=== quant_div_pipe ===
**quant_div_pipe: M4 wires**

Bar = 100 um. Supply wires on this layer in grey.
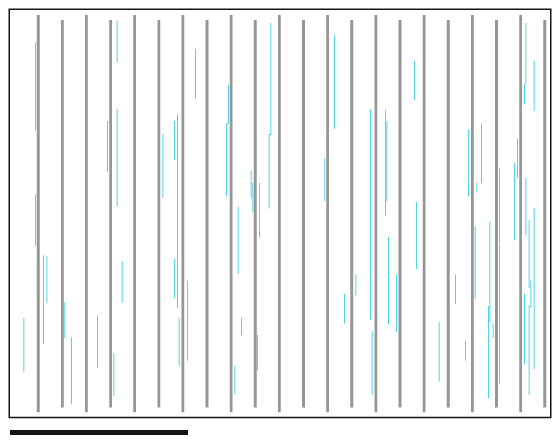

$ cat src/rtl/quant_div_pipe.sv
// quant_div_pipe: pipelined restoring divider, q = floor(act/unit) saturated
// to Q_W bits plus remainder, one result per cycle with valid/ready on both
// sides and a tag carried alongside each operand pair.
// Ports: clk, rst (async, active-high); i_valid/i_ready/i_act/i_unit/i_tag in;
//        o_valid/o_ready/o_q/o_rem/o_sat/o_dz/o_tag out.
// Optional: define QUANT_DIV_ROUND_EN for a round-half-up stage (+1 latency).
module quant_div_pipe #(
    parameter int DATA_W = 32,
    parameter int Q_W    = 8,
    parameter int TAG_W  = 4
) (
    input  logic              clk,
    input  logic              rst,
    input  logic              i_valid,
    output logic              i_ready,
    input  logic [DATA_W-1:0] i_act,
    input  logic [DATA_W-1:0] i_unit,
    input  logic [TAG_W-1:0]  i_tag,
    output logic              o_valid,
    input  logic              o_ready,
    output logic [Q_W-1:0]    o_q,
    output logic [DATA_W-1:0] o_rem,
    output logic              o_sat,
    output logic              o_dz,
    output logic [TAG_W-1:0]  o_tag
);

    localparam int RW = DATA_W + Q_W - 1;
    localparam int NS = Q_W + 1;
    localparam logic [Q_W-1:0] Q_MAX = '1;

    logic              v_q    [0:NS-1];
    logic              v_d    [0:NS-1];
    logic [RW-1:0]     rem_q  [0:NS-1];
    logic [RW-1:0]     rem_d  [0:NS-1];
    logic [RW-1:0]     div_q  [0:NS-1];
    logic [RW-1:0]     div_d  [0:NS-1];
    logic [Q_W-1:0]    quo_q  [0:NS-1];
    logic [Q_W-1:0]    quo_d  [0:NS-1];
    logic [DATA_W-1:0] unit_q [0:NS-1];
    logic [DATA_W-1:0] unit_d [0:NS-1];
    logic [TAG_W-1:0]  tag_q  [0:NS-1];
    logic [TAG_W-1:0]  tag_d  [0:NS-1];
    logic              sat_q  [0:NS-1];
    logic              sat_d  [0:NS-1];
    logic              dz_q   [0:NS-1];
    logic              dz_d   [0:NS-1];

    logic                  adv;
    logic                  s0_dz;
    logic                  s0_sat;
    logic [DATA_W+Q_W-1:0] act_w;
    logic [DATA_W+Q_W-1:0] lim_w;
    logic [Q_W-1:0]        ge;

    assign adv     = !o_valid || o_ready;
    assign i_ready = adv;

    // Saturation test is done one bit wider than the internal datapath so
    // unit << Q_W never overflows.
    assign act_w  = (DATA_W+Q_W)'(i_act);
    assign lim_w  = {i_unit, Q_W'(0)};
    assign s0_dz  = (i_unit == '0);
    assign s0_sat = !s0_dz && (act_w >= lim_w);

    // ge[k] is the quotient bit produced when stage k feeds stage k+1.
    always_comb begin
        ge = '0;
        for (int k = 0; k < Q_W; k++) begin
            ge[k] = (rem_q[k] >= div_q[k]);
        end
    end

    always_comb begin
        for (int k = 0; k < NS; k++) begin
            v_d[k]    = v_q[k];
            rem_d[k]  = rem_q[k];
            div_d[k]  = div_q[k];
            quo_d[k]  = quo_q[k];
            unit_d[k] = unit_q[k];
            tag_d[k]  = tag_q[k];
            sat_d[k]  = sat_q[k];
            dz_d[k]   = dz_q[k];
        end
        if (adv) begin
            v_d[0]    = i_valid;
            rem_d[0]  = RW'(i_act);
            div_d[0]  = RW'(i_unit) << (Q_W - 1);
            quo_d[0]  = '0;
            unit_d[0] = i_unit;
            tag_d[0]  = i_tag;
            sat_d[0]  = s0_sat;
            dz_d[0]   = s0_dz;
            // A zero divisor subtracts nothing each stage, which yields
            // q = all-ones and rem = act without special handling.
            for (int k = 1; k < NS; k++) begin
                v_d[k]    = v_q[k-1];
                rem_d[k]  = ge[k-1] ? rem_q[k-1] - div_q[k-1] : rem_q[k-1];
                div_d[k]  = div_q[k-1] >> 1;
                quo_d[k]  = Q_W'({quo_q[k-1], ge[k-1]});
                unit_d[k] = unit_q[k-1];
                tag_d[k]  = tag_q[k-1];
                sat_d[k]  = sat_q[k-1];
                dz_d[k]   = dz_q[k-1];
            end
            if (sat_q[NS-2]) begin
                quo_d[NS-1] = Q_MAX;
                rem_d[NS-1] = '0;
            end
        end
    end

    always_ff @(posedge clk or posedge rst) begin
        if (rst) begin
            for (int k = 0; k < NS; k++) begin
                v_q[k]    <= 1'b0;
                rem_q[k]  <= '0;
                div_q[k]  <= '0;
                quo_q[k]  <= '0;
                unit_q[k] <= '0;
                tag_q[k]  <= '0;
                sat_q[k]  <= 1'b0;
                dz_q[k]   <= 1'b0;
            end
        end else begin
            for (int k = 0; k < NS; k++) begin
                v_q[k]    <= v_d[k];
                rem_q[k]  <= rem_d[k];
                div_q[k]  <= div_d[k];
                quo_q[k]  <= quo_d[k];
                unit_q[k] <= unit_d[k];
                tag_q[k]  <= tag_d[k];
                sat_q[k]  <= sat_d[k];
                dz_q[k]   <= dz_d[k];
            end
        end
    end

`ifdef QUANT_DIV_ROUND_EN
    logic              r_v_q,   r_v_d;
    logic [Q_W-1:0]    r_q_q,   r_q_d;
    logic [DATA_W-1:0] r_rem_q, r_rem_d;
    logic              r_sat_q, r_sat_d;
    logic              r_dz_q,  r_dz_d;
    logic [TAG_W-1:0]  r_tag_q, r_tag_d;

    logic [DATA_W-1:0] rem_lo;
    logic              rnd;
    logic              q_full;

    // rem < unit here, so the low DATA_W bits hold the whole remainder.
    assign rem_lo = rem_q[NS-1][DATA_W-1:0];
    assign q_full = (quo_q[NS-1] == Q_MAX);
    assign rnd    = !sat_q[NS-1] && !dz_q[NS-1] &&
                    ({rem_lo, 1'b0} >= {1'b0, unit_q[NS-1]});

    always_comb begin
        r_v_d   = r_v_q;
        r_q_d   = r_q_q;
        r_rem_d = r_rem_q;
        r_sat_d = r_sat_q;
        r_dz_d  = r_dz_q;
        r_tag_d = r_tag_q;
        if (adv) begin
            r_v_d   = v_q[NS-1];
            r_q_d   = (rnd && !q_full) ? quo_q[NS-1] + 1'b1 : quo_q[NS-1];
            r_rem_d = rnd ? rem_lo - unit_q[NS-1] : rem_lo;
            r_sat_d = sat_q[NS-1] || (rnd && q_full);
            r_dz_d  = dz_q[NS-1];
            r_tag_d = tag_q[NS-1];
        end
    end

    always_ff @(posedge clk or posedge rst) begin
        if (rst) begin
            r_v_q   <= 1'b0;
            r_q_q   <= '0;
            r_rem_q <= '0;
            r_sat_q <= 1'b0;
            r_dz_q  <= 1'b0;
            r_tag_q <= '0;
        end else begin
            r_v_q   <= r_v_d;
            r_q_q   <= r_q_d;
            r_rem_q <= r_rem_d;
            r_sat_q <= r_sat_d;
            r_dz_q  <= r_dz_d;
            r_tag_q <= r_tag_d;
        end
    end

    assign o_valid = r_v_q;
    assign o_q     = r_q_q;
    assign o_rem   = r_rem_q;
    assign o_sat   = r_sat_q;
    assign o_dz    = r_dz_q;
    assign o_tag   = r_tag_q;
`else
    assign o_valid = v_q[NS-1];
    assign o_q     = quo_q[NS-1];
    assign o_rem   = rem_q[NS-1][DATA_W-1:0];
    assign o_sat   = sat_q[NS-1];
    assign o_dz    = dz_q[NS-1];
    assign o_tag   = tag_q[NS-1];
`endif

endmodule

$ cat config.mk
export PLATFORM = sky130hd
export DESIGN_NAME = quant_div_pipe
export DESIGN_NICKNAME = d
export VERILOG_FILES = /design/src/rtl/quant_div_pipe.sv
export SDC_FILE = /design/constraint.sdc
export NUM_CORES = 2
export LEC_CHECK = 0
export CORE_ASPECT_RATIO = 0.75
export CORE_MARGIN = 2
export CORE_UTILIZATION = 63
export DETAILED_ROUTE_END_ITERATION = 12
export PLACE_DENSITY_LB_ADDON = 0.12
export SLEW_MARGIN = 20
export SYNTH_ARGS = -nofsm -noshare
export SYNTH_HDL_FRONTEND = slang
export SYNTH_SLANG_ARGS = --single-unit
$ cat constraint.sdc
create_clock -name clk -period 28.6 [get_ports clk]
set_input_delay 5.72 -clock clk [delete_from_list [all_inputs] [get_ports clk]]
set_output_delay 5.72 -clock clk [all_outputs]
set_load 0.1 [all_outputs]
=== pc_fetch_unit ===
### src/rtl/pc_fetch_unit.sv
// ---------------------------------------------------------------------------
// pc_fetch_unit
//   Program counter and instruction-fetch stage in front of the jump/decode
//   stage. It holds the PC, drives a synchronous instruction ROM with a
//   1-cycle read latency, presents the fetched instruction, and applies
//   redirects coming back from jump control. It also supplies the interrupt
//   return address.
//
// Ports
//   i_clk             clock, all state on the rising edge
//   i_reset           asynchronous, active-high reset
//   i_stall           hold the fetch stage (downstream not ready)
//   i_pc_mux_sel      redirect request from jump control
//   i_jmp_loc         redirect target
//   o_imem_addr       ROM address (the current PC)
//   o_imem_en         ROM read enable; the ROM holds its output while low
//   i_imem_data       ROM data, valid the cycle after o_imem_en=1
//   o_ins             fetched instruction, or NOP_INS when nothing is fetched
//   o_ins_valid       o_ins holds a real instruction
//   o_ins_pc          address of o_ins
//   o_current_address interrupt return address:
//                     o_ins_valid ? o_ins_pc+1 : PC (wraps)
// ---------------------------------------------------------------------------
module pc_fetch_unit #(
  parameter int                 ADDR_W   = 8,
  parameter int                 INS_W    = 20,
  parameter logic [ADDR_W-1:0]  RESET_PC = 8'h00,
  parameter logic [INS_W-1:0]   NOP_INS  = 20'h00000
) (
  input  logic              i_clk,
  input  logic              i_reset,
  input  logic              i_stall,
  input  logic              i_pc_mux_sel,
  input  logic [ADDR_W-1:0] i_jmp_loc,
  output logic [ADDR_W-1:0] o_imem_addr,
  output logic              o_imem_en,
  input  logic [INS_W-1:0]  i_imem_data,
  output logic [INS_W-1:0]  o_ins,
  output logic              o_ins_valid,
  output logic [ADDR_W-1:0] o_ins_pc,
  output logic [ADDR_W-1:0] o_current_address
);

  // BOOT: no fetch yet since reset, redirects are ignored.
  // RUN: streaming sequential fetches.
  // REFILL: PC was just loaded by a redirect, no valid instruction yet.
  typedef enum logic [1:0] {
    S_BOOT   = 2'd0,
    S_RUN    = 2'd1,
    S_REFILL = 2'd2
  } state_t;

  localparam logic [ADDR_W-1:0] ADDR_ONE = {{(ADDR_W-1){1'b0}}, 1'b1};

  state_t            r_state;
  state_t            w_state_nxt;
  logic [ADDR_W-1:0] r_pc;
  logic [ADDR_W-1:0] w_pc_nxt;
  logic [ADDR_W-1:0] r_ins_pc;
  logic [ADDR_W-1:0] w_ins_pc_nxt;
  logic              r_fetched;
  logic              w_fetched_nxt;
  logic              w_imem_en;
  logic [ADDR_W-1:0] w_pc_inc;
  logic [ADDR_W-1:0] w_ins_pc_inc;

  // Natural-width adds wrap modulo 2^ADDR_W.
  assign w_pc_inc     = r_pc + ADDR_ONE;
  assign w_ins_pc_inc = r_ins_pc + ADDR_ONE;

  // Next-state / ROM-enable logic. Redirect beats stall; a plain stall
  // leaves everything held with the ROM disabled so its output stays put.
  always_comb begin
    w_state_nxt   = r_state;
    w_pc_nxt      = r_pc;
    w_ins_pc_nxt  = r_ins_pc;
    w_fetched_nxt = r_fetched;
    w_imem_en     = 1'b0;
    case (r_state)
      S_BOOT: begin
        if (!i_stall) begin
          w_imem_en     = 1'b1;
          w_ins_pc_nxt  = r_pc;
          w_pc_nxt      = w_pc_inc;
          w_fetched_nxt = 1'b1;
          w_state_nxt   = S_RUN;
        end else begin
          w_imem_en     = 1'b0;
        end
      end
      S_RUN, S_REFILL: begin
        if (i_pc_mux_sel) begin
          // Discard the in-flight slot; target is fetched next cycle.
          w_imem_en     = 1'b0;
          w_pc_nxt      = i_jmp_loc;
          w_fetched_nxt = 1'b0;
          w_state_nxt   = S_REFILL;
        end else if (!i_stall) begin
          w_imem_en     = 1'b1;
          w_ins_pc_nxt  = r_pc;
          w_pc_nxt      = w_pc_inc;
          w_fetched_nxt = 1'b1;
          w_state_nxt   = S_RUN;
        end else begin
          w_imem_en     = 1'b0;
        end
      end
      default: begin
        // Unreachable encoding: recover as if freshly reset.
        w_imem_en     = 1'b0;
        w_pc_nxt      = RESET_PC;
        w_ins_pc_nxt  = {ADDR_W{1'b0}};
        w_fetched_nxt = 1'b0;
        w_state_nxt   = S_BOOT;
      end
    endcase
  end

  // State register with asynchronous reset.
  always_ff @(posedge i_clk or posedge i_reset) begin
    if (i_reset) begin
      r_state   <= S_BOOT;
      r_pc      <= RESET_PC;
      r_ins_pc  <= {ADDR_W{1'b0}};
      r_fetched <= 1'b0;
    end else begin
      r_state   <= w_state_nxt;
      r_pc      <= w_pc_nxt;
      r_ins_pc  <= w_ins_pc_nxt;
      r_fetched <= w_fetched_nxt;
    end
  end

  assign o_imem_addr       = r_pc;
  assign o_imem_en         = w_imem_en;
  assign o_ins             = r_fetched ? i_imem_data : NOP_INS;
  assign o_ins_valid       = r_fetched;
  assign o_ins_pc          = r_ins_pc;
  // In REFILL the PC already holds the redirect target, which is the
  // correct resume point for an interrupt taken during the bubble.
  assign o_current_address = r_fetched ? w_ins_pc_inc : r_pc;

endmodule

### config.mk
export PLATFORM = sky130hd
export DESIGN_NAME = pc_fetch_unit
export DESIGN_NICKNAME = d
export VERILOG_FILES = /design/src/rtl/pc_fetch_unit.sv
export SDC_FILE = /design/constraint.sdc
export NUM_CORES = 1
export LEC_CHECK = 0
export ABC_CLOCK_PERIOD_IN_PS = 2050
export CAP_MARGIN = 20
export CORE_MARGIN = 3
export CORE_UTILIZATION = 35
export CTS_CLUSTER_SIZE = 25
export DETAILED_ROUTE_END_ITERATION = 6
export PLACE_DENSITY = 0.86
export SLEW_MARGIN = 10
export SYNTH_ARGS = -nofsm -noshare
export SYNTH_HDL_FRONTEND = slang
export SYNTH_SLANG_ARGS = --single-unit
### constraint.sdc
create_clock -name i_clk -period 2.05 [get_ports i_clk]
set_clock_uncertainty 0.05 [all_clocks]
set_input_delay 0.41 -clock i_clk [delete_from_list [all_inputs] [get_ports i_clk]]
set_output_delay 0.41 -clock i_clk [all_outputs]
set_load 0.02 [all_outputs]
=== mux_rr_nto1 ===
===== config.mk =====
export PLATFORM = sky130hd
export DESIGN_NAME = mux_rr_nto1
export DESIGN_NICKNAME = d
export VERILOG_FILES = /design/src/rtl/mux_rr_nto1.sv
export SDC_FILE = /design/constraint.sdc
export NUM_CORES = 1
export LEC_CHECK = 0
export CAP_MARGIN = 20
export CELL_PAD_IN_SITES_DETAIL_PLACEMENT = 1
export CELL_PAD_IN_SITES_GLOBAL_PLACEMENT = 1
export CORE_ASPECT_RATIO = 1.75
export CORE_UTILIZATION = 23
export CTS_CLUSTER_DIAMETER = 100
export DETAILED_ROUTE_END_ITERATION = 7
export PLACE_DENSITY_LB_ADDON = 0.1
export REMOVE_ABC_BUFFERS = 1
export SLEW_MARGIN = 5
export SYNTH_ARGS = -nofsm -noshare
export SYNTH_HDL_FRONTEND = slang
export SYNTH_SLANG_ARGS = --single-unit
export TNS_END_PERCENT = 100

===== constraint.sdc =====
create_clock -name i_clk -period 1.8 [get_ports i_clk]
set_clock_uncertainty 0.15 [all_clocks]
set_input_delay 0.27 -clock i_clk [delete_from_list [all_inputs] [get_ports i_clk]]
set_output_delay 0.27 -clock i_clk [all_outputs]
set_load 0.01 [all_outputs]

===== src/rtl/mux_rr_nto1.sv =====
// mux_rr_nto1: N-to-1 registered multiplexer with fixed select or round-robin arbitration.
// Round-robin arbitration and its pointer are built only when MUX_RR_EN is defined.
module mux_rr_nto1 #(
   parameter int WIDTH  = 4,
   parameter int NUM_IN = 5,
   parameter int CTRL_W = 3
) (
   input  logic                    i_clk,
   input  logic                    i_rst_n,
   input  logic                    i_mode,
   input  logic [CTRL_W-1:0]       i_ctrl,
   input  logic [NUM_IN-1:0]       i_vld,
   input  logic [NUM_IN*WIDTH-1:0] i_dat,
   output logic [NUM_IN-1:0]       o_ack,
   input  logic                    i_rdy,
   output logic                    o_vld,
   output logic [WIDTH-1:0]        o_dat,
   output logic [CTRL_W-1:0]       o_ch
);

   logic              vld_q, vld_d;
   logic [WIDTH-1:0]  dat_q, dat_d;
   logic [CTRL_W-1:0] ch_q, ch_d;
   logic              load;
   logic              gnt_any;
   logic [CTRL_W-1:0] gnt_idx;
   logic [NUM_IN-1:0] gnt_oh;
   logic [WIDTH-1:0]  gnt_dat;

`ifdef MUX_RR_EN
   logic [CTRL_W-1:0] ptr_q, ptr_d;
`else
   logic unused_mode;
   assign unused_mode = i_mode;
`endif

   assign load = !vld_q || i_rdy;

   always_comb begin
      gnt_any = 1'b0;
      gnt_idx = '0;
      gnt_oh  = '0;
      gnt_dat = '0;
      if (i_rst_n && load) begin
`ifdef MUX_RR_EN
         if (i_mode) begin
            // First pass covers ptr..NUM_IN-1; second pass picks up the wrap to 0..ptr-1.
            for (int unsigned k = 0; k < NUM_IN; k++) begin
               if (!gnt_any && i_vld[k] && (CTRL_W'(k) >= ptr_q)) begin
                  gnt_any = 1'b1;
                  gnt_idx = CTRL_W'(k);
               end
            end
            for (int unsigned k = 0; k < NUM_IN; k++) begin
               if (!gnt_any && i_vld[k]) begin
                  gnt_any = 1'b1;
                  gnt_idx = CTRL_W'(k);
               end
            end
         end else
`endif
         begin
            for (int unsigned k = 0; k < NUM_IN; k++) begin
               if (!gnt_any && i_vld[k] && (CTRL_W'(k) == i_ctrl)) begin
                  gnt_any = 1'b1;
                  gnt_idx = CTRL_W'(k);
               end
            end
         end
      end
      for (int unsigned k = 0; k < NUM_IN; k++) begin
         if (gnt_any && (gnt_idx == CTRL_W'(k))) begin
            gnt_oh[k] = 1'b1;
            gnt_dat   = i_dat[k*WIDTH +: WIDTH];
         end
      end
   end

   always_comb begin
      vld_d = vld_q;
      dat_d = dat_q;
      ch_d  = ch_q;
      if (load) begin
         vld_d = gnt_any;
         if (gnt_any) begin
            dat_d = gnt_dat;
            ch_d  = gnt_idx;
         end
      end
   end

`ifdef MUX_RR_EN
   always_comb begin
      ptr_d = ptr_q;
      if (i_mode && gnt_any) begin
         ptr_d = (gnt_idx == CTRL_W'(NUM_IN - 1)) ? '0 : gnt_idx + CTRL_W'(1);
      end
   end
`endif

   always_ff @(posedge i_clk) begin
      if (!i_rst_n) begin
         vld_q <= 1'b0;
         dat_q <= '0;
         ch_q  <= '0;
`ifdef MUX_RR_EN
         ptr_q <= '0;
`endif
      end else begin
         vld_q <= vld_d;
         dat_q <= dat_d;
         ch_q  <= ch_d;
`ifdef MUX_RR_EN
         ptr_q <= ptr_d;
`endif
      end
   end

   assign o_ack = gnt_oh;
   assign o_vld = vld_q;
   assign o_dat = dat_q;
   assign o_ch  = ch_q;

endmodule


=== alu_issue_ctrl_flat ===
`src/rtl/alu_pkg.sv`:
```
// Shared widths, state encoding and command record for the ALU issue front-end.
package alu_pkg;

  localparam int ALU_OPC_W = 3;
  localparam int ALU_OPD_W = 8;
  localparam int ALU_RES_W = 16;
  localparam int ALU_CMD_W = ALU_OPC_W + 2 * ALU_OPD_W;

  typedef enum logic [1:0] {
    ST_IDLE  = 2'd0,
    ST_DRIVE = 2'd1,
    ST_HOLD  = 2'd2
  } state_e;

  typedef struct packed {
    logic [ALU_OPC_W-1:0] opcode;
    logic [ALU_OPD_W-1:0] operand1;
    logic [ALU_OPD_W-1:0] operand2;
  } alu_cmd_t;

endpackage

```
`src/rtl/alu_issue_ctrl_if.sv`:
```
// Command stream, ALU drive lines and result stream of alu_issue_ctrl.
interface alu_issue_ctrl_if #(
  parameter int FIFO_DEPTH = 4
);
  import alu_pkg::*;

  localparam int CNT_W = $clog2(FIFO_DEPTH) + 1;

  logic                 in_valid;
  logic                 in_ready;
  logic [ALU_OPC_W-1:0] in_opcode;
  logic [ALU_OPD_W-1:0] in_operand1;
  logic [ALU_OPD_W-1:0] in_operand2;

  logic [ALU_OPC_W-1:0] alu_opcode;
  logic [ALU_OPD_W-1:0] alu_operand1;
  logic [ALU_OPD_W-1:0] alu_operand2;
  logic [ALU_RES_W-1:0] alu_result;
  logic                 alu_flagC;
  logic                 alu_flagZ;

  logic                 out_valid;
  logic                 out_ready;
  logic [ALU_RES_W-1:0] out_result;
  logic                 out_flagC;
  logic                 out_flagZ;
  logic [ALU_OPC_W-1:0] out_opcode;

  logic [CNT_W-1:0]     fifo_count;
  logic [15:0]          done_count;

  // The issue controller is the slave of the command/result streams.
  modport slave (
    input  in_valid, in_opcode, in_operand1, in_operand2,
    input  alu_result, alu_flagC, alu_flagZ, out_ready,
    output in_ready, alu_opcode, alu_operand1, alu_operand2,
    output out_valid, out_result, out_flagC, out_flagZ, out_opcode,
    output fifo_count, done_count
  );

  modport master (
    output in_valid, in_opcode, in_operand1, in_operand2,
    output alu_result, alu_flagC, alu_flagZ, out_ready,
    input  in_ready, alu_opcode, alu_operand1, alu_operand2,
    input  out_valid, out_result, out_flagC, out_flagZ, out_opcode,
    input  fifo_count, done_count
  );

endinterface

```
`src/rtl/alu_issue_ctrl_fifo.sv`:
```
// Synchronous command FIFO; full/empty come from the occupancy count, never a bypass.
module alu_cmd_fifo
  import alu_pkg::*;
#(
  parameter int DEPTH = 4,
  parameter int CNT_W = $clog2(DEPTH) + 1
) (
  input  logic             clk,
  input  logic             rst_n,
  input  logic             push,
  input  alu_cmd_t         wdata,
  input  logic             pop,
  output alu_cmd_t         rdata,
  output logic             full,
  output logic             empty,
  output logic [CNT_W-1:0] count
);

  localparam int PTR_W = $clog2(DEPTH);

  alu_cmd_t         mem_q [DEPTH];
  alu_cmd_t         mem_d [DEPTH];
  logic [PTR_W-1:0] wr_ptr_q, wr_ptr_d;
  logic [PTR_W-1:0] rd_ptr_q, rd_ptr_d;
  logic [CNT_W-1:0] count_q, count_d;
  logic             do_push, do_pop;

  assign full  = (count_q == CNT_W'(DEPTH));
  assign empty = (count_q == '0);
  assign count = count_q;
  assign rdata = mem_q[rd_ptr_q];

  always_comb begin
    do_push  = push && !full;
    do_pop   = pop && !empty;
    mem_d    = mem_q;
    // Power-of-two depth lets the pointers wrap by plain overflow.
    wr_ptr_d = wr_ptr_q + PTR_W'(do_push);
    rd_ptr_d = rd_ptr_q + PTR_W'(do_pop);
    count_d  = count_q + CNT_W'(do_push) - CNT_W'(do_pop);
    if (do_push) begin
      mem_d[wr_ptr_q] = wdata;
    end
  end

  always_ff @(posedge clk or negedge rst_n) begin
    if (!rst_n) begin
      wr_ptr_q <= '0;
      rd_ptr_q <= '0;
      count_q  <= '0;
    end else begin
      wr_ptr_q <= wr_ptr_d;
      rd_ptr_q <= rd_ptr_d;
      count_q  <= count_d;
    end
  end

  always_ff @(posedge clk) begin
    mem_q <= mem_d;
  end

endmodule

```
`src/rtl/alu_issue_ctrl.sv`:
```
// Issue controller: queues ALU commands, drives ALU8bit for one cycle, holds the result.
module alu_issue_ctrl
  import alu_pkg::*;
#(
  parameter int FIFO_DEPTH = 4
) (
  input logic            clk,
  input logic            rst_n,
  alu_issue_ctrl_if.slave bus
);

  localparam int CNT_W = $clog2(FIFO_DEPTH) + 1;

  state_e               state_q, state_d;
  logic [ALU_OPC_W-1:0] alu_opcode_q, alu_opcode_d;
  logic [ALU_OPD_W-1:0] alu_operand1_q, alu_operand1_d;
  logic [ALU_OPD_W-1:0] alu_operand2_q, alu_operand2_d;
  logic [ALU_RES_W-1:0] out_result_q, out_result_d;
  logic                 out_flag_c_q, out_flag_c_d;
  logic                 out_flag_z_q, out_flag_z_d;
  logic [ALU_OPC_W-1:0] out_opcode_q, out_opcode_d;
  logic                 out_valid_q, out_valid_d;
  logic [15:0]          done_count_q, done_count_d;

  alu_cmd_t             in_cmd, head_cmd;
  logic                 fifo_pop, fifo_full, fifo_empty;
  logic [CNT_W-1:0]     fifo_count;

  assign in_cmd.opcode   = bus.in_opcode;
  assign in_cmd.operand1 = bus.in_operand1;
  assign in_cmd.operand2 = bus.in_operand2;

  alu_cmd_fifo #(
    .DEPTH (FIFO_DEPTH),
    .CNT_W (CNT_W)
  ) u_fifo (
    .clk   (clk),
    .rst_n (rst_n),
    .push  (bus.in_valid),
    .wdata (in_cmd),
    .pop   (fifo_pop),
    .rdata (head_cmd),
    .full  (fifo_full),
    .empty (fifo_empty),
    .count (fifo_count)
  );

  always_comb begin
    state_d        = state_q;
    alu_opcode_d   = alu_opcode_q;
    alu_operand1_d = alu_operand1_q;
    alu_operand2_d = alu_operand2_q;
    out_result_d   = out_result_q;
    out_flag_c_d   = out_flag_c_q;
    out_flag_z_d   = out_flag_z_q;
    out_opcode_d   = out_opcode_q;
    out_valid_d    = out_valid_q;
    done_count_d   = done_count_q;
    fifo_pop       = 1'b0;

    unique case (state_q)
      ST_IDLE: begin
        if (!fifo_empty) begin
          fifo_pop = 1'b1;
          state_d  = ST_DRIVE;
        end
      end
      ST_DRIVE: begin
        // ALU8bit is combinational: its outputs reflect the drive lines set one edge ago.
        out_result_d = bus.alu_result;
        out_flag_c_d = bus.alu_flagC;
        out_flag_z_d = bus.alu_flagZ;
        out_opcode_d = alu_opcode_q;
        out_valid_d  = 1'b1;
        state_d      = ST_HOLD;
      end
      ST_HOLD: begin
        if (out_valid_q && bus.out_ready) begin
          done_count_d = done_count_q + 16'd1;
          out_valid_d  = 1'b0;
          if (!fifo_empty) begin
            fifo_pop = 1'b1;
            state_d  = ST_DRIVE;
          end else begin
            state_d  = ST_IDLE;
          end
        end
      end
      default: state_d = ST_IDLE;
    endcase

    if (fifo_pop) begin
      alu_opcode_d   = head_cmd.opcode;
      alu_operand1_d = head_cmd.operand1;
      alu_operand2_d = head_cmd.operand2;
    end
  end

  always_ff @(posedge clk or negedge rst_n) begin
    if (!rst_n) begin
      state_q        <= ST_IDLE;
      alu_opcode_q   <= '0;
      alu_operand1_q <= '0;
      alu_operand2_q <= '0;
      out_result_q   <= '0;
      out_flag_c_q   <= 1'b0;
      out_flag_z_q   <= 1'b0;
      out_opcode_q   <= '0;
      out_valid_q    <= 1'b0;
      done_count_q   <= '0;
    end else begin
      state_q        <= state_d;
      alu_opcode_q   <= alu_opcode_d;
      alu_operand1_q <= alu_operand1_d;
      alu_operand2_q <= alu_operand2_d;
      out_result_q   <= out_result_d;
      out_flag_c_q   <= out_flag_c_d;
      out_flag_z_q   <= out_flag_z_d;
      out_opcode_q   <= out_opcode_d;
      out_valid_q    <= out_valid_d;
      done_count_q   <= done_count_d;
    end
  end

  assign bus.in_ready     = !fifo_full;
  assign bus.alu_opcode   = alu_opcode_q;
  assign bus.alu_operand1 = alu_operand1_q;
  assign bus.alu_operand2 = alu_operand2_q;
  assign bus.out_valid    = out_valid_q;
  assign bus.out_result   = out_result_q;
  assign bus.out_flagC    = out_flag_c_q;
  assign bus.out_flagZ    = out_flag_z_q;
  assign bus.out_opcode   = out_opcode_q;
  assign bus.fifo_count   = fifo_count;
  assign bus.done_count   = done_count_q;

endmodule
```
`src/flat_wrapper.sv`:
```
// flat-port wrapper written by rule: the top's interface ports become plain ports
module alu_issue_ctrl_flat import alu_pkg::*;
#(
  parameter int FIFO_DEPTH = 4
)
  (clk, rst_n, bus_in_valid, bus_in_opcode, bus_in_operand1, bus_in_operand2, bus_alu_result, bus_alu_flagC, bus_alu_flagZ, bus_out_ready, bus_in_ready, bus_alu_opcode, bus_alu_operand1, bus_alu_operand2, bus_out_valid, bus_out_result, bus_out_flagC, bus_out_flagZ, bus_out_opcode, bus_fifo_count, bus_done_count);
  alu_issue_ctrl_if #(.FIFO_DEPTH(FIFO_DEPTH)) bus_i ();
  input logic clk;
  input logic rst_n;
  input wire logic [$bits(bus_i.in_valid)-1:0] bus_in_valid;
  input wire logic [$bits(bus_i.in_opcode)-1:0] bus_in_opcode;
  input wire logic [$bits(bus_i.in_operand1)-1:0] bus_in_operand1;
  input wire logic [$bits(bus_i.in_operand2)-1:0] bus_in_operand2;
  input wire logic [$bits(bus_i.alu_result)-1:0] bus_alu_result;
  input wire logic [$bits(bus_i.alu_flagC)-1:0] bus_alu_flagC;
  input wire logic [$bits(bus_i.alu_flagZ)-1:0] bus_alu_flagZ;
  input wire logic [$bits(bus_i.out_ready)-1:0] bus_out_ready;
  output wire logic [$bits(bus_i.in_ready)-1:0] bus_in_ready;
  output wire logic [$bits(bus_i.alu_opcode)-1:0] bus_alu_opcode;
  output wire logic [$bits(bus_i.alu_operand1)-1:0] bus_alu_operand1;
  output wire logic [$bits(bus_i.alu_operand2)-1:0] bus_alu_operand2;
  output wire logic [$bits(bus_i.out_valid)-1:0] bus_out_valid;
  output wire logic [$bits(bus_i.out_result)-1:0] bus_out_result;
  output wire logic [$bits(bus_i.out_flagC)-1:0] bus_out_flagC;
  output wire logic [$bits(bus_i.out_flagZ)-1:0] bus_out_flagZ;
  output wire logic [$bits(bus_i.out_opcode)-1:0] bus_out_opcode;
  output wire logic [$bits(bus_i.fifo_count)-1:0] bus_fifo_count;
  output wire logic [$bits(bus_i.done_count)-1:0] bus_done_count;
  assign bus_i.in_valid = bus_in_valid;
  assign bus_i.in_opcode = bus_in_opcode;
  assign bus_i.in_operand1 = bus_in_operand1;
  assign bus_i.in_operand2 = bus_in_operand2;
  assign bus_i.alu_result = bus_alu_result;
  assign bus_i.alu_flagC = bus_alu_flagC;
  assign bus_i.alu_flagZ = bus_alu_flagZ;
  assign bus_i.out_ready = bus_out_ready;
  assign bus_in_ready = bus_i.in_ready;
  assign bus_alu_opcode = bus_i.alu_opcode;
  assign bus_alu_operand1 = bus_i.alu_operand1;
  assign bus_alu_operand2 = bus_i.alu_operand2;
  assign bus_out_valid = bus_i.out_valid;
  assign bus_out_result = bus_i.out_result;
  assign bus_out_flagC = bus_i.out_flagC;
  assign bus_out_flagZ = bus_i.out_flagZ;
  assign bus_out_opcode = bus_i.out_opcode;
  assign bus_fifo_count = bus_i.fifo_count;
  assign bus_done_count = bus_i.done_count;
  alu_issue_ctrl #(.FIFO_DEPTH(FIFO_DEPTH)) u_core (.clk(clk), .rst_n(rst_n), .bus(bus_i));
endmodule
```
`config.mk`:
```
export PLATFORM = sky130hd
export DESIGN_NAME = alu_issue_ctrl_flat
export DESIGN_NICKNAME = d
export VERILOG_FILES = /design/src/rtl/alu_pkg.sv /design/src/rtl/alu_issue_ctrl_if.sv /design/src/rtl/alu_issue_ctrl_fifo.sv /design/src/rtl/alu_issue_ctrl.sv /design/src/flat_wrapper.sv
export SDC_FILE = /design/constraint.sdc
export NUM_CORES = 1
export LEC_CHECK = 0
export CORE_UTILIZATION = 47
export DETAILED_ROUTE_END_ITERATION = 8
export GPL_TIMING_DRIVEN = 0
export PLACE_DENSITY_LB_ADDON = 0.25
export SLEW_MARGIN = 20
export SYNTH_ARGS = -nofsm -noshare
export SYNTH_HDL_FRONTEND = slang
export SYNTH_SLANG_ARGS = --single-unit
```
`constraint.sdc`:
```
create_clock -name clk -period 2.4 [get_ports clk]
set_input_delay 0.36 -clock clk [delete_from_list [all_inputs] [get_ports clk]]
set_output_delay 0.36 -clock clk [all_outputs]
set_load 0.01 [all_outputs]
```
**alu_issue_ctrl_flat: metal 3**

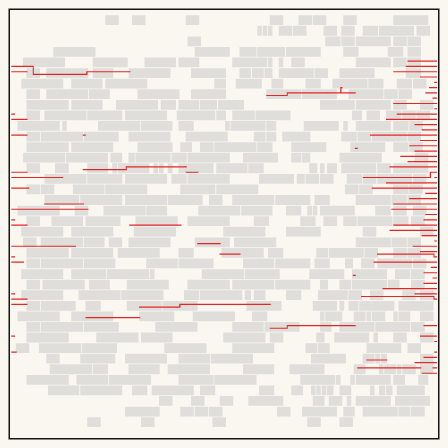
nets with wire on the layer = 76
main direction = horizontal
longest straight run = 23.2 um
wire length on this layer = 669 um
total number of vias: 2920
total routed wirelength: 9.84 mm
met3 usage: 5.70%

==> flow_metrics.tcl, alu_issue_ctrl_flat <==
# place-and-route summary
set metrics [dict create \
    ff_type "edfxtp_1" \
    taps 143 \
    clock_skew_ns 0.00752 \
    instances_no_fill 568 \
    r2r_end "u_core.u_fifo.count[2]" \
    status "finished clean" \
    antenna_left 0 \
    clkbuf_count 20 \
    crit_path_start "u_core.u_fifo.count[1]" \
    drt-initial-drc-count 146 \
    die_height_um 110 \
    tool_warnings 26 \
    ys.flops 142 \
    viasPerCell 5.14 \
    setup_slack_ns 0.290 \
    clk_pin_slew_worst_paths_ns 0.06 \
    highest_layer "met4" \
    place_congestion 0.720 \
    edf_count 76 \
    diodes 0 \
    hold_slack_ns 0.419 \
    final-comb-area_um2 1480 \
    rsz0062_at_grt "no" \
    syn_area_per_cell_um2 19.2 \
    most_common_cell "edfxtp_1" \
    initial_core_util_pct 48.1 \
    grt_pass1_wl_mm 15.4 \
    portBuffers 101 \
    final_cell_mix "clkdlybuf4s50_1, edfxtp_1, dfrtp_1" \
    layout_top_cell "clkdlybuf4s50_1" \
    top_usage_layer "met2" \
    ff2ff_setup_slack_ns 0.29 \
    die_w_um 110 \
    dieArea_um2 12100 \
    yosys_cells 286 \
    synth-simple-area-share_pct 4.74 \
]
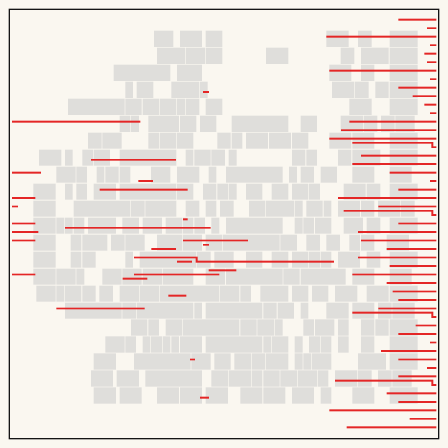
**Above:** pc_fetch_unit (metal 3).
wire length on this layer = 588 um
main direction = horizontal
total number of vias: 1638
met3 usage: 4.54%
total routed wirelength: 4.65 mm

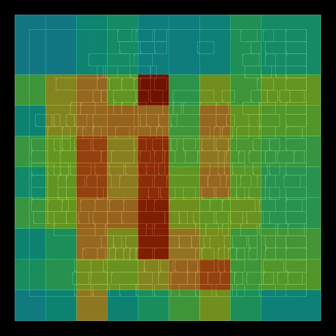
**Above:** pc_fetch_unit (track usage over the die).
Total Routing Usage GR: 19.1%
routed wire length per instance: 14.4 um
grt peak-use layer: met2
Final Util: 67.8%

==> flow_metrics.tcl, pc_fetch_unit <==
# place-and-route summary
set metrics [dict create \
    status "finished clean" \
    area_growth_pct 84.0 \
    taps 48 \
    setup_slack_ns 0.0241 \
    post-cts-setup-buffers 3 \
    cp_top_family "buffers and inverters" \
    synth_warnings 0 \
    tns_ns 0 \
    instances_no_fill 322 \
    portBuffers 77 \
    grt_pass1_wl_mm 6.80 \
    cp_max_fo 3 \
    drc 0 \
    fin_crit_ns 2.03 \
    clk_pin_slew_worst_paths_ns 0.07 \
    fp_nets 201 \
    final_cell_mix "clkdlybuf4s50_1, buf_4, and2_1" \
    dpl_cell_area_um2 2430 \
    drive_above_1_share_pct 20.8 \
    path_cells "buf_4, buf_4, nand2_1, or3_1, a31oi_1, buf_4" \
]
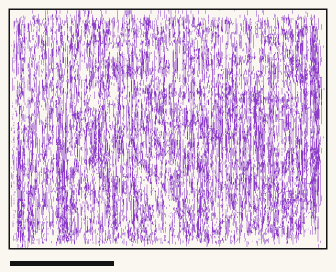
**Above:** quant_div_pipe (signal wires on met2).
Bar = 100 um.
wire length on this layer = 46.7 mm
main direction = vertical
share of all routed wire = 40%
longest straight run = 99.6 um
nets with wire on the layer = 4379
met2 Track Usage GR: 46.5%
total number of vias: 36.3k

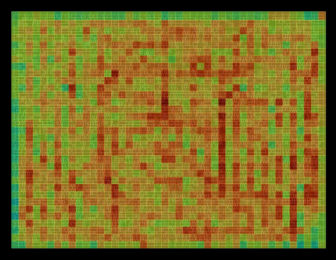
**Above:** quant_div_pipe (track usage over the die).
grt peak-use layer: met1
Final Util: 69.4%
met3 usage: 6.54%
routed wire length per instance: 19.4 um

About 'M4 wires' of quant_div_pipe:
nets with wire on the layer = 42
wire length on this layer = 2340 um
share of all routed wire = 2.0%
total routed wirelength: 116 mm

==> flow_metrics.tcl, quant_div_pipe <==
# place-and-route summary
set metrics [dict create \
    fmax_ghz 0.0712 \
    drt-pass1-iter-count 6 \
    path_buffers 4 \
    cp_top_family "buffers and inverters" \
    largestClassByArea "logic gates" \
    nets 5432 \
    finalCritPeriodShare_pct 49.1 \
    ys_types 98 \
    area_growth_pct 9.07 \
    drc 0 \
    portBuffers 119 \
    drive_above_1_share_pct 4.03 \
    initial_core_util_pct 63.6 \
    status "finished clean" \
    fill_cells 5532 \
    muxShareOfSynthArea_pct 2.22 \
    hold_path_end "quo_q[13]" \
    n_all_inverters 349 \
    syn_area_per_cell_um2 8.30 \
    grt_pass1_vias 33300 \
    grtUsageMet1_pct 53.6 \
    edf_count 0 \
    regArea_um2 17300 \
    tns_ns 0 \
    worst_pin_slew_ns 1.03 \
    cts_buffers 73 \
    yosys-top-cells-count "nand2_1, dfrtp_1, o21ai_0" \
]
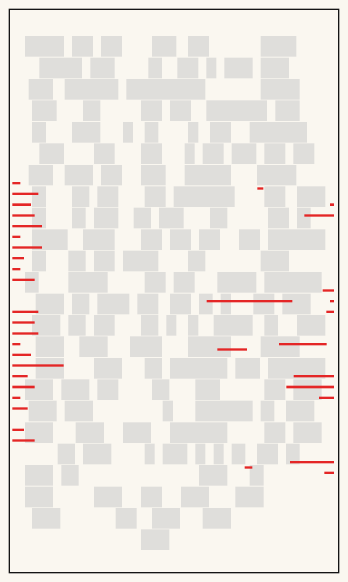
**Above:** mux_rr_nto1 (metal 3).
main direction = horizontal
wire length on this layer = 92.7 um
nets with wire on the layer = 34
longest straight run = 10.6 um
total routed wirelength: 2.60 mm
met3 usage: 2.27%
total number of vias: 890

==> flow_metrics.tcl, mux_rr_nto1 <==
# place-and-route summary
set metrics [dict create \
    status "finished clean" \
    setup_slack_ns 0.0585 \
    drv_slew 0 \
    syn_inst 76 \
    drive_above_1_share_pct 40.3 \
    synthesis.area_um2 631 \
    endpoint_kind "flip-flop" \
    clk_pin_slew_worst_paths_ns 0.04 \
    critPathLaunchType "input port" \
    path_cells "dlygate4sd2_1, mux2i_1, buf_4, buf_4, nor4_4, a21oi_4, buf_6, o21bai_1, a2bb2oi_2" \
    ys_types 31 \
    place_congestion 0.801 \
    crit_end "o_dat[2]" \
    final-comb-area_um2 539 \
    yosys-top-cells-count "nor2_1, dfxtp_1, mux2i_1" \
    synth-xor-area-share_pct 0 \
    cp_max_fo 5 \
    comb_cells 64 \
    grt_overflow 0 \
]

=== aes_round_sequencer_flat ===
**aes_round_sequencer_flat: metal 3**

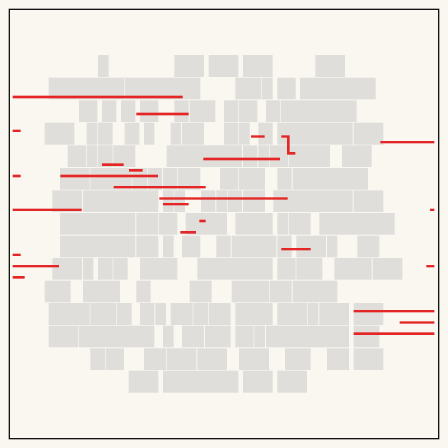

File: src/rtl/aes_round_sequencer_if.sv
// Handshake and control bundle between the AES block wrapper and the round sequencer.
// The master side is the wrapper; the slave side is the sequencer.
interface aes_round_sequencer_if;
   logic       start_valid;
   logic       start_ready;
   logic       abort;
   logic       state_load;
   logic       key_load;
   logic       round_en;
   logic       last_round;
   logic [3:0] round_idx;
   logic [7:0] rcon;
   logic       done_valid;
   logic       done_ready;

   modport master (
      output start_valid, abort, done_ready,
      input  start_ready, state_load, key_load, round_en, last_round, round_idx, rcon,
             done_valid
   );

   modport slave (
      input  start_valid, abort, done_ready,
      output start_ready, state_load, key_load, round_en, last_round, round_idx, rcon,
             done_valid
   );
endinterface

File: src/rtl/aes_round_sequencer.sv
// Control FSM for the iterative AES-128 round datapath: initial key load, NR rounds with
// round index / rcon / final-round bypass, and a done handshake. Holds no data.
module aes_round_sequencer #(
   parameter int unsigned NR           = 10,
   parameter int unsigned ROUND_CYCLES = 1
) (
   input logic                   clk,
   input logic                   rst_n,
   aes_round_sequencer_if.slave  bus_io
);

   localparam int unsigned    CntW    = (ROUND_CYCLES > 1) ? $clog2(ROUND_CYCLES) : 1;
   localparam logic [CntW-1:0] CntLast = CntW'(ROUND_CYCLES - 1);
   localparam logic [3:0]     IdxLast = 4'(NR);

   typedef enum logic [1:0] {StIdle, StLoad, StRound, StDone} state_e;

   state_e          state_q, state_d;
   logic [3:0]      idx_q, idx_d;
   logic [7:0]      rcon_q, rcon_d;
   logic [CntW-1:0] cnt_q, cnt_d;

   logic start_ready, state_load, key_load, round_en, last_round, done_valid;

   function automatic logic [7:0] xtime(input logic [7:0] x);
      return {x[6:0], 1'b0} ^ (x[7] ? 8'h1b : 8'h00);
   endfunction

   always_ff @(posedge clk or negedge rst_n) begin
      if (!rst_n) begin
         state_q <= StIdle;
         idx_q   <= '0;
         rcon_q  <= '0;
         cnt_q   <= '0;
      end else begin
         state_q <= state_d;
         idx_q   <= idx_d;
         rcon_q  <= rcon_d;
         cnt_q   <= cnt_d;
      end
   end

   always_comb begin
      state_d     = state_q;
      idx_d       = idx_q;
      rcon_d      = rcon_q;
      cnt_d       = cnt_q;
      start_ready = 1'b0;
      state_load  = 1'b0;
      key_load    = 1'b0;
      round_en    = 1'b0;
      last_round  = 1'b0;
      done_valid  = 1'b0;

      unique case (state_q)
         StIdle: begin
            start_ready = !bus_io.abort;
            if (bus_io.start_valid && !bus_io.abort) state_d = StLoad;
         end
         StLoad: begin
            state_load = 1'b1;
            key_load   = 1'b1;
            if (bus_io.abort) begin
               state_d = StIdle;
            end else begin
               state_d = StRound;
               idx_d   = 4'd1;
               rcon_d  = 8'h01;
               cnt_d   = '0;
            end
         end
         StRound: begin
            last_round = (idx_q == IdxLast);
            if (bus_io.abort) begin
               state_d = StIdle;
            end else if (cnt_q == CntLast) begin
               // Abort takes priority, so round_en is only raised when the round really commits.
               round_en = 1'b1;
               if (idx_q == IdxLast) begin
                  state_d = StDone;
               end else begin
                  idx_d  = idx_q + 4'd1;
                  rcon_d = xtime(rcon_q);
                  cnt_d  = '0;
               end
            end else begin
               cnt_d = cnt_q + 1'b1;
            end
         end
         StDone: begin
            done_valid = 1'b1;
            if (bus_io.abort || bus_io.done_ready) state_d = StIdle;
         end
         default: state_d = StIdle;
      endcase

      // Every path back to idle clears the round bookkeeping.
      if (state_d == StIdle) begin
         idx_d  = '0;
         rcon_d = '0;
         cnt_d  = '0;
      end
   end

   assign bus_io.start_ready = start_ready;
   assign bus_io.state_load  = state_load;
   assign bus_io.key_load    = key_load;
   assign bus_io.round_en    = round_en;
   assign bus_io.last_round  = last_round;
   assign bus_io.round_idx   = idx_q;
   assign bus_io.rcon        = rcon_q;
   assign bus_io.done_valid  = done_valid;

endmodule

File: src/flat_wrapper.sv
// flat-port wrapper written by rule: the top's interface ports become plain ports
module aes_round_sequencer_flat 
#(
   parameter int unsigned NR           = 10,
   parameter int unsigned ROUND_CYCLES = 1
)
  (clk, rst_n, bus_io_start_valid, bus_io_abort, bus_io_done_ready, bus_io_start_ready, bus_io_state_load, bus_io_key_load, bus_io_round_en, bus_io_last_round, bus_io_round_idx, bus_io_rcon, bus_io_done_valid);
  aes_round_sequencer_if bus_io_i ();
  input logic clk;
  input logic rst_n;
  input wire logic [$bits(bus_io_i.start_valid)-1:0] bus_io_start_valid;
  input wire logic [$bits(bus_io_i.abort)-1:0] bus_io_abort;
  input wire logic [$bits(bus_io_i.done_ready)-1:0] bus_io_done_ready;
  output wire logic [$bits(bus_io_i.start_ready)-1:0] bus_io_start_ready;
  output wire logic [$bits(bus_io_i.state_load)-1:0] bus_io_state_load;
  output wire logic [$bits(bus_io_i.key_load)-1:0] bus_io_key_load;
  output wire logic [$bits(bus_io_i.round_en)-1:0] bus_io_round_en;
  output wire logic [$bits(bus_io_i.last_round)-1:0] bus_io_last_round;
  output wire logic [$bits(bus_io_i.round_idx)-1:0] bus_io_round_idx;
  output wire logic [$bits(bus_io_i.rcon)-1:0] bus_io_rcon;
  output wire logic [$bits(bus_io_i.done_valid)-1:0] bus_io_done_valid;
  assign bus_io_i.start_valid = bus_io_start_valid;
  assign bus_io_i.abort = bus_io_abort;
  assign bus_io_i.done_ready = bus_io_done_ready;
  assign bus_io_start_ready = bus_io_i.start_ready;
  assign bus_io_state_load = bus_io_i.state_load;
  assign bus_io_key_load = bus_io_i.key_load;
  assign bus_io_round_en = bus_io_i.round_en;
  assign bus_io_last_round = bus_io_i.last_round;
  assign bus_io_round_idx = bus_io_i.round_idx;
  assign bus_io_rcon = bus_io_i.rcon;
  assign bus_io_done_valid = bus_io_i.done_valid;
  aes_round_sequencer #(.NR(NR), .ROUND_CYCLES(ROUND_CYCLES)) u_core (.clk(clk), .rst_n(rst_n), .bus_io(bus_io_i));
endmodule
File: config.mk
export PLATFORM = sky130hd
export DESIGN_NAME = aes_round_sequencer_flat
export DESIGN_NICKNAME = d
export VERILOG_FILES = /design/src/rtl/aes_round_sequencer_if.sv /design/src/rtl/aes_round_sequencer.sv /design/src/flat_wrapper.sv
export SDC_FILE = /design/constraint.sdc
export NUM_CORES = 1
export LEC_CHECK = 0
export CAP_MARGIN = 20
export CORE_MARGIN = 4
export CORE_UTILIZATION = 50
export CTS_BUF_LIST = sky130_fd_sc_hd__clkbuf_8
export DETAILED_ROUTE_END_ITERATION = 12
export PLACE_DENSITY = 0.81
export SYNTH_ARGS = -nofsm -noshare
export SYNTH_HDL_FRONTEND = slang
export SYNTH_SLANG_ARGS = --single-unit
File: constraint.sdc
create_clock -name clk -period 2.3 [get_ports clk]
set_clock_uncertainty 0.15 [all_clocks]
set_input_delay 0.46 -clock clk [delete_from_list [all_inputs] [get_ports clk]]
set_output_delay 0.46 -clock clk [all_outputs]
set_load 0.005 [all_outputs]
=== frame_rd_if ===
===== config.mk =====
export PLATFORM = sky130hd
export DESIGN_NAME = frame_rd_if
export DESIGN_NICKNAME = d
export VERILOG_FILES = /design/src/rtl/frame_rd_if.sv
export SDC_FILE = /design/constraint.sdc
export NUM_CORES = 1
export LEC_CHECK = 0
export ABC_AREA = 0
export ABC_CLOCK_PERIOD_IN_PS = 3700
export CAP_MARGIN = 5
export CORE_AREA = 5 5 233 235
export CTS_CLUSTER_DIAMETER = 40
export CTS_CLUSTER_SIZE = 20
export DETAILED_ROUTE_END_ITERATION = 12
export DIE_AREA = 0 0 238 240
export GPL_ROUTABILITY_DRIVEN = 0
export SETUP_SLACK_MARGIN = 0.1
export SLEW_MARGIN = 30
export SYNTH_ARGS = -nofsm -noshare
export SYNTH_HDL_FRONTEND = slang
export SYNTH_SLANG_ARGS = --single-unit

===== constraint.sdc =====
create_clock -name mem_clk -period 3.7 [get_ports mem_clk]
set_input_delay 1.11 -clock mem_clk [delete_from_list [all_inputs] [get_ports mem_clk]]
set_output_delay 1.11 -clock mem_clk [all_outputs]
set_load 0.02 [all_outputs]

===== src/rtl/frame_rd_if.sv =====
// frame_rd_if
// Fetches one stored frame from DDR through the MIG user read port and pushes
// each returned 256-bit word into the output buffer FIFO. Single clock domain.
//
// Ports
//   mem_clk, mem_reset_n   UI clock, asynchronous active-low reset
//   start                  one-cycle pulse launching a frame read (ignored unless idle)
//   start_addr, num_bursts frame byte address and length in bursts, sampled with start
//   busy, frame_read       busy from accepted start to the frame_read pulse
//   unexp_data             sticky flag: read data arrived with nothing outstanding
//   mem_rd_req/addr/ack    read command handshake towards the MIG arbiter
//   mem_rd_valid/data      returned read data, one word per accepted command
//   ob_count               output FIFO write-side occupancy
//   ob_wr_en, ob_wr_data   output FIFO write port
//
// state | meaning
// IDLE  | waiting for start; also emits frame_read for a zero-length frame
// CHECK | decide: all issued -> DRAIN, else request when credit allows
// ISSUE | mem_rd_req held high until the arbiter acks
// DRAIN | wait for outstanding data and the final FIFO write
module frame_rd_if #(
    parameter int ADDRESS_INCREMENT = 8,
    parameter int MAX_OUTSTANDING   = 4,
    parameter int FIFO_DEPTH        = 256
) (
    input  logic         mem_clk,
    input  logic         mem_reset_n,
    input  logic         start,
    input  logic [29:0]  start_addr,
    input  logic [19:0]  num_bursts,
    output logic         busy,
    output logic         frame_read,
    output logic         unexp_data,
    output logic         mem_rd_req,
    output logic [28:0]  mem_rd_addr,
    input  logic         mem_rd_ack,
    input  logic         mem_rd_valid,
    input  logic [255:0] mem_rd_data,
    input  logic [8:0]   ob_count,
    output logic         ob_wr_en,
    output logic [255:0] ob_wr_data
);

    localparam int OW = $clog2(MAX_OUTSTANDING + 1);
    localparam logic [OW-1:0] MAX_OUT  = OW'(MAX_OUTSTANDING);
    localparam logic [28:0]   ADDR_INC = 29'(ADDRESS_INCREMENT);
    localparam logic [10:0]   DEPTH    = 11'(FIFO_DEPTH);

    typedef enum logic [1:0] {IDLE, CHECK, ISSUE, DRAIN} state_t;

    state_t        state;
    logic [19:0]   remaining;
    logic [OW-1:0] outstanding;
    logic [OW-1:0] outstanding_nxt;
    logic          rd_take;
    logic          cmd_accept;
    logic          credit_ok;
    logic          addr_lsb_unused;

    // The memory word address drops the byte-address LSB.
    assign addr_lsb_unused = start_addr[0];

    // Data is only accepted against an outstanding command; anything else is dropped.
    assign rd_take    = mem_rd_valid && (outstanding != '0);
    assign cmd_accept = (state == ISSUE) && mem_rd_ack;

    // Reserve FIFO space for every word already in flight so writes never need gating.
    assign credit_ok = (outstanding < MAX_OUT) &&
                       ((11'(ob_count) + 11'(outstanding) + 11'd1) <= DEPTH);

    always_comb begin
        outstanding_nxt = outstanding;
        case ({cmd_accept, rd_take})
            2'b10:   outstanding_nxt = outstanding + 1'b1;
            2'b01:   outstanding_nxt = outstanding - 1'b1;
            default: outstanding_nxt = outstanding;
        endcase
    end

    always_ff @(posedge mem_clk or negedge mem_reset_n) begin
        if (!mem_reset_n) begin
            state       <= IDLE;
            busy        <= 1'b0;
            frame_read  <= 1'b0;
            unexp_data  <= 1'b0;
            mem_rd_req  <= 1'b0;
            mem_rd_addr <= '0;
            remaining   <= '0;
            outstanding <= '0;
            ob_wr_en    <= 1'b0;
            ob_wr_data  <= '0;
        end else begin
            frame_read  <= 1'b0;
            ob_wr_en    <= rd_take;
            outstanding <= outstanding_nxt;
            if (rd_take) begin
                ob_wr_data <= mem_rd_data;
            end

            case (state)
                IDLE: begin
                    // busy while idle only happens right after a zero-length start
                    if (busy) begin
                        frame_read <= 1'b1;
                        busy       <= 1'b0;
                    end else if (start) begin
                        mem_rd_addr <= start_addr[29:1];
                        remaining   <= num_bursts;
                        busy        <= 1'b1;
                        unexp_data  <= 1'b0;
                        if (num_bursts != '0) begin
                            state <= CHECK;
                        end
                    end
                end
                CHECK: begin
                    if (remaining == '0) begin
                        state <= DRAIN;
                    end else if (credit_ok) begin
                        mem_rd_req <= 1'b1;
                        state      <= ISSUE;
                    end
                end
                ISSUE: begin
                    if (mem_rd_ack) begin
                        mem_rd_req  <= 1'b0;
                        mem_rd_addr <= mem_rd_addr + ADDR_INC;
                        remaining   <= remaining - 20'd1;
                        state       <= CHECK;
                    end
                end
                DRAIN: begin
                    // the last word is written while ob_wr_en is high; finish after it
                    if ((outstanding == '0) && !ob_wr_en) begin
                        frame_read <= 1'b1;
                        busy       <= 1'b0;
                        state      <= IDLE;
                    end
                end
                default: state <= IDLE;
            endcase

            // placed last so stray data in the same cycle as a start still flags
            if (mem_rd_valid && (outstanding == '0)) begin
                unexp_data <= 1'b1;
            end
        end
    end

endmodule


=== mag_stats_flat ===
File: config.mk
export PLATFORM = sky130hd
export DESIGN_NAME = mag_stats_flat
export DESIGN_NICKNAME = d
export VERILOG_FILES = /design/src/rtl/mag_stats_if.sv /design/src/rtl/mag_stats.sv /design/src/flat_wrapper.sv
export SDC_FILE = /design/constraint.sdc
export NUM_CORES = 1
export LEC_CHECK = 0
export ABC_AREA = 0
export CAP_MARGIN = 20
export CORE_MARGIN = 2
export CORE_UTILIZATION = 40
export DETAILED_ROUTE_END_ITERATION = 7
export PLACE_DENSITY_LB_ADDON = 0.3
export SLEW_MARGIN = 30
export SYNTH_ARGS = -nofsm -noshare
export SYNTH_HDL_FRONTEND = slang
export SYNTH_SLANG_ARGS = --single-unit
File: constraint.sdc
create_clock -name clk_i -period 4.2 [get_ports clk_i]
set_input_delay 1.26 -clock clk_i [delete_from_list [all_inputs] [get_ports clk_i]]
set_output_delay 1.26 -clock clk_i [all_outputs]
set_load 0.01 [all_outputs]
File: src/rtl/mag_stats_if.sv
// Sample stream in, windowed statistics result out, for the mag_stats stage.
// The block itself connects through the slave modport; the driver/consumer side uses master.
interface mag_stats_if #(
    parameter int WIDTH = 32
);
    logic             valid_i;
    logic [WIDTH-1:0] data_i;
    logic             clear_i;
    logic             valid_o;
    logic             ready_i;
    logic [WIDTH-1:0] mean_o;
    logic [WIDTH-1:0] max_o;
    logic [WIDTH-1:0] min_o;
    logic             overrun_o;

    modport slave (
        input  valid_i, data_i, clear_i, ready_i,
        output valid_o, mean_o, max_o, min_o, overrun_o
    );

    modport master (
        output valid_i, data_i, clear_i, ready_i,
        input  valid_o, mean_o, max_o, min_o, overrun_o
    );
endinterface

File: src/rtl/mag_stats.sv
// Windowed mean/max/min over non-overlapping 2^LOG2_LEN sample windows of an unstallable
// magnitude stream, with a one-deep valid/ready result register and a sticky overrun flag.
module mag_stats #(
    parameter int WIDTH    = 32,
    parameter int LOG2_LEN = 4
) (
    input  logic        clk_i,
    input  logic        rst_ni,
    mag_stats_if.slave  bus
);
    localparam int AW = WIDTH + LOG2_LEN;

    localparam logic [0:0] EMPTY = 1'b0;
    localparam logic [0:0] FULL  = 1'b1;

    logic [AW-1:0]       acc;
    logic [LOG2_LEN-1:0] cnt;
    logic [WIDTH-1:0]    run_max;
    logic [WIDTH-1:0]    run_min;
    logic [0:0]          state;

    logic [WIDTH-1:0]    mean_q;
    logic [WIDTH-1:0]    max_q;
    logic [WIDTH-1:0]    min_q;
    logic                overrun_q;

    logic                take;
    logic                last;
    logic                accept;
    logic [AW-1:0]       sum;
    logic [WIDTH-1:0]    fin_max;
    logic [WIDTH-1:0]    fin_min;

    // The completing sample is folded in combinationally so the result is ready on that edge.
    assign take    = bus.valid_i && !bus.clear_i;
    assign last    = take && (cnt == '1);
    assign accept  = (state == FULL) && bus.ready_i;
    assign sum     = acc + AW'(bus.data_i);
    assign fin_max = (bus.data_i > run_max) ? bus.data_i : run_max;
    assign fin_min = (bus.data_i < run_min) ? bus.data_i : run_min;

    // NOTE: all state uses non-blocking assignments so every register sees pre-edge values.
    always_ff @(posedge clk_i) begin
        // NOTE: reset is synchronous and covers every register; there is no memory array here.
        if (!rst_ni) begin
            acc       <= '0;
            cnt       <= '0;
            run_max   <= '0;
            run_min   <= '1;
            state     <= EMPTY;
            mean_q    <= '0;
            max_q     <= '0;
            min_q     <= '0;
            overrun_q <= 1'b0;
        end else begin
            if (bus.clear_i) begin
                acc       <= '0;
                cnt       <= '0;
                run_max   <= '0;
                run_min   <= '1;
                overrun_q <= 1'b0;
            end else if (bus.valid_i) begin
                if (last) begin
                    acc     <= '0;
                    cnt     <= '0;
                    run_max <= '0;
                    run_min <= '1;
                end else begin
                    acc     <= sum;
                    cnt     <= cnt + 1'b1;
                    run_max <= fin_max;
                    run_min <= fin_min;
                end
            end

            // A completion may only overwrite the register if it is empty or being drained now.
            if (last && (state == EMPTY || accept)) begin
                mean_q <= sum[AW-1:LOG2_LEN];
                max_q  <= fin_max;
                min_q  <= fin_min;
                state  <= FULL;
            end else if (last) begin
                overrun_q <= 1'b1;
            end else if (accept) begin
                state <= EMPTY;
            end
        end
    end

    assign bus.valid_o   = (state == FULL);
    assign bus.mean_o    = mean_q;
    assign bus.max_o     = max_q;
    assign bus.min_o     = min_q;
    assign bus.overrun_o = overrun_q;
endmodule
File: src/flat_wrapper.sv
// flat-port wrapper written by rule: the top's interface ports become plain ports
module mag_stats_flat 
#(
    parameter int WIDTH    = 32,
    parameter int LOG2_LEN = 4
)
  (clk_i, rst_ni, bus_valid_i, bus_data_i, bus_clear_i, bus_ready_i, bus_valid_o, bus_mean_o, bus_max_o, bus_min_o, bus_overrun_o);
  mag_stats_if #(.WIDTH(WIDTH)) bus_i ();
  input  logic clk_i;
  input  logic rst_ni;
  input wire logic [$bits(bus_i.valid_i)-1:0] bus_valid_i;
  input wire logic [$bits(bus_i.data_i)-1:0] bus_data_i;
  input wire logic [$bits(bus_i.clear_i)-1:0] bus_clear_i;
  input wire logic [$bits(bus_i.ready_i)-1:0] bus_ready_i;
  output wire logic [$bits(bus_i.valid_o)-1:0] bus_valid_o;
  output wire logic [$bits(bus_i.mean_o)-1:0] bus_mean_o;
  output wire logic [$bits(bus_i.max_o)-1:0] bus_max_o;
  output wire logic [$bits(bus_i.min_o)-1:0] bus_min_o;
  output wire logic [$bits(bus_i.overrun_o)-1:0] bus_overrun_o;
  assign bus_i.valid_i = bus_valid_i;
  assign bus_i.data_i = bus_data_i;
  assign bus_i.clear_i = bus_clear_i;
  assign bus_i.ready_i = bus_ready_i;
  assign bus_valid_o = bus_i.valid_o;
  assign bus_mean_o = bus_i.mean_o;
  assign bus_max_o = bus_i.max_o;
  assign bus_min_o = bus_i.min_o;
  assign bus_overrun_o = bus_i.overrun_o;
  mag_stats #(.WIDTH(WIDTH), .LOG2_LEN(LOG2_LEN)) u_core (.clk_i(clk_i), .rst_ni(rst_ni), .bus(bus_i));
endmodule
=== gate_arb ===
`config.mk`:
```
export PLATFORM = sky130hd
export DESIGN_NAME = gate_arb
export DESIGN_NICKNAME = d
export VERILOG_FILES = /design/src/rtl/gate_arb.sv
export SDC_FILE = /design/constraint.sdc
export NUM_CORES = 1
export LEC_CHECK = 0
export ABC_AREA = 1
export CAP_MARGIN = 10
export CORE_MARGIN = 3
export CORE_UTILIZATION = 40
export CTS_CLUSTER_DIAMETER = 150
export DETAILED_ROUTE_END_ITERATION = 12
export MAX_ROUTING_LAYER = met4
export PLACE_DENSITY_LB_ADDON = 0.05
export SETUP_SLACK_MARGIN = 0.2
export SLEW_MARGIN = 20
export SYNTH_ARGS = -nofsm -noshare
export SYNTH_HDL_FRONTEND = slang
export SYNTH_SLANG_ARGS = --single-unit
export TNS_END_PERCENT = 20
```
`constraint.sdc`:
```
create_clock -name clk -period 1.7 [get_ports clk]
set_input_delay 0.34 -clock clk [delete_from_list [all_inputs] [get_ports clk]]
set_output_delay 0.34 -clock clk [all_outputs]
set_load 0.02 [all_outputs]
```
`src/rtl/gate_arb.sv`:
```
// Round-robin arbiter sharing one combinational two-input gate among N_REQ
// requesters: grant, drive the gate from registers, settle, and return the result.
module gate_arb #(
  parameter  int N_REQ = 4,
  parameter  int W     = 1,
  localparam int IDW   = $clog2(N_REQ)
) (
  input  logic               clk,
  input  logic               rst_n,
  input  logic [N_REQ-1:0]   req_valid,
  input  logic [N_REQ*W-1:0] req_a,
  input  logic [N_REQ*W-1:0] req_b,
  output logic [N_REQ-1:0]   req_ready,
  output logic [W-1:0]       gate_a,
  output logic [W-1:0]       gate_b,
  input  logic [W-1:0]       gate_y,
  output logic               rsp_valid,
  output logic [IDW-1:0]     rsp_id,
  output logic [W-1:0]       rsp_y,
  input  logic               rsp_ready
);
  localparam int SW = IDW + 1;

  typedef enum logic [1:0] {IDLE, EVAL, RESP} state_t;

  state_t                  state, state_nx;
  logic [IDW-1:0]          ptr, win, cand;
  logic [SW-1:0]           sum;
  logic                    found;
  logic [N_REQ-1:0][W-1:0] op_a, op_b;

  for (genvar i = 0; i < N_REQ; i++) begin : g_unpack
    assign op_a[i] = req_a[i*W +: W];
    assign op_b[i] = req_b[i*W +: W];
  end

  // First valid requester scanning upward from ptr, wrapping at N_REQ.
  always_comb begin
    found = 1'b0;
    win   = '0;
    sum   = '0;
    cand  = '0;
    for (int k = 0; k < N_REQ; k++) begin
      sum = {1'b0, ptr} + SW'(k);
      if (sum >= SW'(N_REQ)) sum = sum - SW'(N_REQ);
      cand = sum[IDW-1:0];
      if (!found && req_valid[cand]) begin
        found = 1'b1;
        win   = cand;
      end
    end
  end

  always_comb begin
    req_ready = '0;
    if (rst_n && state == IDLE && found) req_ready[win] = 1'b1;
  end

  always_ff @(posedge clk or negedge rst_n) begin
    if (!rst_n) state <= IDLE;
    else        state <= state_nx;
  end

  always_comb begin
    state_nx = state;
    case (state)
      IDLE:    if (found) state_nx = EVAL;
      EVAL:    state_nx = RESP;
      RESP:    if (rsp_ready) state_nx = IDLE;
      default: state_nx = IDLE;
    endcase
  end

  // Gate drive is held through IDLE; ptr only moves once the result is taken.
  always_ff @(posedge clk or negedge rst_n) begin
    if (!rst_n) begin
      ptr       <= '0;
      gate_a    <= '0;
      gate_b    <= '0;
      rsp_valid <= 1'b0;
      rsp_id    <= '0;
      rsp_y     <= '0;
    end else begin
      case (state)
        IDLE: if (found) begin
          gate_a <= op_a[win];
          gate_b <= op_b[win];
          rsp_id <= win;
        end
        EVAL: begin
          rsp_y     <= gate_y;
          rsp_valid <= 1'b1;
        end
        RESP: if (rsp_ready) begin
          rsp_valid <= 1'b0;
          ptr       <= (rsp_id == IDW'(N_REQ-1)) ? '0 : rsp_id + 1'b1;
        end
        default: ;
      endcase
    end
  end
endmodule
```

==> screenshots <==
Metal 3.
image #1
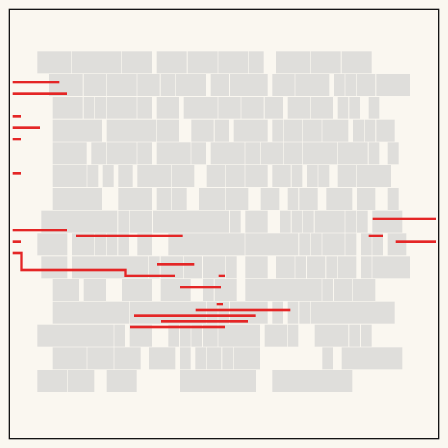
image #2
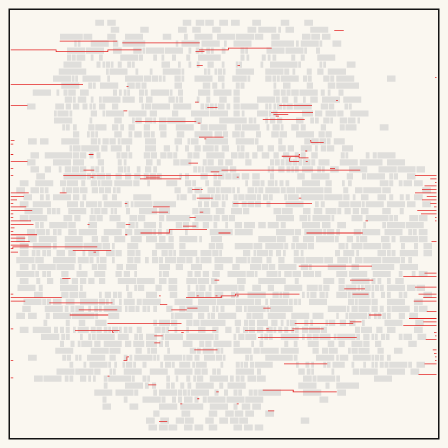
image #3
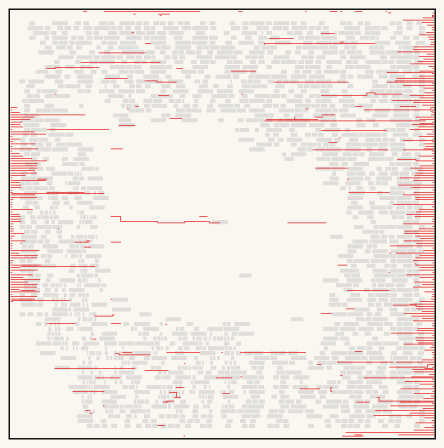
- image #1 = gate_arb
- image #3 = frame_rd_if
- image #2 = mag_stats_flat

**frame_rd_if: signal wires on met2**

Bar = 50 um.
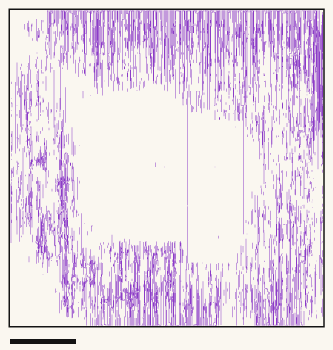
nets with wire on the layer = 1796
share of all routed wire = 51%
wire length on this layer = 25.0 mm
total number of vias: 10.7k
met2 Track Usage GR: 27.5%

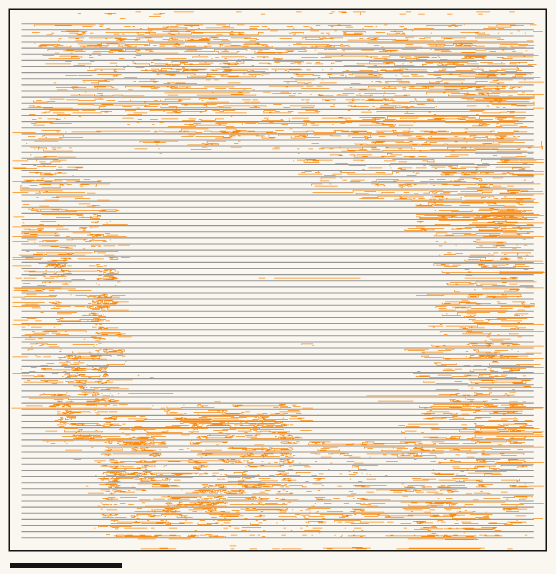
**Above:** frame_rd_if (the metal 1 layer).
Bar = 50 um. Supply wires on this layer in grey.
longest straight run = 91.1 um
main direction = horizontal
total routed wirelength: 49.3 mm
met1 usage: 18.8%

==> flow_metrics.tcl, frame_rd_if <==
# place-and-route summary
set metrics [dict create \
    status "finished clean" \
    cp_max_fo 9 \
    layout_top_cell "clkdlybuf4s50_1" \
    path_depth 1 \
    die_height_um 240 \
    hold_path_end "ob_wr_data[242]" \
    yosys-stat-area_um2 14200 \
    reg.largest.list "ob_wr_data: 256 flops, mem_rd_addr: 29 flops, remaining: 20 flops" \
    max_slew_margin_pct 50.8 \
    flops 315 \
    cts_root_buf "clkbuf_16" \
    muxShareOfSynthArea_pct 26.9 \
    tool_warnings 31 \
    rows 84 \
    p_clk_mw 5.82 \
    hold_slack_ns 0.479 \
    worst_pin_slew_ns 0.739 \
    cts_buffers 66 \
    die_w_um 238 \
    clock-sinks 315 \
    power_leader "combinational cells" \
]
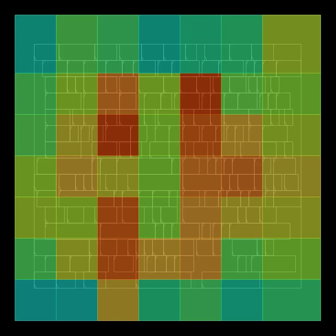
**Above:** gate_arb (track usage over the die).
grt peak-use layer: met2
met1 usage: 24.5%
Total Routing Usage GR: 21.9%
Final Util: 84.5%

==> flow_metrics.tcl, gate_arb <==
# place-and-route summary
set metrics [dict create \
    dieArea_um2 2610 \
    grt_pass1_vias 1040 \
    final-comb-area_um2 633 \
    violations "setup timing" \
    syn_inst 127 \
    use_met3_pct 3.50 \
    path_class "input port to output port" \
    synthTopCellsByArea "dfrtp_1, nand2_1, nand3_1, inv_1, buf_6" \
    r2r_end "gate_b" \
    flops 10 \
    crit_path_start "req_valid[2]" \
    pwr-share-seq_pct 13.7 \
    power_mw 3.40 \
    clock-sinks 10 \
    synth-xor-area-share_pct 0 \
    status "finished, violations left" \
    yosys-stat-area_um2 815 \
    switching_share_pct 48.0 \
    fmax_ghz 0.428 \
    crit_top_cell "nand2_2" \
    finalSetupViolCount 8 \
    setup_slack_ns -0.637 \
    viasPerCell 4.98 \
    most_common_cell "nand2_1" \
    critical-path-max-stage-delay_ns 0.44 \
    ioPinCount 26 \
    switchingPower_mw 1.63 \
    instances_no_fill 209 \
    yosys-top-cells-count "nand2_1, nand3_1, dfrtp_1, inv_1" \
]
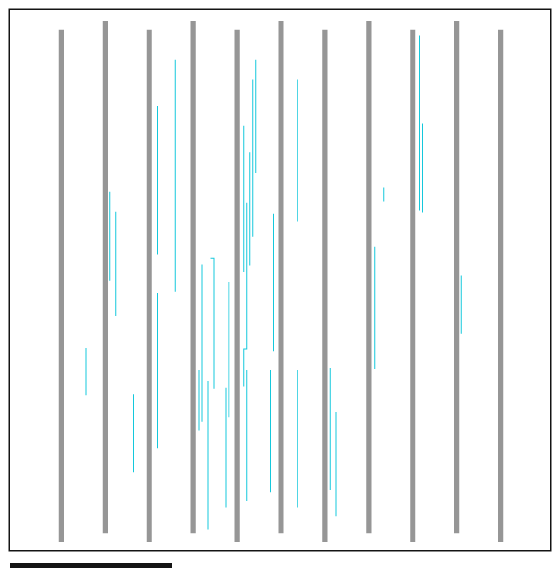
**Above:** mag_stats_flat (M4 wires).
Bar = 50 um. Supply wires on this layer in grey.
share of all routed wire = 3.6%
longest straight run = 71.4 um
nets with wire on the layer = 23
total number of vias: 9892
total routed wirelength: 31.3 mm

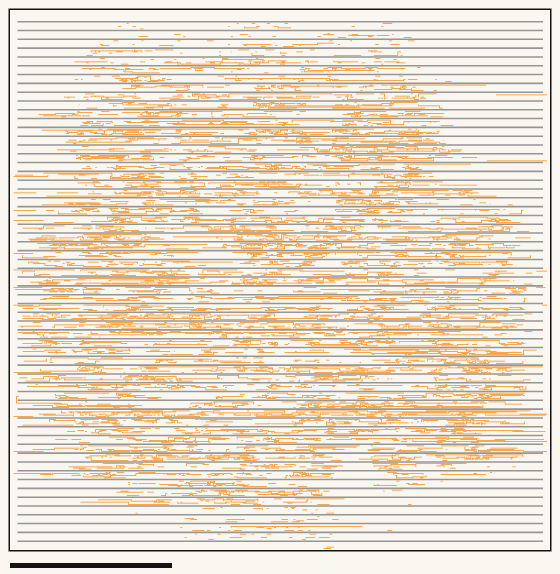
**Above:** mag_stats_flat (the metal 1 layer).
Bar = 50 um. Supply wires on this layer in grey.
wire length on this layer = 14000 um
longest straight run = 51.1 um
share of all routed wire = 45%
main direction = horizontal
nets with wire on the layer = 1502
met1 usage: 28.4%

==> flow_metrics.tcl, mag_stats_flat <==
# place-and-route summary
set metrics [dict create \
    reg2reg_depth 12 \
    diodes 1 \
    cts_hold_buffers 0 \
    hold_slack_ns 0.456 \
    dieArea_um2 27800 \
    yosys-top-cells-count "dfxtp_1, nand2_1, a21oi_1" \
    ys_seq_share_pct 38.1 \
    clock-sinks 202 \
    clkCellAreaFrac_pct 6.66 \
    met3_length_mm 1.28 \
    ff_type "dfxtp_1" \
    dr_wl_met2_mm 14.9 \
    p_leak_nw 5.96 \
    most_common_cell "dfxtp_1" \
    crit_end "u_core.bus.max_o[11]" \
    yosys-stat-area_um2 10600 \
    ys_types 61 \
    clkbuf_count 29 \
    pwr-share-comb_pct 13.6 \
    cts_resized 0 \
    crit_slowest_cell "clkdlybuf4s50_1" \
    grt_usage_pct 22.1 \
    cts_tree "done" \
    drv_slew 0 \
    finalSetupViolCount 0 \
    taps 335 \
    antenna_found_initial 1 \
    dp_hpwl_mm 22.9 \
    clock_skew_ns 0.0277 \
    clk_latency_ns 0.54 \
    use_met3_pct 2.78 \
    nets 1592 \
    num-nonclk-buffers 255 \
    status "finished clean" \
    antenna_left 0 \
    synth_warnings 0 \
    async_flop_share_pct 0 \
]
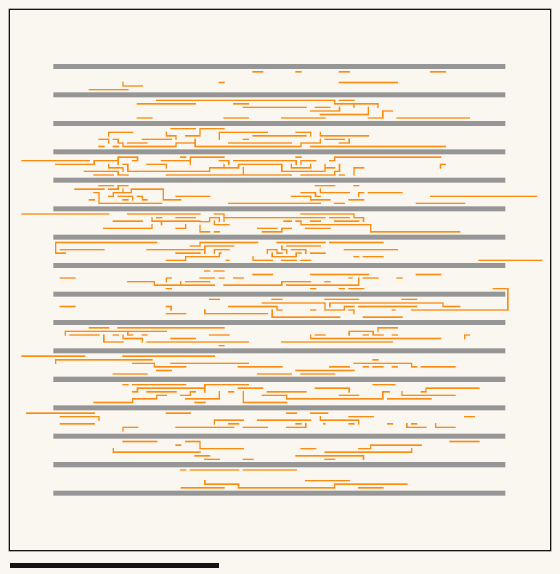
**Above:** aes_round_sequencer_flat (the metal 1 layer).
Bar = 20 um. Supply wires on this layer in grey.
main direction = horizontal
longest straight run = 17.0 um
share of all routed wire = 46%
nets with wire on the layer = 126
wire length on this layer = 997 um
total number of vias: 901
total routed wirelength: 2.18 mm
met1 usage: 23.6%

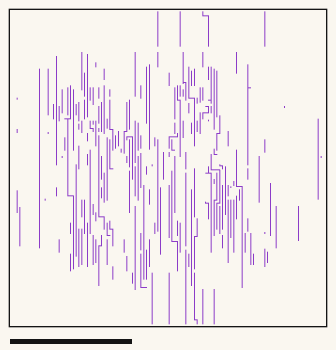
**Above:** aes_round_sequencer_flat (signal wires on met2).
Bar = 20 um.
share of all routed wire = 47%
main direction = vertical
longest straight run = 29.2 um
met2 Track Usage GR: 31.1%

Notes on 'metal 3' of aes_round_sequencer_flat above:
longest straight run = 20.2 um
wire length on this layer = 135 um
main direction = horizontal
nets with wire on the layer = 23
share of all routed wire = 6.2%
met3 usage: 5.44%

==> flow_metrics.tcl, aes_round_sequencer_flat <==
# place-and-route summary
set metrics [dict create \
    status "finished clean" \
    synthesis.area_um2 952 \
    ys_seq_share_pct 36.8 \
    antenna_found_initial 0 \
    buffer_area_share_pct 22.5 \
    powerComb_uw 493 \
    cp_top_family "buffers and inverters" \
    critPathLaunchType "flip-flop" \
    dr_wl_met2_mm 1.02 \
    r2r_start "u_core.state_q[0]" \
    tool_warnings 31 \
    nets 146 \
    top_cell_area_share_pct 36.8 \
    yosys_cells 104 \
    maxCapViolCount 0 \
    largest_reg_flops 8 \
    finalSetupViolCount 0 \
    dieArea_um2 2670 \
    num-nonclk-buffers 32 \
    taps 25 \
    cts_resized 6 \
    ioPinCount 23 \
    instances_no_fill 158 \
    cts_tree "done" \
    reg2reg_depth 8 \
    layout_top_cell "clkdlybuf4s50_1" \
    place_congestion 0.906 \
    path_cells "inv_1, ha_2, clkdlybuf4s50_1" \
    vdd_drop_max_v 0.000596 \
    fin_crit_ns 2.22 \
    async_flop_share_pct 100 \
    edf_count 0 \
    yosysTopAreaCell "dfrtp_1" \
    cts_root_buf "clkbuf_8" \
    die_height_um 51.6 \
    comb_share_pct 42.8 \
    most_common_cell "nand3_1" \
    top_usage_layer "met2" \
    dpl.cell_count 152 \
    highest_layer "met4" \
    viasPerCell 5.70 \
    p_clk_uw 245 \
    grt_overflow 0 \
    post-cts-setup-buffers 0 \
]

=== am2910_gen ===
**am2910_gen: signal wires on met2**

Bar = 50 um.
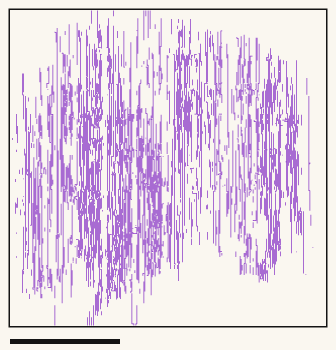

$ cat src/rtl/am2910_gen_pkg.sv
// Shared types for the am2910_gen microprogram sequencer: opcodes and stack operations.
package am2910_gen_pkg;

  typedef enum logic [3:0] {
    OP_JZ   = 4'd0,
    OP_CJS  = 4'd1,
    OP_JMAP = 4'd2,
    OP_CJP  = 4'd3,
    OP_PUSH = 4'd4,
    OP_JSRP = 4'd5,
    OP_CJV  = 4'd6,
    OP_JRP  = 4'd7,
    OP_RFCT = 4'd8,
    OP_RPCT = 4'd9,
    OP_CRTN = 4'd10,
    OP_CJPP = 4'd11,
    OP_LDCT = 4'd12,
    OP_LOOP = 4'd13,
    OP_CONT = 4'd14,
    OP_TWB  = 4'd15
  } opcode_e;

  typedef enum logic [1:0] {
    STK_NONE,
    STK_PUSH,
    STK_POP,
    STK_CLEAR
  } stack_op_e;

endpackage

$ cat src/rtl/am2910_gen_stack.sv
// Subroutine/loop stack for am2910_gen; a push when full overwrites the top entry.
// Sticky overflow/underflow flags exist only when AM2910_GEN_STACK_ERR_EN is defined.
module am2910_gen_stack
  import am2910_gen_pkg::*;
#(
  parameter int AW    = 12,
  parameter int DEPTH = 5
) (
  input  logic          clk,
  input  logic          rst_n,
  input  stack_op_e     i_op,
  input  logic [AW-1:0] i_data,
  output logic [AW-1:0] o_tos,
  output logic          o_full,
  output logic          o_empty
`ifdef AM2910_GEN_STACK_ERR_EN
  ,
  output logic          o_ovf,
  output logic          o_unf
`endif
);

  localparam int SPW = $clog2(DEPTH + 1);
  localparam logic [SPW-1:0] SP_FULL = SPW'(DEPTH);
  localparam logic [SPW-1:0] SP_ONE  = SPW'(1);

  logic [AW-1:0]  r_mem [DEPTH];
  logic [SPW-1:0] r_sp;
  logic [SPW-1:0] w_rdIdx;
  logic [SPW-1:0] w_wrIdx;

  assign o_full  = (r_sp == SP_FULL);
  assign o_empty = (r_sp == '0);
  // An empty stack still reads entry 0, so a stray return lands on its last value.
  assign w_rdIdx = o_empty ? '0 : r_sp - SP_ONE;
  assign w_wrIdx = o_full ? r_sp - SP_ONE : r_sp;

  always_comb begin
    o_tos = '0;
    for (int i = 0; i < DEPTH; i++) begin
      if (w_rdIdx == SPW'(i)) o_tos = r_mem[i];
    end
  end

  always_ff @(posedge clk or negedge rst_n) begin
    if (!rst_n) begin
      r_sp <= '0;
      for (int i = 0; i < DEPTH; i++) r_mem[i] <= '0;
    end else begin
      case (i_op)
        STK_CLEAR: r_sp <= '0;
        STK_PUSH: begin
          for (int i = 0; i < DEPTH; i++) begin
            if (w_wrIdx == SPW'(i)) r_mem[i] <= i_data;
          end
          if (!o_full) r_sp <= r_sp + SP_ONE;
        end
        STK_POP: if (!o_empty) r_sp <= r_sp - SP_ONE;
        default: ;
      endcase
    end
  end

`ifdef AM2910_GEN_STACK_ERR_EN
  logic r_ovf;
  logic r_unf;

  always_ff @(posedge clk or negedge rst_n) begin
    if (!rst_n) begin
      r_ovf <= 1'b0;
      r_unf <= 1'b0;
    end else if (i_op == STK_CLEAR) begin
      r_ovf <= 1'b0;
      r_unf <= 1'b0;
    end else begin
      if (i_op == STK_PUSH && o_full) r_ovf <= 1'b1;
      if (i_op == STK_POP && o_empty) r_unf <= 1'b1;
    end
  end

  assign o_ovf = r_ovf;
  assign o_unf = r_unf;
`endif

endmodule

$ cat src/rtl/am2910_gen.sv
// Parametrised Am2910-style microprogram sequencer: decode, microPC, register/counter and y mux.
// Define AM2910_GEN_STACK_ERR_EN to add the sticky stk_ovf/stk_unf outputs.
module am2910_gen
  import am2910_gen_pkg::*;
#(
  parameter int AW    = 12,
  parameter int DEPTH = 5
) (
  input  logic          clk,
  input  logic          rst_n,
  input  logic [AW-1:0] di,
  input  logic [3:0]    instr,
  input  logic          ccn,
  input  logic          ccen,
  input  logic          rldn,
  input  logic          ci,
  output logic [AW-1:0] y,
  output logic          fulln,
  output logic          emptyn,
  output logic          pln,
  output logic          mapn,
  output logic          vectn
`ifdef AM2910_GEN_STACK_ERR_EN
  ,
  output logic          stk_ovf,
  output logic          stk_unf
`endif
);

  logic [AW-1:0] r_upc;
  logic [AW-1:0] r_cnt;
  logic [AW-1:0] w_y;
  logic [AW-1:0] w_tos;
  logic          w_pass;
  logic          w_cntZero;
  logic          w_loadCnt;
  logic          w_decCnt;
  logic          w_pln;
  logic          w_mapn;
  logic          w_vectn;
  logic          w_full;
  logic          w_empty;
  stack_op_e     w_stkOp;

  assign w_pass    = ~ccen | ~ccn;
  assign w_cntZero = (r_cnt == '0);

  always_comb begin
    w_y       = r_upc;
    w_stkOp   = STK_NONE;
    w_loadCnt = 1'b0;
    w_decCnt  = 1'b0;
    w_pln     = 1'b0;
    w_mapn    = 1'b1;
    w_vectn   = 1'b1;
    case (opcode_e'(instr))
      OP_JZ: begin
        w_y     = '0;
        w_stkOp = STK_CLEAR;
      end
      OP_CJS: if (w_pass) begin
        w_y     = di;
        w_stkOp = STK_PUSH;
      end
      OP_JMAP: begin
        w_y    = di;
        w_pln  = 1'b1;
        w_mapn = 1'b0;
      end
      OP_CJP: if (w_pass) w_y = di;
      OP_PUSH: begin
        w_stkOp   = STK_PUSH;
        w_loadCnt = w_pass;
      end
      OP_JSRP: begin
        w_y     = w_pass ? di : r_cnt;
        w_stkOp = STK_PUSH;
      end
      OP_CJV: begin
        if (w_pass) w_y = di;
        w_pln   = 1'b1;
        w_vectn = 1'b0;
      end
      OP_JRP: w_y = w_pass ? di : r_cnt;
      OP_RFCT: begin
        if (!w_cntZero) begin
          w_y      = w_tos;
          w_decCnt = 1'b1;
        end else begin
          w_stkOp = STK_POP;
        end
      end
      OP_RPCT: if (!w_cntZero) begin
        w_y      = di;
        w_decCnt = 1'b1;
      end
      OP_CRTN: if (w_pass) begin
        w_y     = w_tos;
        w_stkOp = STK_POP;
      end
      OP_CJPP: if (w_pass) begin
        w_y     = di;
        w_stkOp = STK_POP;
      end
      OP_LDCT: w_loadCnt = 1'b1;
      OP_LOOP: begin
        if (w_pass) w_stkOp = STK_POP;
        else        w_y     = w_tos;
      end
      OP_TWB: begin
        // Only "counter running and condition failing" keeps the loop alive.
        if (!w_cntZero && !w_pass) begin
          w_y      = w_tos;
          w_decCnt = 1'b1;
        end else begin
          w_stkOp = STK_POP;
          if (w_cntZero && !w_pass) w_y = di;
        end
      end
      default: ;
    endcase
  end

  always_ff @(posedge clk or negedge rst_n) begin
    if (!rst_n) begin
      r_upc <= '0;
      r_cnt <= '0;
    end else begin
      r_upc <= w_y + AW'(ci);
      if (!rldn || w_loadCnt) r_cnt <= di;
      else if (w_decCnt)      r_cnt <= r_cnt - AW'(1);
    end
  end

  am2910_gen_stack #(
    .AW    (AW),
    .DEPTH (DEPTH)
  ) u_stack (
    .clk     (clk),
    .rst_n   (rst_n),
    .i_op    (w_stkOp),
    .i_data  (r_upc),
    .o_tos   (w_tos),
    .o_full  (w_full),
    .o_empty (w_empty)
`ifdef AM2910_GEN_STACK_ERR_EN
    ,
    .o_ovf   (stk_ovf),
    .o_unf   (stk_unf)
`endif
  );

  // Address bus and source enables are held at their idle values during reset.
  assign y      = rst_n ? w_y : '0;
  assign pln    = rst_n ? w_pln : 1'b0;
  assign mapn   = rst_n ? w_mapn : 1'b1;
  assign vectn  = rst_n ? w_vectn : 1'b1;
  assign fulln  = ~w_full;
  assign emptyn = ~w_empty;

endmodule

$ cat config.mk
export PLATFORM = sky130hd
export DESIGN_NAME = am2910_gen
export DESIGN_NICKNAME = d
export VERILOG_FILES = /design/src/rtl/am2910_gen_pkg.sv /design/src/rtl/am2910_gen_stack.sv /design/src/rtl/am2910_gen.sv
export SDC_FILE = /design/constraint.sdc
export NUM_CORES = 1
export LEC_CHECK = 0
export CAP_MARGIN = 25
export CORE_MARGIN = 2
export CORE_UTILIZATION = 34
export CTS_CLUSTER_DIAMETER = 80
export DETAILED_ROUTE_END_ITERATION = 10
export GPL_TIMING_DRIVEN = 0
export HOLD_SLACK_MARGIN = 0.03
export MAX_ROUTING_LAYER = met4
export PLACE_DENSITY = 0.51
export RECOVER_POWER = 100
export SLEW_MARGIN = 30
export SYNTH_ARGS = -nofsm -noshare
export SYNTH_HDL_FRONTEND = slang
export SYNTH_HIERARCHICAL = 1
export SYNTH_SLANG_ARGS = --single-unit
$ cat constraint.sdc
create_clock -name clk -period 11.4 [get_ports clk]
set_input_delay 3.42 -clock clk [delete_from_list [all_inputs] [get_ports clk]]
set_output_delay 3.42 -clock clk [all_outputs]
set_load 0.01 [all_outputs]
=== filter_verdict ===
[src/rtl/filter_pkg.sv]
// Shared constants, rule layout and FSM encoding for the verdict filter.
package filter_pkg;

  // Stream geometry: beat 0 carries packet bytes 0-31.
  localparam int DATA_W = 256;

  // Ethernet / IPv4 header locations within beat 0.
  localparam logic [15:0] ETHERTYPE_IPV4 = 16'h0800;
  localparam int          OFF_ETHERTYPE  = 12;
  localparam int          OFF_IP_SRC     = 26;
  // Bytes 0..29 must all be present to see the full source address.
  localparam int          RUNT_MIN_BYTES = 30;

  // Verdict encoding pushed into the store stage's result FIFO.
  localparam logic VERDICT_PASS = 1'b1;
  localparam logic VERDICT_DROP = 1'b0;

  // Rule table layout: {valid, action, ip[31:0], mask[31:0]}.
  localparam int IP_W        = 32;
  localparam int RULE_ADDR_W = 4;
  localparam int RULE_W      = 2 + 2 * IP_W;

  typedef struct packed {
    logic            valid;
    logic            action;
    logic [IP_W-1:0] ip;
    logic [IP_W-1:0] mask;
  } rule_t;

  // Packet-framing state: waiting for a start-of-packet or inside a packet.
  typedef enum logic {
    ST_IDLE = 1'b0,
    ST_BODY = 1'b1
  } sop_state_e;

  // Byte k of a beat lives at bits [8k+7:8k].
  function automatic logic [7:0] get_byte(input logic [DATA_W-1:0] data, input int k);
    return data[8*k +: 8];
  endfunction

endpackage

[src/rtl/filter_rule_match.sv]
// Masked source-address rule table with a write port and a registered hit vector.
module filter_rule_match
  import filter_pkg::*;
#(
  parameter int NUM_RULES = 8
) (
  input  logic                   i_clk,
  input  logic                   i_reset,
  input  logic                   i_rule_wr_en,
  input  logic [RULE_ADDR_W-1:0] i_rule_wr_addr,
  input  logic [RULE_W-1:0]      i_rule_wr_data,
  input  logic                   i_sample,
  input  logic [IP_W-1:0]        i_src,
  output logic [NUM_RULES-1:0]   o_hit,
  output logic [NUM_RULES-1:0]   o_action
);

  rule_t                r_rules [NUM_RULES];
  logic [NUM_RULES-1:0] w_hit;
  logic [NUM_RULES-1:0] w_action;
  logic [NUM_RULES-1:0] r_hit;
  logic [NUM_RULES-1:0] r_action;

  // Rule storage: reset only invalidates entries; addresses past the table match no slot.
  always_ff @(posedge i_clk) begin
    for (int i = 0; i < NUM_RULES; i++) begin
      if (i_reset) begin
        r_rules[i].valid <= 1'b0;
      end else if (i_rule_wr_en && (i_rule_wr_addr == RULE_ADDR_W'(i))) begin
        r_rules[i] <= rule_t'(i_rule_wr_data);
      end
    end
  end

  genvar gi;
  generate
    for (gi = 0; gi < NUM_RULES; gi++) begin : g_match
      assign w_hit[gi]    = r_rules[gi].valid &
                            ((i_src & r_rules[gi].mask) == (r_rules[gi].ip & r_rules[gi].mask));
      assign w_action[gi] = r_rules[gi].action;
    end
  endgenerate

  // Snapshot hits and actions together so a later rule write cannot change a pending verdict.
  always_ff @(posedge i_clk) begin
    if (i_reset) begin
      r_hit    <= '0;
      r_action <= '0;
    end else if (i_sample) begin
      r_hit    <= w_hit;
      r_action <= w_action;
    end
  end

  assign o_hit    = r_hit;
  assign o_action = r_action;

endmodule

[src/rtl/filter_verdict.sv]
// In-line AXI-Stream filter: passes beats through, parses each packet's first beat
// and pushes one forward/drop verdict per packet into the store stage's result FIFO.
module filter_verdict
  import filter_pkg::*;
#(
  parameter int   C_S_AXIS_DATA_WIDTH  = 256,
  parameter int   C_S_AXIS_TUSER_WIDTH = 128,
  parameter int   NUM_RULES            = 8,
  parameter logic DEFAULT_ACTION       = VERDICT_PASS,
  parameter logic NON_IP_ACTION        = VERDICT_PASS,
  parameter logic RUNT_ACTION          = VERDICT_DROP
) (
  input  logic                              axi_aclk,
  input  logic                              reset,
  input  logic [C_S_AXIS_DATA_WIDTH-1:0]    s_axis_tdata,
  input  logic [C_S_AXIS_DATA_WIDTH/8-1:0]  s_axis_tstrb,
  input  logic [C_S_AXIS_TUSER_WIDTH-1:0]   s_axis_tuser,
  input  logic                              s_axis_tvalid,
  output logic                              s_axis_tready,
  input  logic                              s_axis_tlast,
  output logic [C_S_AXIS_DATA_WIDTH-1:0]    m_axis_tdata,
  output logic [C_S_AXIS_DATA_WIDTH/8-1:0]  m_axis_tstrb,
  output logic [C_S_AXIS_TUSER_WIDTH-1:0]   m_axis_tuser,
  output logic                              m_axis_tlast,
  output logic                              m_axis_tvalid,
  input  logic                              m_axis_tready,
  output logic                              result_wr_en,
  output logic                              result_din,
  input  logic                              result_nearly_full,
  input  logic                              rule_wr_en,
  input  logic [RULE_ADDR_W-1:0]            rule_wr_addr,
  input  logic [RULE_W-1:0]                 rule_wr_data,
  output logic [31:0]                       pass_count,
  output logic [31:0]                       drop_count
);

  sop_state_e           r_state;
  sop_state_e           w_state_next;
  logic                 w_allow;
  logic                 w_accept;
  logic                 w_sop;
  logic [15:0]          w_ethertype;
  logic [IP_W-1:0]      w_src;
  logic                 r_v1;
  logic                 r_v2;
  logic                 r_is_ip;
  logic                 r_runt;
  logic [IP_W-1:0]      r_src;
  logic [NUM_RULES-1:0] w_hit;
  logic [NUM_RULES-1:0] w_action;
  logic                 w_verdict;
  logic [31:0]          r_pass_count;
  logic [31:0]          r_drop_count;

  // Header fields straight off the incoming beat; only meaningful on the SOP beat.
  assign w_ethertype = {get_byte(s_axis_tdata, OFF_ETHERTYPE),
                        get_byte(s_axis_tdata, OFF_ETHERTYPE + 1)};
  assign w_src       = {get_byte(s_axis_tdata, OFF_IP_SRC),
                        get_byte(s_axis_tdata, OFF_IP_SRC + 1),
                        get_byte(s_axis_tdata, OFF_IP_SRC + 2),
                        get_byte(s_axis_tdata, OFF_IP_SRC + 3)};

  assign w_accept = s_axis_tvalid & s_axis_tready;
  assign w_sop    = w_accept & (r_state == ST_IDLE);

  // Framing state register.
  always_ff @(posedge axi_aclk) begin
    if (reset) begin
      r_state <= ST_IDLE;
    end else begin
      r_state <= w_state_next;
    end
  end

  // Framing next state: single-beat packets never leave IDLE.
  always_comb begin
    w_state_next = r_state;
    case (r_state)
      ST_IDLE: if (w_accept && !s_axis_tlast) w_state_next = ST_BODY;
      ST_BODY: if (w_accept &&  s_axis_tlast) w_state_next = ST_IDLE;
      default: w_state_next = ST_IDLE;
    endcase
  end

  // Gate output: mid-packet beats always flow; a new packet waits until no verdict is in flight.
  always_comb begin
    w_allow = (r_state == ST_BODY) | (!r_v1 & !r_v2 & !result_nearly_full);
  end

  assign s_axis_tready = m_axis_tready & w_allow;
  assign m_axis_tvalid = s_axis_tvalid & w_allow;
  assign m_axis_tdata  = s_axis_tdata;
  assign m_axis_tstrb  = s_axis_tstrb;
  assign m_axis_tuser  = s_axis_tuser;
  assign m_axis_tlast  = s_axis_tlast;

  // Stage 1: capture header facts on the SOP. These registers stay stable until the
  // verdict is written, because no further SOP is accepted while v1/v2 are set.
  always_ff @(posedge axi_aclk) begin
    if (reset) begin
      r_v1    <= 1'b0;
      r_is_ip <= 1'b0;
      r_runt  <= 1'b0;
      r_src   <= '0;
    end else begin
      r_v1 <= w_sop;
      if (w_sop) begin
        r_is_ip <= (w_ethertype == ETHERTYPE_IPV4);
        r_runt  <= ~&s_axis_tstrb[RUNT_MIN_BYTES-1:0];
        r_src   <= w_src;
      end
    end
  end

  filter_rule_match #(
    .NUM_RULES (NUM_RULES)
  ) u_rule_match (
    .i_clk          (axi_aclk),
    .i_reset        (reset),
    .i_rule_wr_en   (rule_wr_en),
    .i_rule_wr_addr (rule_wr_addr),
    .i_rule_wr_data (rule_wr_data),
    .i_sample       (r_v1),
    .i_src          (r_src),
    .o_hit          (w_hit),
    .o_action       (w_action)
  );

  // Stage 2: verdict pending until the result FIFO has room.
  always_ff @(posedge axi_aclk) begin
    if (reset) begin
      r_v2 <= 1'b0;
    end else if (r_v1) begin
      r_v2 <= 1'b1;
    end else if (result_wr_en) begin
      r_v2 <= 1'b0;
    end
  end

  // Verdict priority: runt, then non-IPv4, then lowest-index hit, then default.
  always_comb begin
    w_verdict = DEFAULT_ACTION;
    for (int i = NUM_RULES - 1; i >= 0; i--) begin
      if (w_hit[i]) w_verdict = w_action[i];
    end
    if (!r_is_ip) w_verdict = NON_IP_ACTION;
    if (r_runt)   w_verdict = RUNT_ACTION;
  end

  assign result_wr_en = r_v2 & !result_nearly_full;
  assign result_din   = w_verdict;

  // Wrapping verdict statistics.
  always_ff @(posedge axi_aclk) begin
    if (reset) begin
      r_pass_count <= '0;
      r_drop_count <= '0;
    end else if (result_wr_en) begin
      if (result_din == VERDICT_PASS) r_pass_count <= r_pass_count + 32'd1;
      else                            r_drop_count <= r_drop_count + 32'd1;
    end
  end

  assign pass_count = r_pass_count;
  assign drop_count = r_drop_count;

endmodule

[config.mk]
export PLATFORM = sky130hd
export DESIGN_NAME = filter_verdict
export DESIGN_NICKNAME = d
export VERILOG_FILES = /design/src/rtl/filter_pkg.sv /design/src/rtl/filter_rule_match.sv /design/src/rtl/filter_verdict.sv
export SDC_FILE = /design/constraint.sdc
export NUM_CORES = 1
export LEC_CHECK = 0
export CAP_MARGIN = 10
export CORE_AREA = 2 2 383 385
export DETAILED_ROUTE_END_ITERATION = 10
export DIE_AREA = 0 0 385 387
export GPL_ROUTABILITY_DRIVEN = 0
export GPL_TIMING_DRIVEN = 0
export PLACE_DENSITY_LB_ADDON = 0.12
export SKIP_CTS_REPAIR_TIMING = 1
export SLEW_MARGIN = 5
export SYNTH_ARGS = -nofsm -noshare
export SYNTH_HDL_FRONTEND = slang
export SYNTH_SLANG_ARGS = --single-unit
export TNS_END_PERCENT = 20
[constraint.sdc]
create_clock -name axi_aclk -period 12.18 [get_ports axi_aclk]
set_clock_uncertainty 0.1 [all_clocks]
set_input_delay 2.436 -clock axi_aclk [delete_from_list [all_inputs] [get_ports axi_aclk]]
set_output_delay 2.436 -clock axi_aclk [all_outputs]
set_load 0.02 [all_outputs]
=== prog_loader ===
$ cat src/rtl/prog_loader.sv
// Program loader: parses a framed byte stream and writes 18-bit instructions into the
// writable program memory, holding the MCU in reset until a load is verified.
module prog_loader #(
    parameter int         ADDR_W      = 10,
    parameter logic [7:0] SYNC_BYTE   = 8'h5A,
    parameter int         TIMEOUT_CYC = 1_000_000
) (
    input  logic              CLK,
    input  logic              RST,
    input  logic [7:0]        RX_DATA,
    input  logic              RX_VALID,
    output logic              PROG_WE,
    output logic [ADDR_W-1:0] PROG_WADDR,
    output logic [17:0]       PROG_WDATA,
    output logic              MCU_RST,
    output logic              LOADING,
    output logic              LOAD_DONE,
    output logic              LOAD_ERR
);

    localparam logic [2:0] S_IDLE   = 3'd0;
    localparam logic [2:0] S_CNT_HI = 3'd1;
    localparam logic [2:0] S_CNT_LO = 3'd2;
    localparam logic [2:0] S_B0     = 3'd3;
    localparam logic [2:0] S_B1     = 3'd4;
    localparam logic [2:0] S_B2     = 3'd5;
    localparam logic [2:0] S_CHK    = 3'd6;
    localparam logic [2:0] S_ERR    = 3'd7;

    localparam int          TMR_W     = $clog2(TIMEOUT_CYC + 1);
    localparam int unsigned MAX_WORDS = 1 << ADDR_W;

    logic [2:0]        state;
    logic [7:0]        cnt_hi;
    logic [ADDR_W:0]   words_left;
    logic [ADDR_W-1:0] addr;
    logic [7:0]        sum;
    logic [1:0]        b0_bits;
    logic [7:0]        b1_byte;
    logic [TMR_W-1:0]  timer;

    logic [15:0] cnt_full;
    logic        cnt_ok;
    logic        in_packet;
    logic        timed_out;

    always_comb begin
        cnt_full  = {cnt_hi, RX_DATA};
        cnt_ok    = (cnt_full != 16'd0) && (32'(cnt_full) <= MAX_WORDS);
        in_packet = (state != S_IDLE) && (state != S_ERR);
        timed_out = in_packet && !RX_VALID && (timer == TMR_W'(TIMEOUT_CYC - 1));
    end

    // NOTE: every register sits in one clocked block with non-blocking assignments and
    // a synchronous reset, so a reset cycle also suppresses any write in flight.
    always_ff @(posedge CLK) begin
        if (RST) begin
            state      <= S_IDLE;
            cnt_hi     <= '0;
            words_left <= '0;
            addr       <= '0;
            sum        <= '0;
            b0_bits    <= '0;
            b1_byte    <= '0;
            timer      <= '0;
            PROG_WE    <= 1'b0;
            PROG_WADDR <= '0;
            PROG_WDATA <= '0;
            MCU_RST    <= 1'b0;
            LOADING    <= 1'b0;
            LOAD_DONE  <= 1'b0;
            LOAD_ERR   <= 1'b0;
        end else begin
            PROG_WE   <= 1'b0;
            LOAD_DONE <= 1'b0;

            // Inter-byte watchdog runs only while a packet is being parsed.
            if (RX_VALID || !in_packet) begin
                timer <= '0;
            end else if (!timed_out) begin
                timer <= timer + TMR_W'(1);
            end

            if (timed_out) begin
                state    <= S_ERR;
                LOAD_ERR <= 1'b1;
                LOADING  <= 1'b0;
            end else if (RX_VALID) begin
                case (state)
                    S_IDLE, S_ERR: begin
                        if (RX_DATA == SYNC_BYTE) begin
                            state    <= S_CNT_HI;
                            LOADING  <= 1'b1;
                            MCU_RST  <= 1'b1;
                            LOAD_ERR <= 1'b0;
                            addr     <= '0;
                            sum      <= '0;
                        end
                    end
                    S_CNT_HI: begin
                        cnt_hi <= RX_DATA;
                        state  <= S_CNT_LO;
                    end
                    S_CNT_LO: begin
                        if (cnt_ok) begin
                            words_left <= cnt_full[ADDR_W:0];
                            state      <= S_B0;
                        end else begin
                            state    <= S_ERR;
                            LOAD_ERR <= 1'b1;
                            LOADING  <= 1'b0;
                        end
                    end
                    S_B0: begin
                        b0_bits <= RX_DATA[1:0];
                        sum     <= sum + RX_DATA;
                        state   <= S_B1;
                    end
                    S_B1: begin
                        b1_byte <= RX_DATA;
                        sum     <= sum + RX_DATA;
                        state   <= S_B2;
                    end
                    S_B2: begin
                        sum        <= sum + RX_DATA;
                        PROG_WE    <= 1'b1;
                        PROG_WADDR <= addr;
                        PROG_WDATA <= {b0_bits, b1_byte, RX_DATA};
                        // A full-size load wraps addr back to 0; the word count ends it.
                        addr       <= addr + ADDR_W'(1);
                        words_left <= words_left - (ADDR_W + 1)'(1);
                        state      <= (words_left == (ADDR_W + 1)'(1)) ? S_CHK : S_B0;
                    end
                    S_CHK: begin
                        LOADING <= 1'b0;
                        if (RX_DATA == sum) begin
                            state     <= S_IDLE;
                            LOAD_DONE <= 1'b1;
                            MCU_RST   <= 1'b0;
                        end else begin
                            state    <= S_ERR;
                            LOAD_ERR <= 1'b1;
                        end
                    end
                    default: state <= S_IDLE;
                endcase
            end
        end
    end

endmodule
$ cat config.mk
export PLATFORM = sky130hd
export DESIGN_NAME = prog_loader
export DESIGN_NICKNAME = d
export VERILOG_FILES = /design/src/rtl/prog_loader.sv
export SDC_FILE = /design/constraint.sdc
export NUM_CORES = 1
export LEC_CHECK = 0
export ABC_AREA = 1
export CORE_MARGIN = 5
export CORE_UTILIZATION = 52
export DETAILED_ROUTE_END_ITERATION = 16
export MAX_ROUTING_LAYER = met4
export PLACE_DENSITY = 0.8
export SLEW_MARGIN = 20
export SYNTH_ARGS = -nofsm -noshare
export SYNTH_HDL_FRONTEND = slang
export SYNTH_SLANG_ARGS = --single-unit
$ cat constraint.sdc
create_clock -name CLK -period 1.7 [get_ports CLK]
set_input_delay 0.34 -clock CLK [delete_from_list [all_inputs] [get_ports CLK]]
set_output_delay 0.34 -clock CLK [all_outputs]
set_load 0.05 [all_outputs]
=== fsx_output_stage ===
**src/rtl/fsx_output_stage.sv**
```systemverilog
// Final GPU pixel stage: aligns sync to the renderer latency, blanks, applies a frame-synchronous
// brightness fade and registers the LCD/VGA pins. Emits a one-cycle frame_start on vsync fall.
module fsx_output_stage #(
   parameter int PIPE_DEPTH  = 2,
   parameter int FADE_FRAMES = 4
) (
   input  logic       vga_clk,
   input  logic       reset,
   input  logic [2:0] in_r,
   input  logic [2:0] in_g,
   input  logic [1:0] in_b,
   input  logic       in_hs,
   input  logic       in_vs,
   input  logic       in_de,
   input  logic       fade_out_req,
   input  logic       fade_in_req,
   output logic [2:0] vga_r,
   output logic [2:0] vga_g,
   output logic [1:0] vga_b,
   output logic       vga_hs,
   output logic       vga_vs,
   output logic       vga_de,
   output logic       frame_start,
   output logic [3:0] fade_level,
   output logic       fade_busy
);

   typedef enum logic [1:0] {S_VISIBLE, S_FADING_OUT, S_BLACK, S_FADING_IN} state_t;

   localparam logic [7:0] CNT_LAST = 8'(FADE_FRAMES - 1);

   // {hs, vs, de} after the alignment delay
   logic [2:0] w_sync_d;

   generate
      if (PIPE_DEPTH == 0) begin : g_bypass
         assign w_sync_d = {in_hs, in_vs, in_de};
      end else begin : g_pipe
         logic [2:0] r_sync_pipe [PIPE_DEPTH];
         always_ff @(posedge vga_clk or posedge reset) begin
            if (reset) begin
               for (int i = 0; i < PIPE_DEPTH; i++) r_sync_pipe[i] <= 3'b110;
            end else begin
               r_sync_pipe[0] <= {in_hs, in_vs, in_de};
               for (int i = 1; i < PIPE_DEPTH; i++) r_sync_pipe[i] <= r_sync_pipe[i-1];
            end
         end
         assign w_sync_d = r_sync_pipe[PIPE_DEPTH-1];
      end
   endgenerate

   state_t     r_state, w_state_nx;
   logic [3:0] r_level, w_level_nx;
   logic [7:0] r_cnt,   w_cnt_nx;
   logic [2:0] r_r, r_g;
   logic [1:0] r_b;
   logic       r_hs, r_vs, r_de, r_fs;

   logic [6:0] w_r_prod, w_g_prod;
   logic [5:0] w_b_prod;
   logic [2:0] w_r_sc, w_g_sc;
   logic [1:0] w_b_sc;
   logic       w_busy, w_fade_in;

   assign w_r_prod = {4'b0, in_r} * {3'b0, r_level};
   assign w_g_prod = {4'b0, in_g} * {3'b0, r_level};
   assign w_b_prod = {4'b0, in_b} * {2'b0, r_level};
   assign w_r_sc   = 3'(w_r_prod >> 3);
   assign w_g_sc   = 3'(w_g_prod >> 3);
   assign w_b_sc   = 2'(w_b_prod >> 3);

   // Colour is blanked by the delayed de so pins stay coherent with vga_de.
   always_ff @(posedge vga_clk or posedge reset) begin
      if (reset) begin
         r_r  <= '0;
         r_g  <= '0;
         r_b  <= '0;
         r_hs <= 1'b1;
         r_vs <= 1'b1;
         r_de <= 1'b0;
         r_fs <= 1'b0;
      end else begin
         r_r  <= w_sync_d[0] ? w_r_sc : 3'd0;
         r_g  <= w_sync_d[0] ? w_g_sc : 3'd0;
         r_b  <= w_sync_d[0] ? w_b_sc : 2'd0;
         r_hs <= w_sync_d[2];
         r_vs <= w_sync_d[1];
         r_de <= w_sync_d[0];
         r_fs <= r_vs & ~w_sync_d[1];
      end
   end

   assign w_busy    = (r_state == S_FADING_OUT) || (r_state == S_FADING_IN);
   assign w_fade_in = fade_in_req & ~fade_out_req;

   always_comb begin
      w_state_nx = r_state;
      w_level_nx = r_level;
      w_cnt_nx   = r_cnt;
      if (fade_out_req && (r_state == S_VISIBLE || r_state == S_FADING_IN)) begin
         w_state_nx = S_FADING_OUT;
         w_cnt_nx   = '0;
      end else if (w_fade_in && (r_state == S_BLACK || r_state == S_FADING_OUT)) begin
         w_state_nx = S_FADING_IN;
         w_cnt_nx   = '0;
      end else if (r_fs && w_busy) begin
         if (r_cnt == CNT_LAST) begin
            w_cnt_nx = '0;
            if (r_state == S_FADING_OUT) begin
               w_level_nx = r_level - 4'd1;
               if (r_level == 4'd1) w_state_nx = S_BLACK;
            end else begin
               w_level_nx = r_level + 4'd1;
               if (r_level == 4'd7) w_state_nx = S_VISIBLE;
            end
         end else begin
            w_cnt_nx = r_cnt + 8'd1;
         end
      end
   end

   always_ff @(posedge vga_clk or posedge reset) begin
      if (reset) begin
         r_state <= S_VISIBLE;
         r_level <= 4'd8;
         r_cnt   <= '0;
      end else begin
         r_state <= w_state_nx;
         r_level <= w_level_nx;
         r_cnt   <= w_cnt_nx;
      end
   end

   assign vga_r       = r_r;
   assign vga_g       = r_g;
   assign vga_b       = r_b;
   assign vga_hs      = r_hs;
   assign vga_vs      = r_vs;
   assign vga_de      = r_de;
   assign frame_start = r_fs;
   assign fade_level  = r_level;
   assign fade_busy   = w_busy;

endmodule

```
**config.mk**
```make
export PLATFORM = sky130hd
export DESIGN_NAME = fsx_output_stage
export DESIGN_NICKNAME = d
export VERILOG_FILES = /design/src/rtl/fsx_output_stage.sv
export SDC_FILE = /design/constraint.sdc
export NUM_CORES = 1
export LEC_CHECK = 0
export CORE_ASPECT_RATIO = 1.1
export CORE_MARGIN = 2
export CORE_UTILIZATION = 25
export CTS_CLUSTER_SIZE = 28
export DETAILED_ROUTE_END_ITERATION = 6
export PLACE_DENSITY = 0.45
export SYNTH_ARGS = -nofsm -noshare
export SYNTH_HDL_FRONTEND = slang
export SYNTH_SLANG_ARGS = --single-unit
export TNS_END_PERCENT = 5
```
**constraint.sdc**
```tcl
create_clock -name vga_clk -period 3.45 [get_ports vga_clk]
set_clock_uncertainty 0.2 [all_clocks]
set_input_delay 0.69 -clock vga_clk [delete_from_list [all_inputs] [get_ports vga_clk]]
set_output_delay 0.69 -clock vga_clk [all_outputs]
set_load 0.03 [all_outputs]
```

==> layout pictures side by side <==
Signal wires on met2.
panel A
Bar = 20 um.
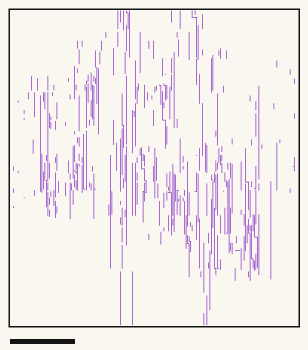
panel B
Bar = 100 um.
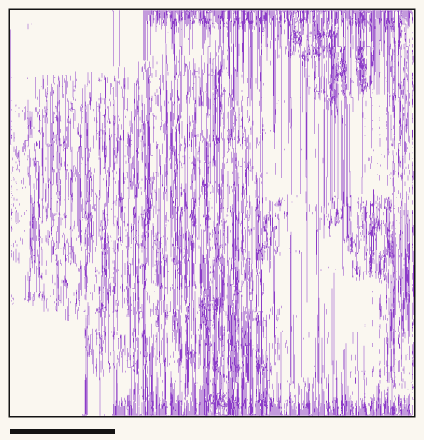
panel C
Bar = 20 um.
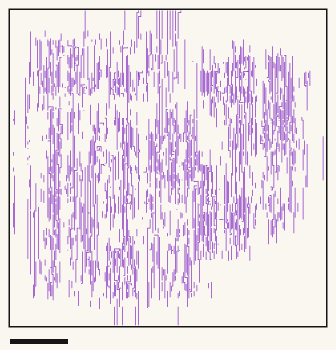
The one with the smallest die is panel A.
The one with the largest die is panel B.
- prog_loader = panel C
- filter_verdict = panel B
- fsx_output_stage = panel A

**fsx_output_stage: the metal 1 layer**

Bar = 20 um. Supply wires on this layer in grey.
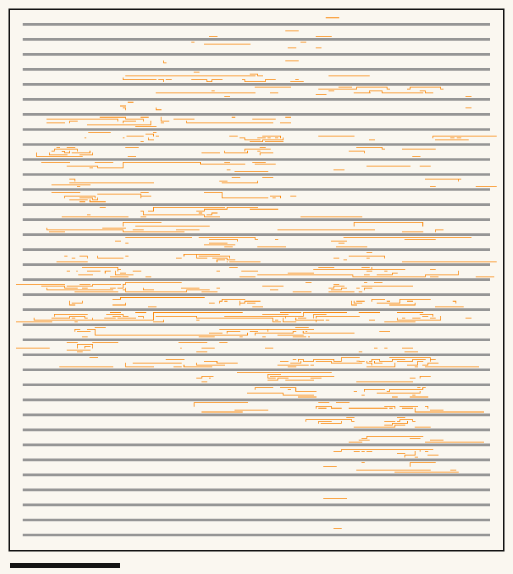
longest straight run = 27.6 um
nets with wire on the layer = 230
met1 usage: 13.6%
total routed wirelength: 4.15 mm

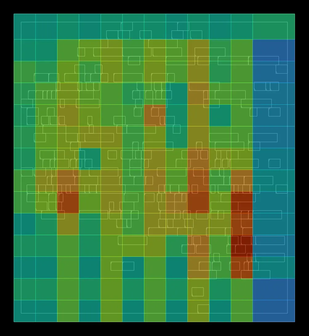
**Above:** fsx_output_stage (track usage over the die).
Total Routing Usage GR: 10.7%
routed wire length per instance: 12.5 um
met2 Track Usage GR: 17.2%

==> flow_metrics.tcl, fsx_output_stage <==
# place-and-route summary
set metrics [dict create \
    status "finished clean" \
    die_height_um 97.8 \
    powerComb_uw 608 \
    crit_path_start "r_state[1]" \
    switchingPower_uw 561 \
    place_congestion 0.742 \
    final_cell_mix "clkdlybuf4s50_1, dfrtp_1, and2_1" \
    synth-xor-area-share_pct 7.45 \
    drt-pass1-iter-count 4 \
    worst_pin_slew_ns 0.448 \
    met3_length_um 161 \
    final-comb-area_um2 1130 \
    regArea_um2 810 \
    fin_crit_ns 2.89 \
    fp_nets 224 \
    most_common_cell "dfrtp_1" \
    fill_cells 829 \
    reg2reg_depth 6 \
    fa_ha_area_share_pct 15.4 \
    yosys-stat-area_um2 2000 \
    ff_type "dfrtp_1" \
    portBuffers 31 \
    highest_layer "met4" \
    clk_latency_ns 0.28 \
    setup_slack_ns 0.555 \
    rows 34 \
    hold_path_end "w_sync_d[0]" \
    hold_start "g_pipe.r_sync_pipe[3]" \
    ff2ff_setup_slack_ns 1.01 \
    pwr-share-comb_pct 41.4 \
    clkbuf_count 6 \
    layout_top_cell "clkdlybuf4s50_1" \
    crit_slowest_cell "clkdlybuf4s50_1" \
]
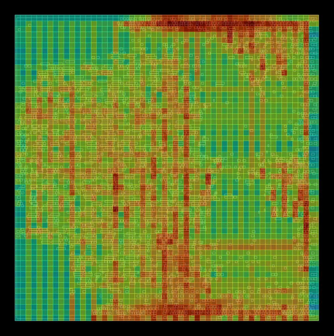
**Above:** filter_verdict (track usage over the die).
Total Routing Usage GR: 21.5%
routed wire length per instance: 34.3 um
met2 Track Usage GR: 29.6%
met1 usage: 28.6%
Final Util: 27.5%

==> flow_metrics.tcl, filter_verdict <==
# place-and-route summary
set metrics [dict create \
    cts_buffers 80 \
    regArea_um2 18200 \
    dpl.cell_count 4664 \
    instances_no_fill 4824 \
    powerComb_uw 676 \
    nets 3324 \
    use_met3_pct 12.7 \
    max_slew_margin_pct 24.1 \
    drt-total-wl_mm 166 \
    status "finished clean" \
    crit_slowest_cell "clkdlybuf4s50_1" \
    maxCapViolCount 0 \
    muxShareOfSynthArea_pct 0.359 \
    n_all_inverters 15 \
    cts_tree "done" \
    seq_share_pct 45.6 \
    dp_hpwl_mm 143 \
    yosys_cells 2061 \
    ioPinCount 978 \
    drv_slew 0 \
    critical-path-max-stage-delay_ns 0.76 \
    drc 0 \
    met3_length_mm 23.4 \
    diodes 12 \
    hold_path_end "u_rule_match.o_hit[7]" \
    syn_inst 2061 \
    antenna_found_initial 89 \
    hold_start "u_rule_match.o_hit[7]" \
    final_cell_mix "clkdlybuf4s50_1, edfxtp_1, buf_4" \
    top_cell_area_share_pct 56.8 \
    worst_hold_path_type "flip-flop to flip-flop" \
    comb_cells 913 \
    synth-simple-area-share_pct 6.60 \
    area_growth_pct 42.9 \
    switching_share_pct 25.6 \
]
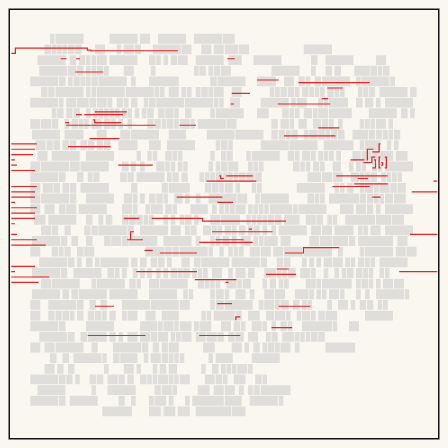
**Above:** prog_loader (metal 3).
wire length on this layer = 607 um
share of all routed wire = 4.5%
nets with wire on the layer = 73
main direction = horizontal
longest straight run = 22.5 um
met3 usage: 4.35%
total number of vias: 5244
total routed wirelength: 13.4 mm

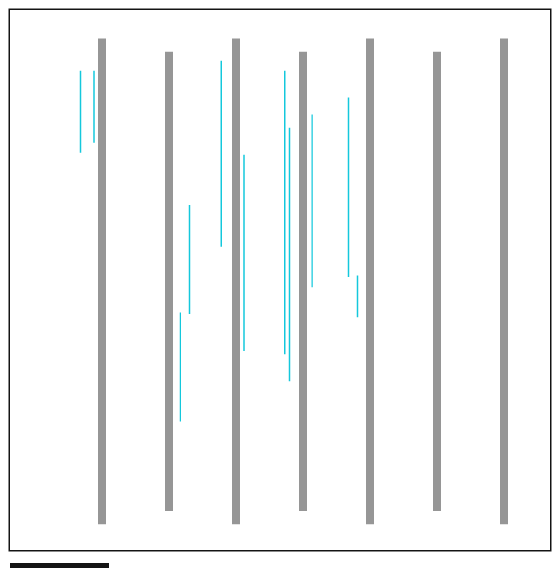
**Above:** prog_loader (M4 wires).
Bar = 20 um. Supply wires on this layer in grey.
share of all routed wire = 2.5%
longest straight run = 57.1 um
wire length on this layer = 338 um
nets with wire on the layer = 8
main direction = vertical

==> flow_metrics.tcl, prog_loader <==
# place-and-route summary
set metrics [dict create \
    diodes 0 \
    syn_area_per_cell_um2 6.83 \
    highest_layer "met4" \
    clkbuf_count 9 \
    taps 133 \
    nets 881 \
    dieArea_um2 12000 \
    area_growth_pct 25.0 \
    instances_no_fill 996 \
    flops 103 \
    drive_above_1_share_pct 20.3 \
    status "finished clean" \
    buffer_area_share_pct 14.5 \
    cp_max_fo 5 \
    die_w_um 109 \
    grt_usage_pct 23.9 \
    crit_path_start "timer[0]" \
    critical-path-max-stage-delay_ns 0.38 \
    fp_nets 775 \
]
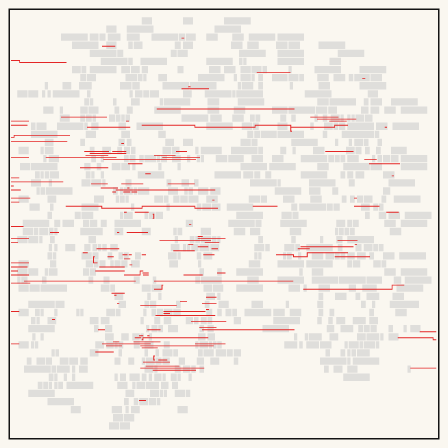
**Above:** am2910_gen (metal 3).
share of all routed wire = 5.3%
nets with wire on the layer = 108
longest straight run = 46.5 um
main direction = horizontal
total routed wirelength: 24.0 mm
total number of vias: 6060
met3 usage: 3.60%

## Picture notes: 'signal wires on met2' of am2910_gen
share of all routed wire = 48%
main direction = vertical
wire length on this layer = 11500 um
nets with wire on the layer = 663
met2 Track Usage GR: 40.2%

==> flow_metrics.tcl, am2910_gen <==
# place-and-route summary
set metrics [dict create \
    pwr-share-seq_pct 38.9 \
    power_mw 1.28 \
    setup_slack_ns 0.667 \
    violations "capacitance limit, slew limit" \
    max_slew_margin_pct -41.8 \
    dieArea_um2 20700 \
    dp_slack_ns 1.02 \
    ioPinCount 39 \
    path_depth 9 \
    finalCritPeriodShare_pct 94.2 \
    fin_area_um2 7480 \
    instances_no_fill 1025 \
    layout_top_cell "dfrtp_1" \
    drt-initial-drc-count 558 \
    core_area_um2 19300 \
    worst_hold_path_type "flip-flop to flip-flop" \
    maxCapViolCount 1 \
    yosys-top-cells-count "dfrtp_1, nand2_1, o21ai_0" \
    clock-sinks 87 \
    ys_seq_share_pct 32.8 \
    portBuffers 38 \
    crit_slowest_cell "o21ai_0" \
    dpl_cell_area_um2 7380 \
    tool_warnings 31 \
    status "finished, violations left" \
    vdd_drop_max_v 0.0000889 \
    drive_above_1_share_pct 11.8 \
    ys_types 84 \
    drv_slew 36 \
    crit_path_start "instr[1]" \
    powerComb_uw 469 \
    fp_nets 738 \
    cts_root_buf "clkbuf_16" \
    grtUsageMet1_pct 29.0 \
    powerDensity_nw_per_um2 171 \
    critPathLaunchType "input port" \
    fa_ha_area_share_pct 2.07 \
    crit_top_cell "clkbuf_1" \
]


==> gallery <==
M4 wires.
picture 1
Bar = 50 um. Supply wires on this layer in grey.
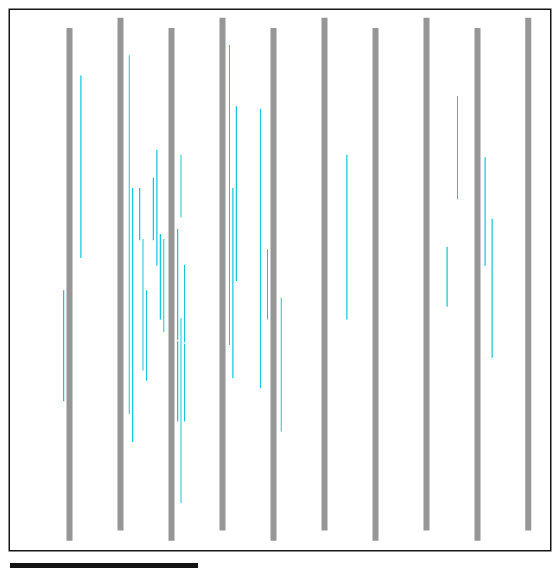
picture 2
Bar = 100 um. Supply wires on this layer in grey.
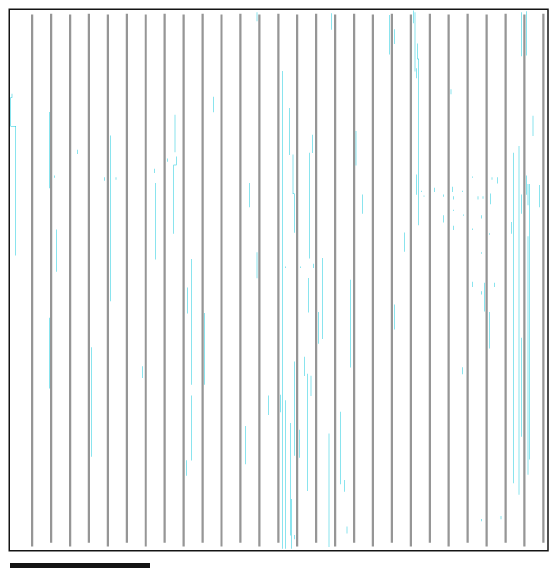
picture 3
Bar = 50 um. Supply wires on this layer in grey.
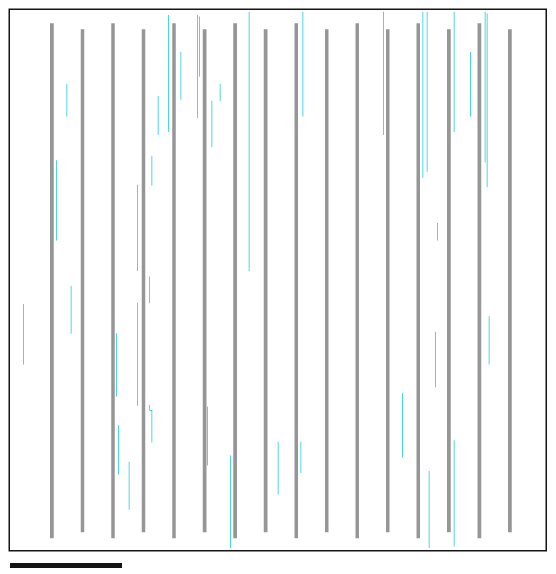
- largest die: picture 2
- smallest die: picture 1
- filter_verdict = picture 2
- am2910_gen = picture 1
- frame_rd_if = picture 3


==> screenshots <==
The metal 1 layer.
(a)
Bar = 50 um. Supply wires on this layer in grey.
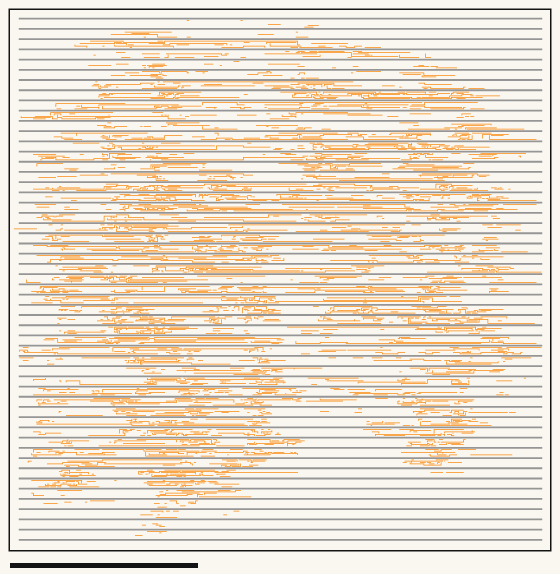
(b)
Bar = 100 um. Supply wires on this layer in grey.
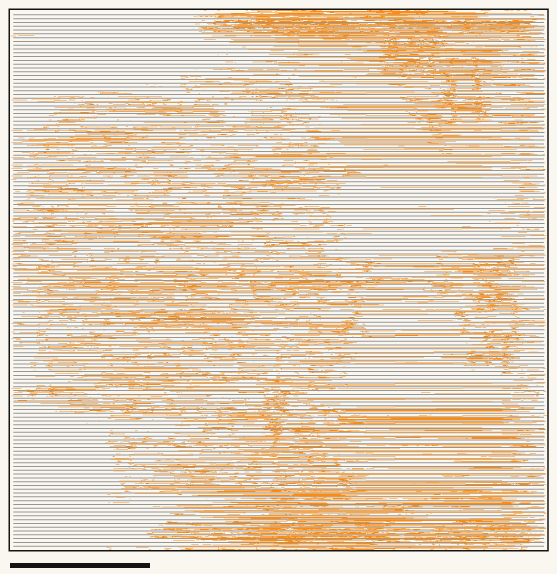
(c)
Bar = 20 um. Supply wires on this layer in grey.
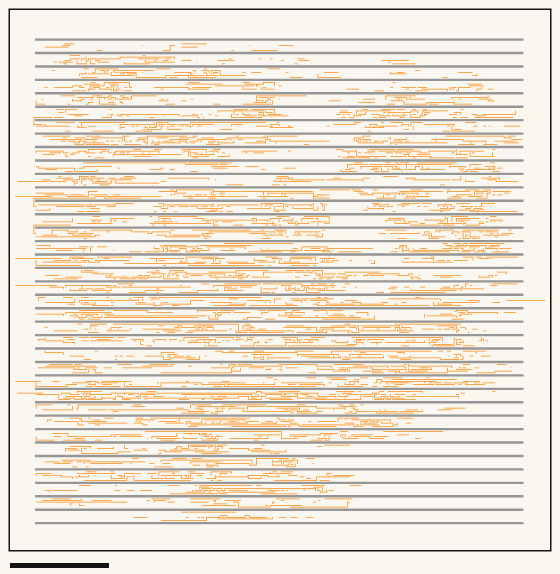
(d)
Bar = 20 um. Supply wires on this layer in grey.
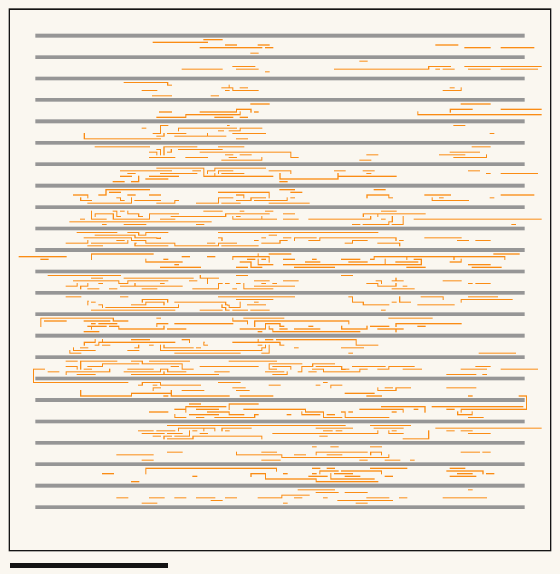
(e)
Bar = 10 um. Supply wires on this layer in grey.
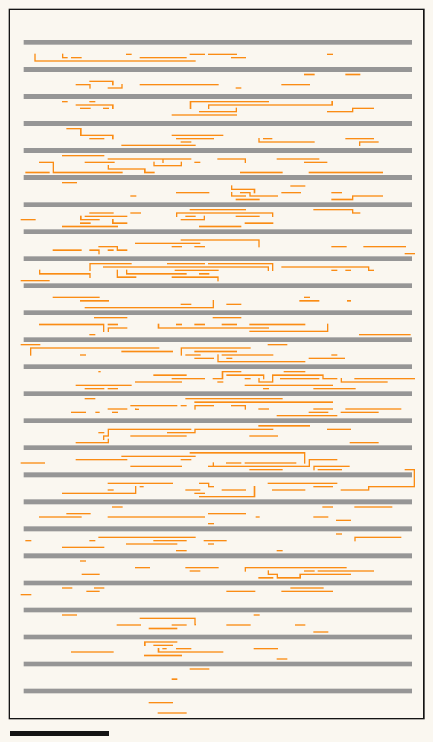
(f)
Bar = 20 um. Supply wires on this layer in grey.
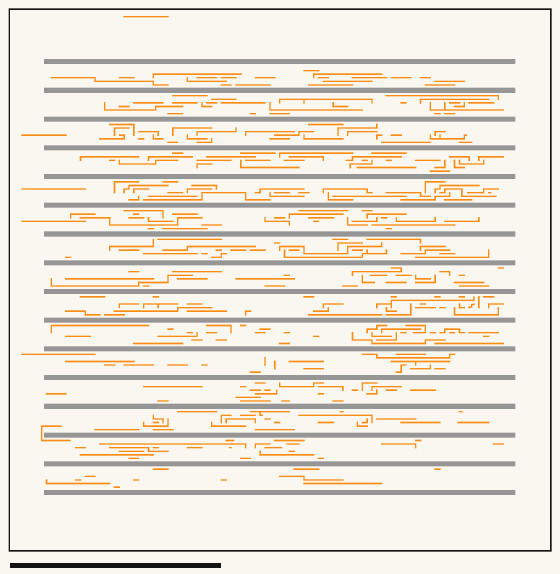
- pc_fetch_unit = (d)
- filter_verdict = (b)
- mux_rr_nto1 = (e)
- am2910_gen = (a)
- gate_arb = (f)
- prog_loader = (c)
- largest die: (b)

Power is estimated from default activity; no workload was simulated.
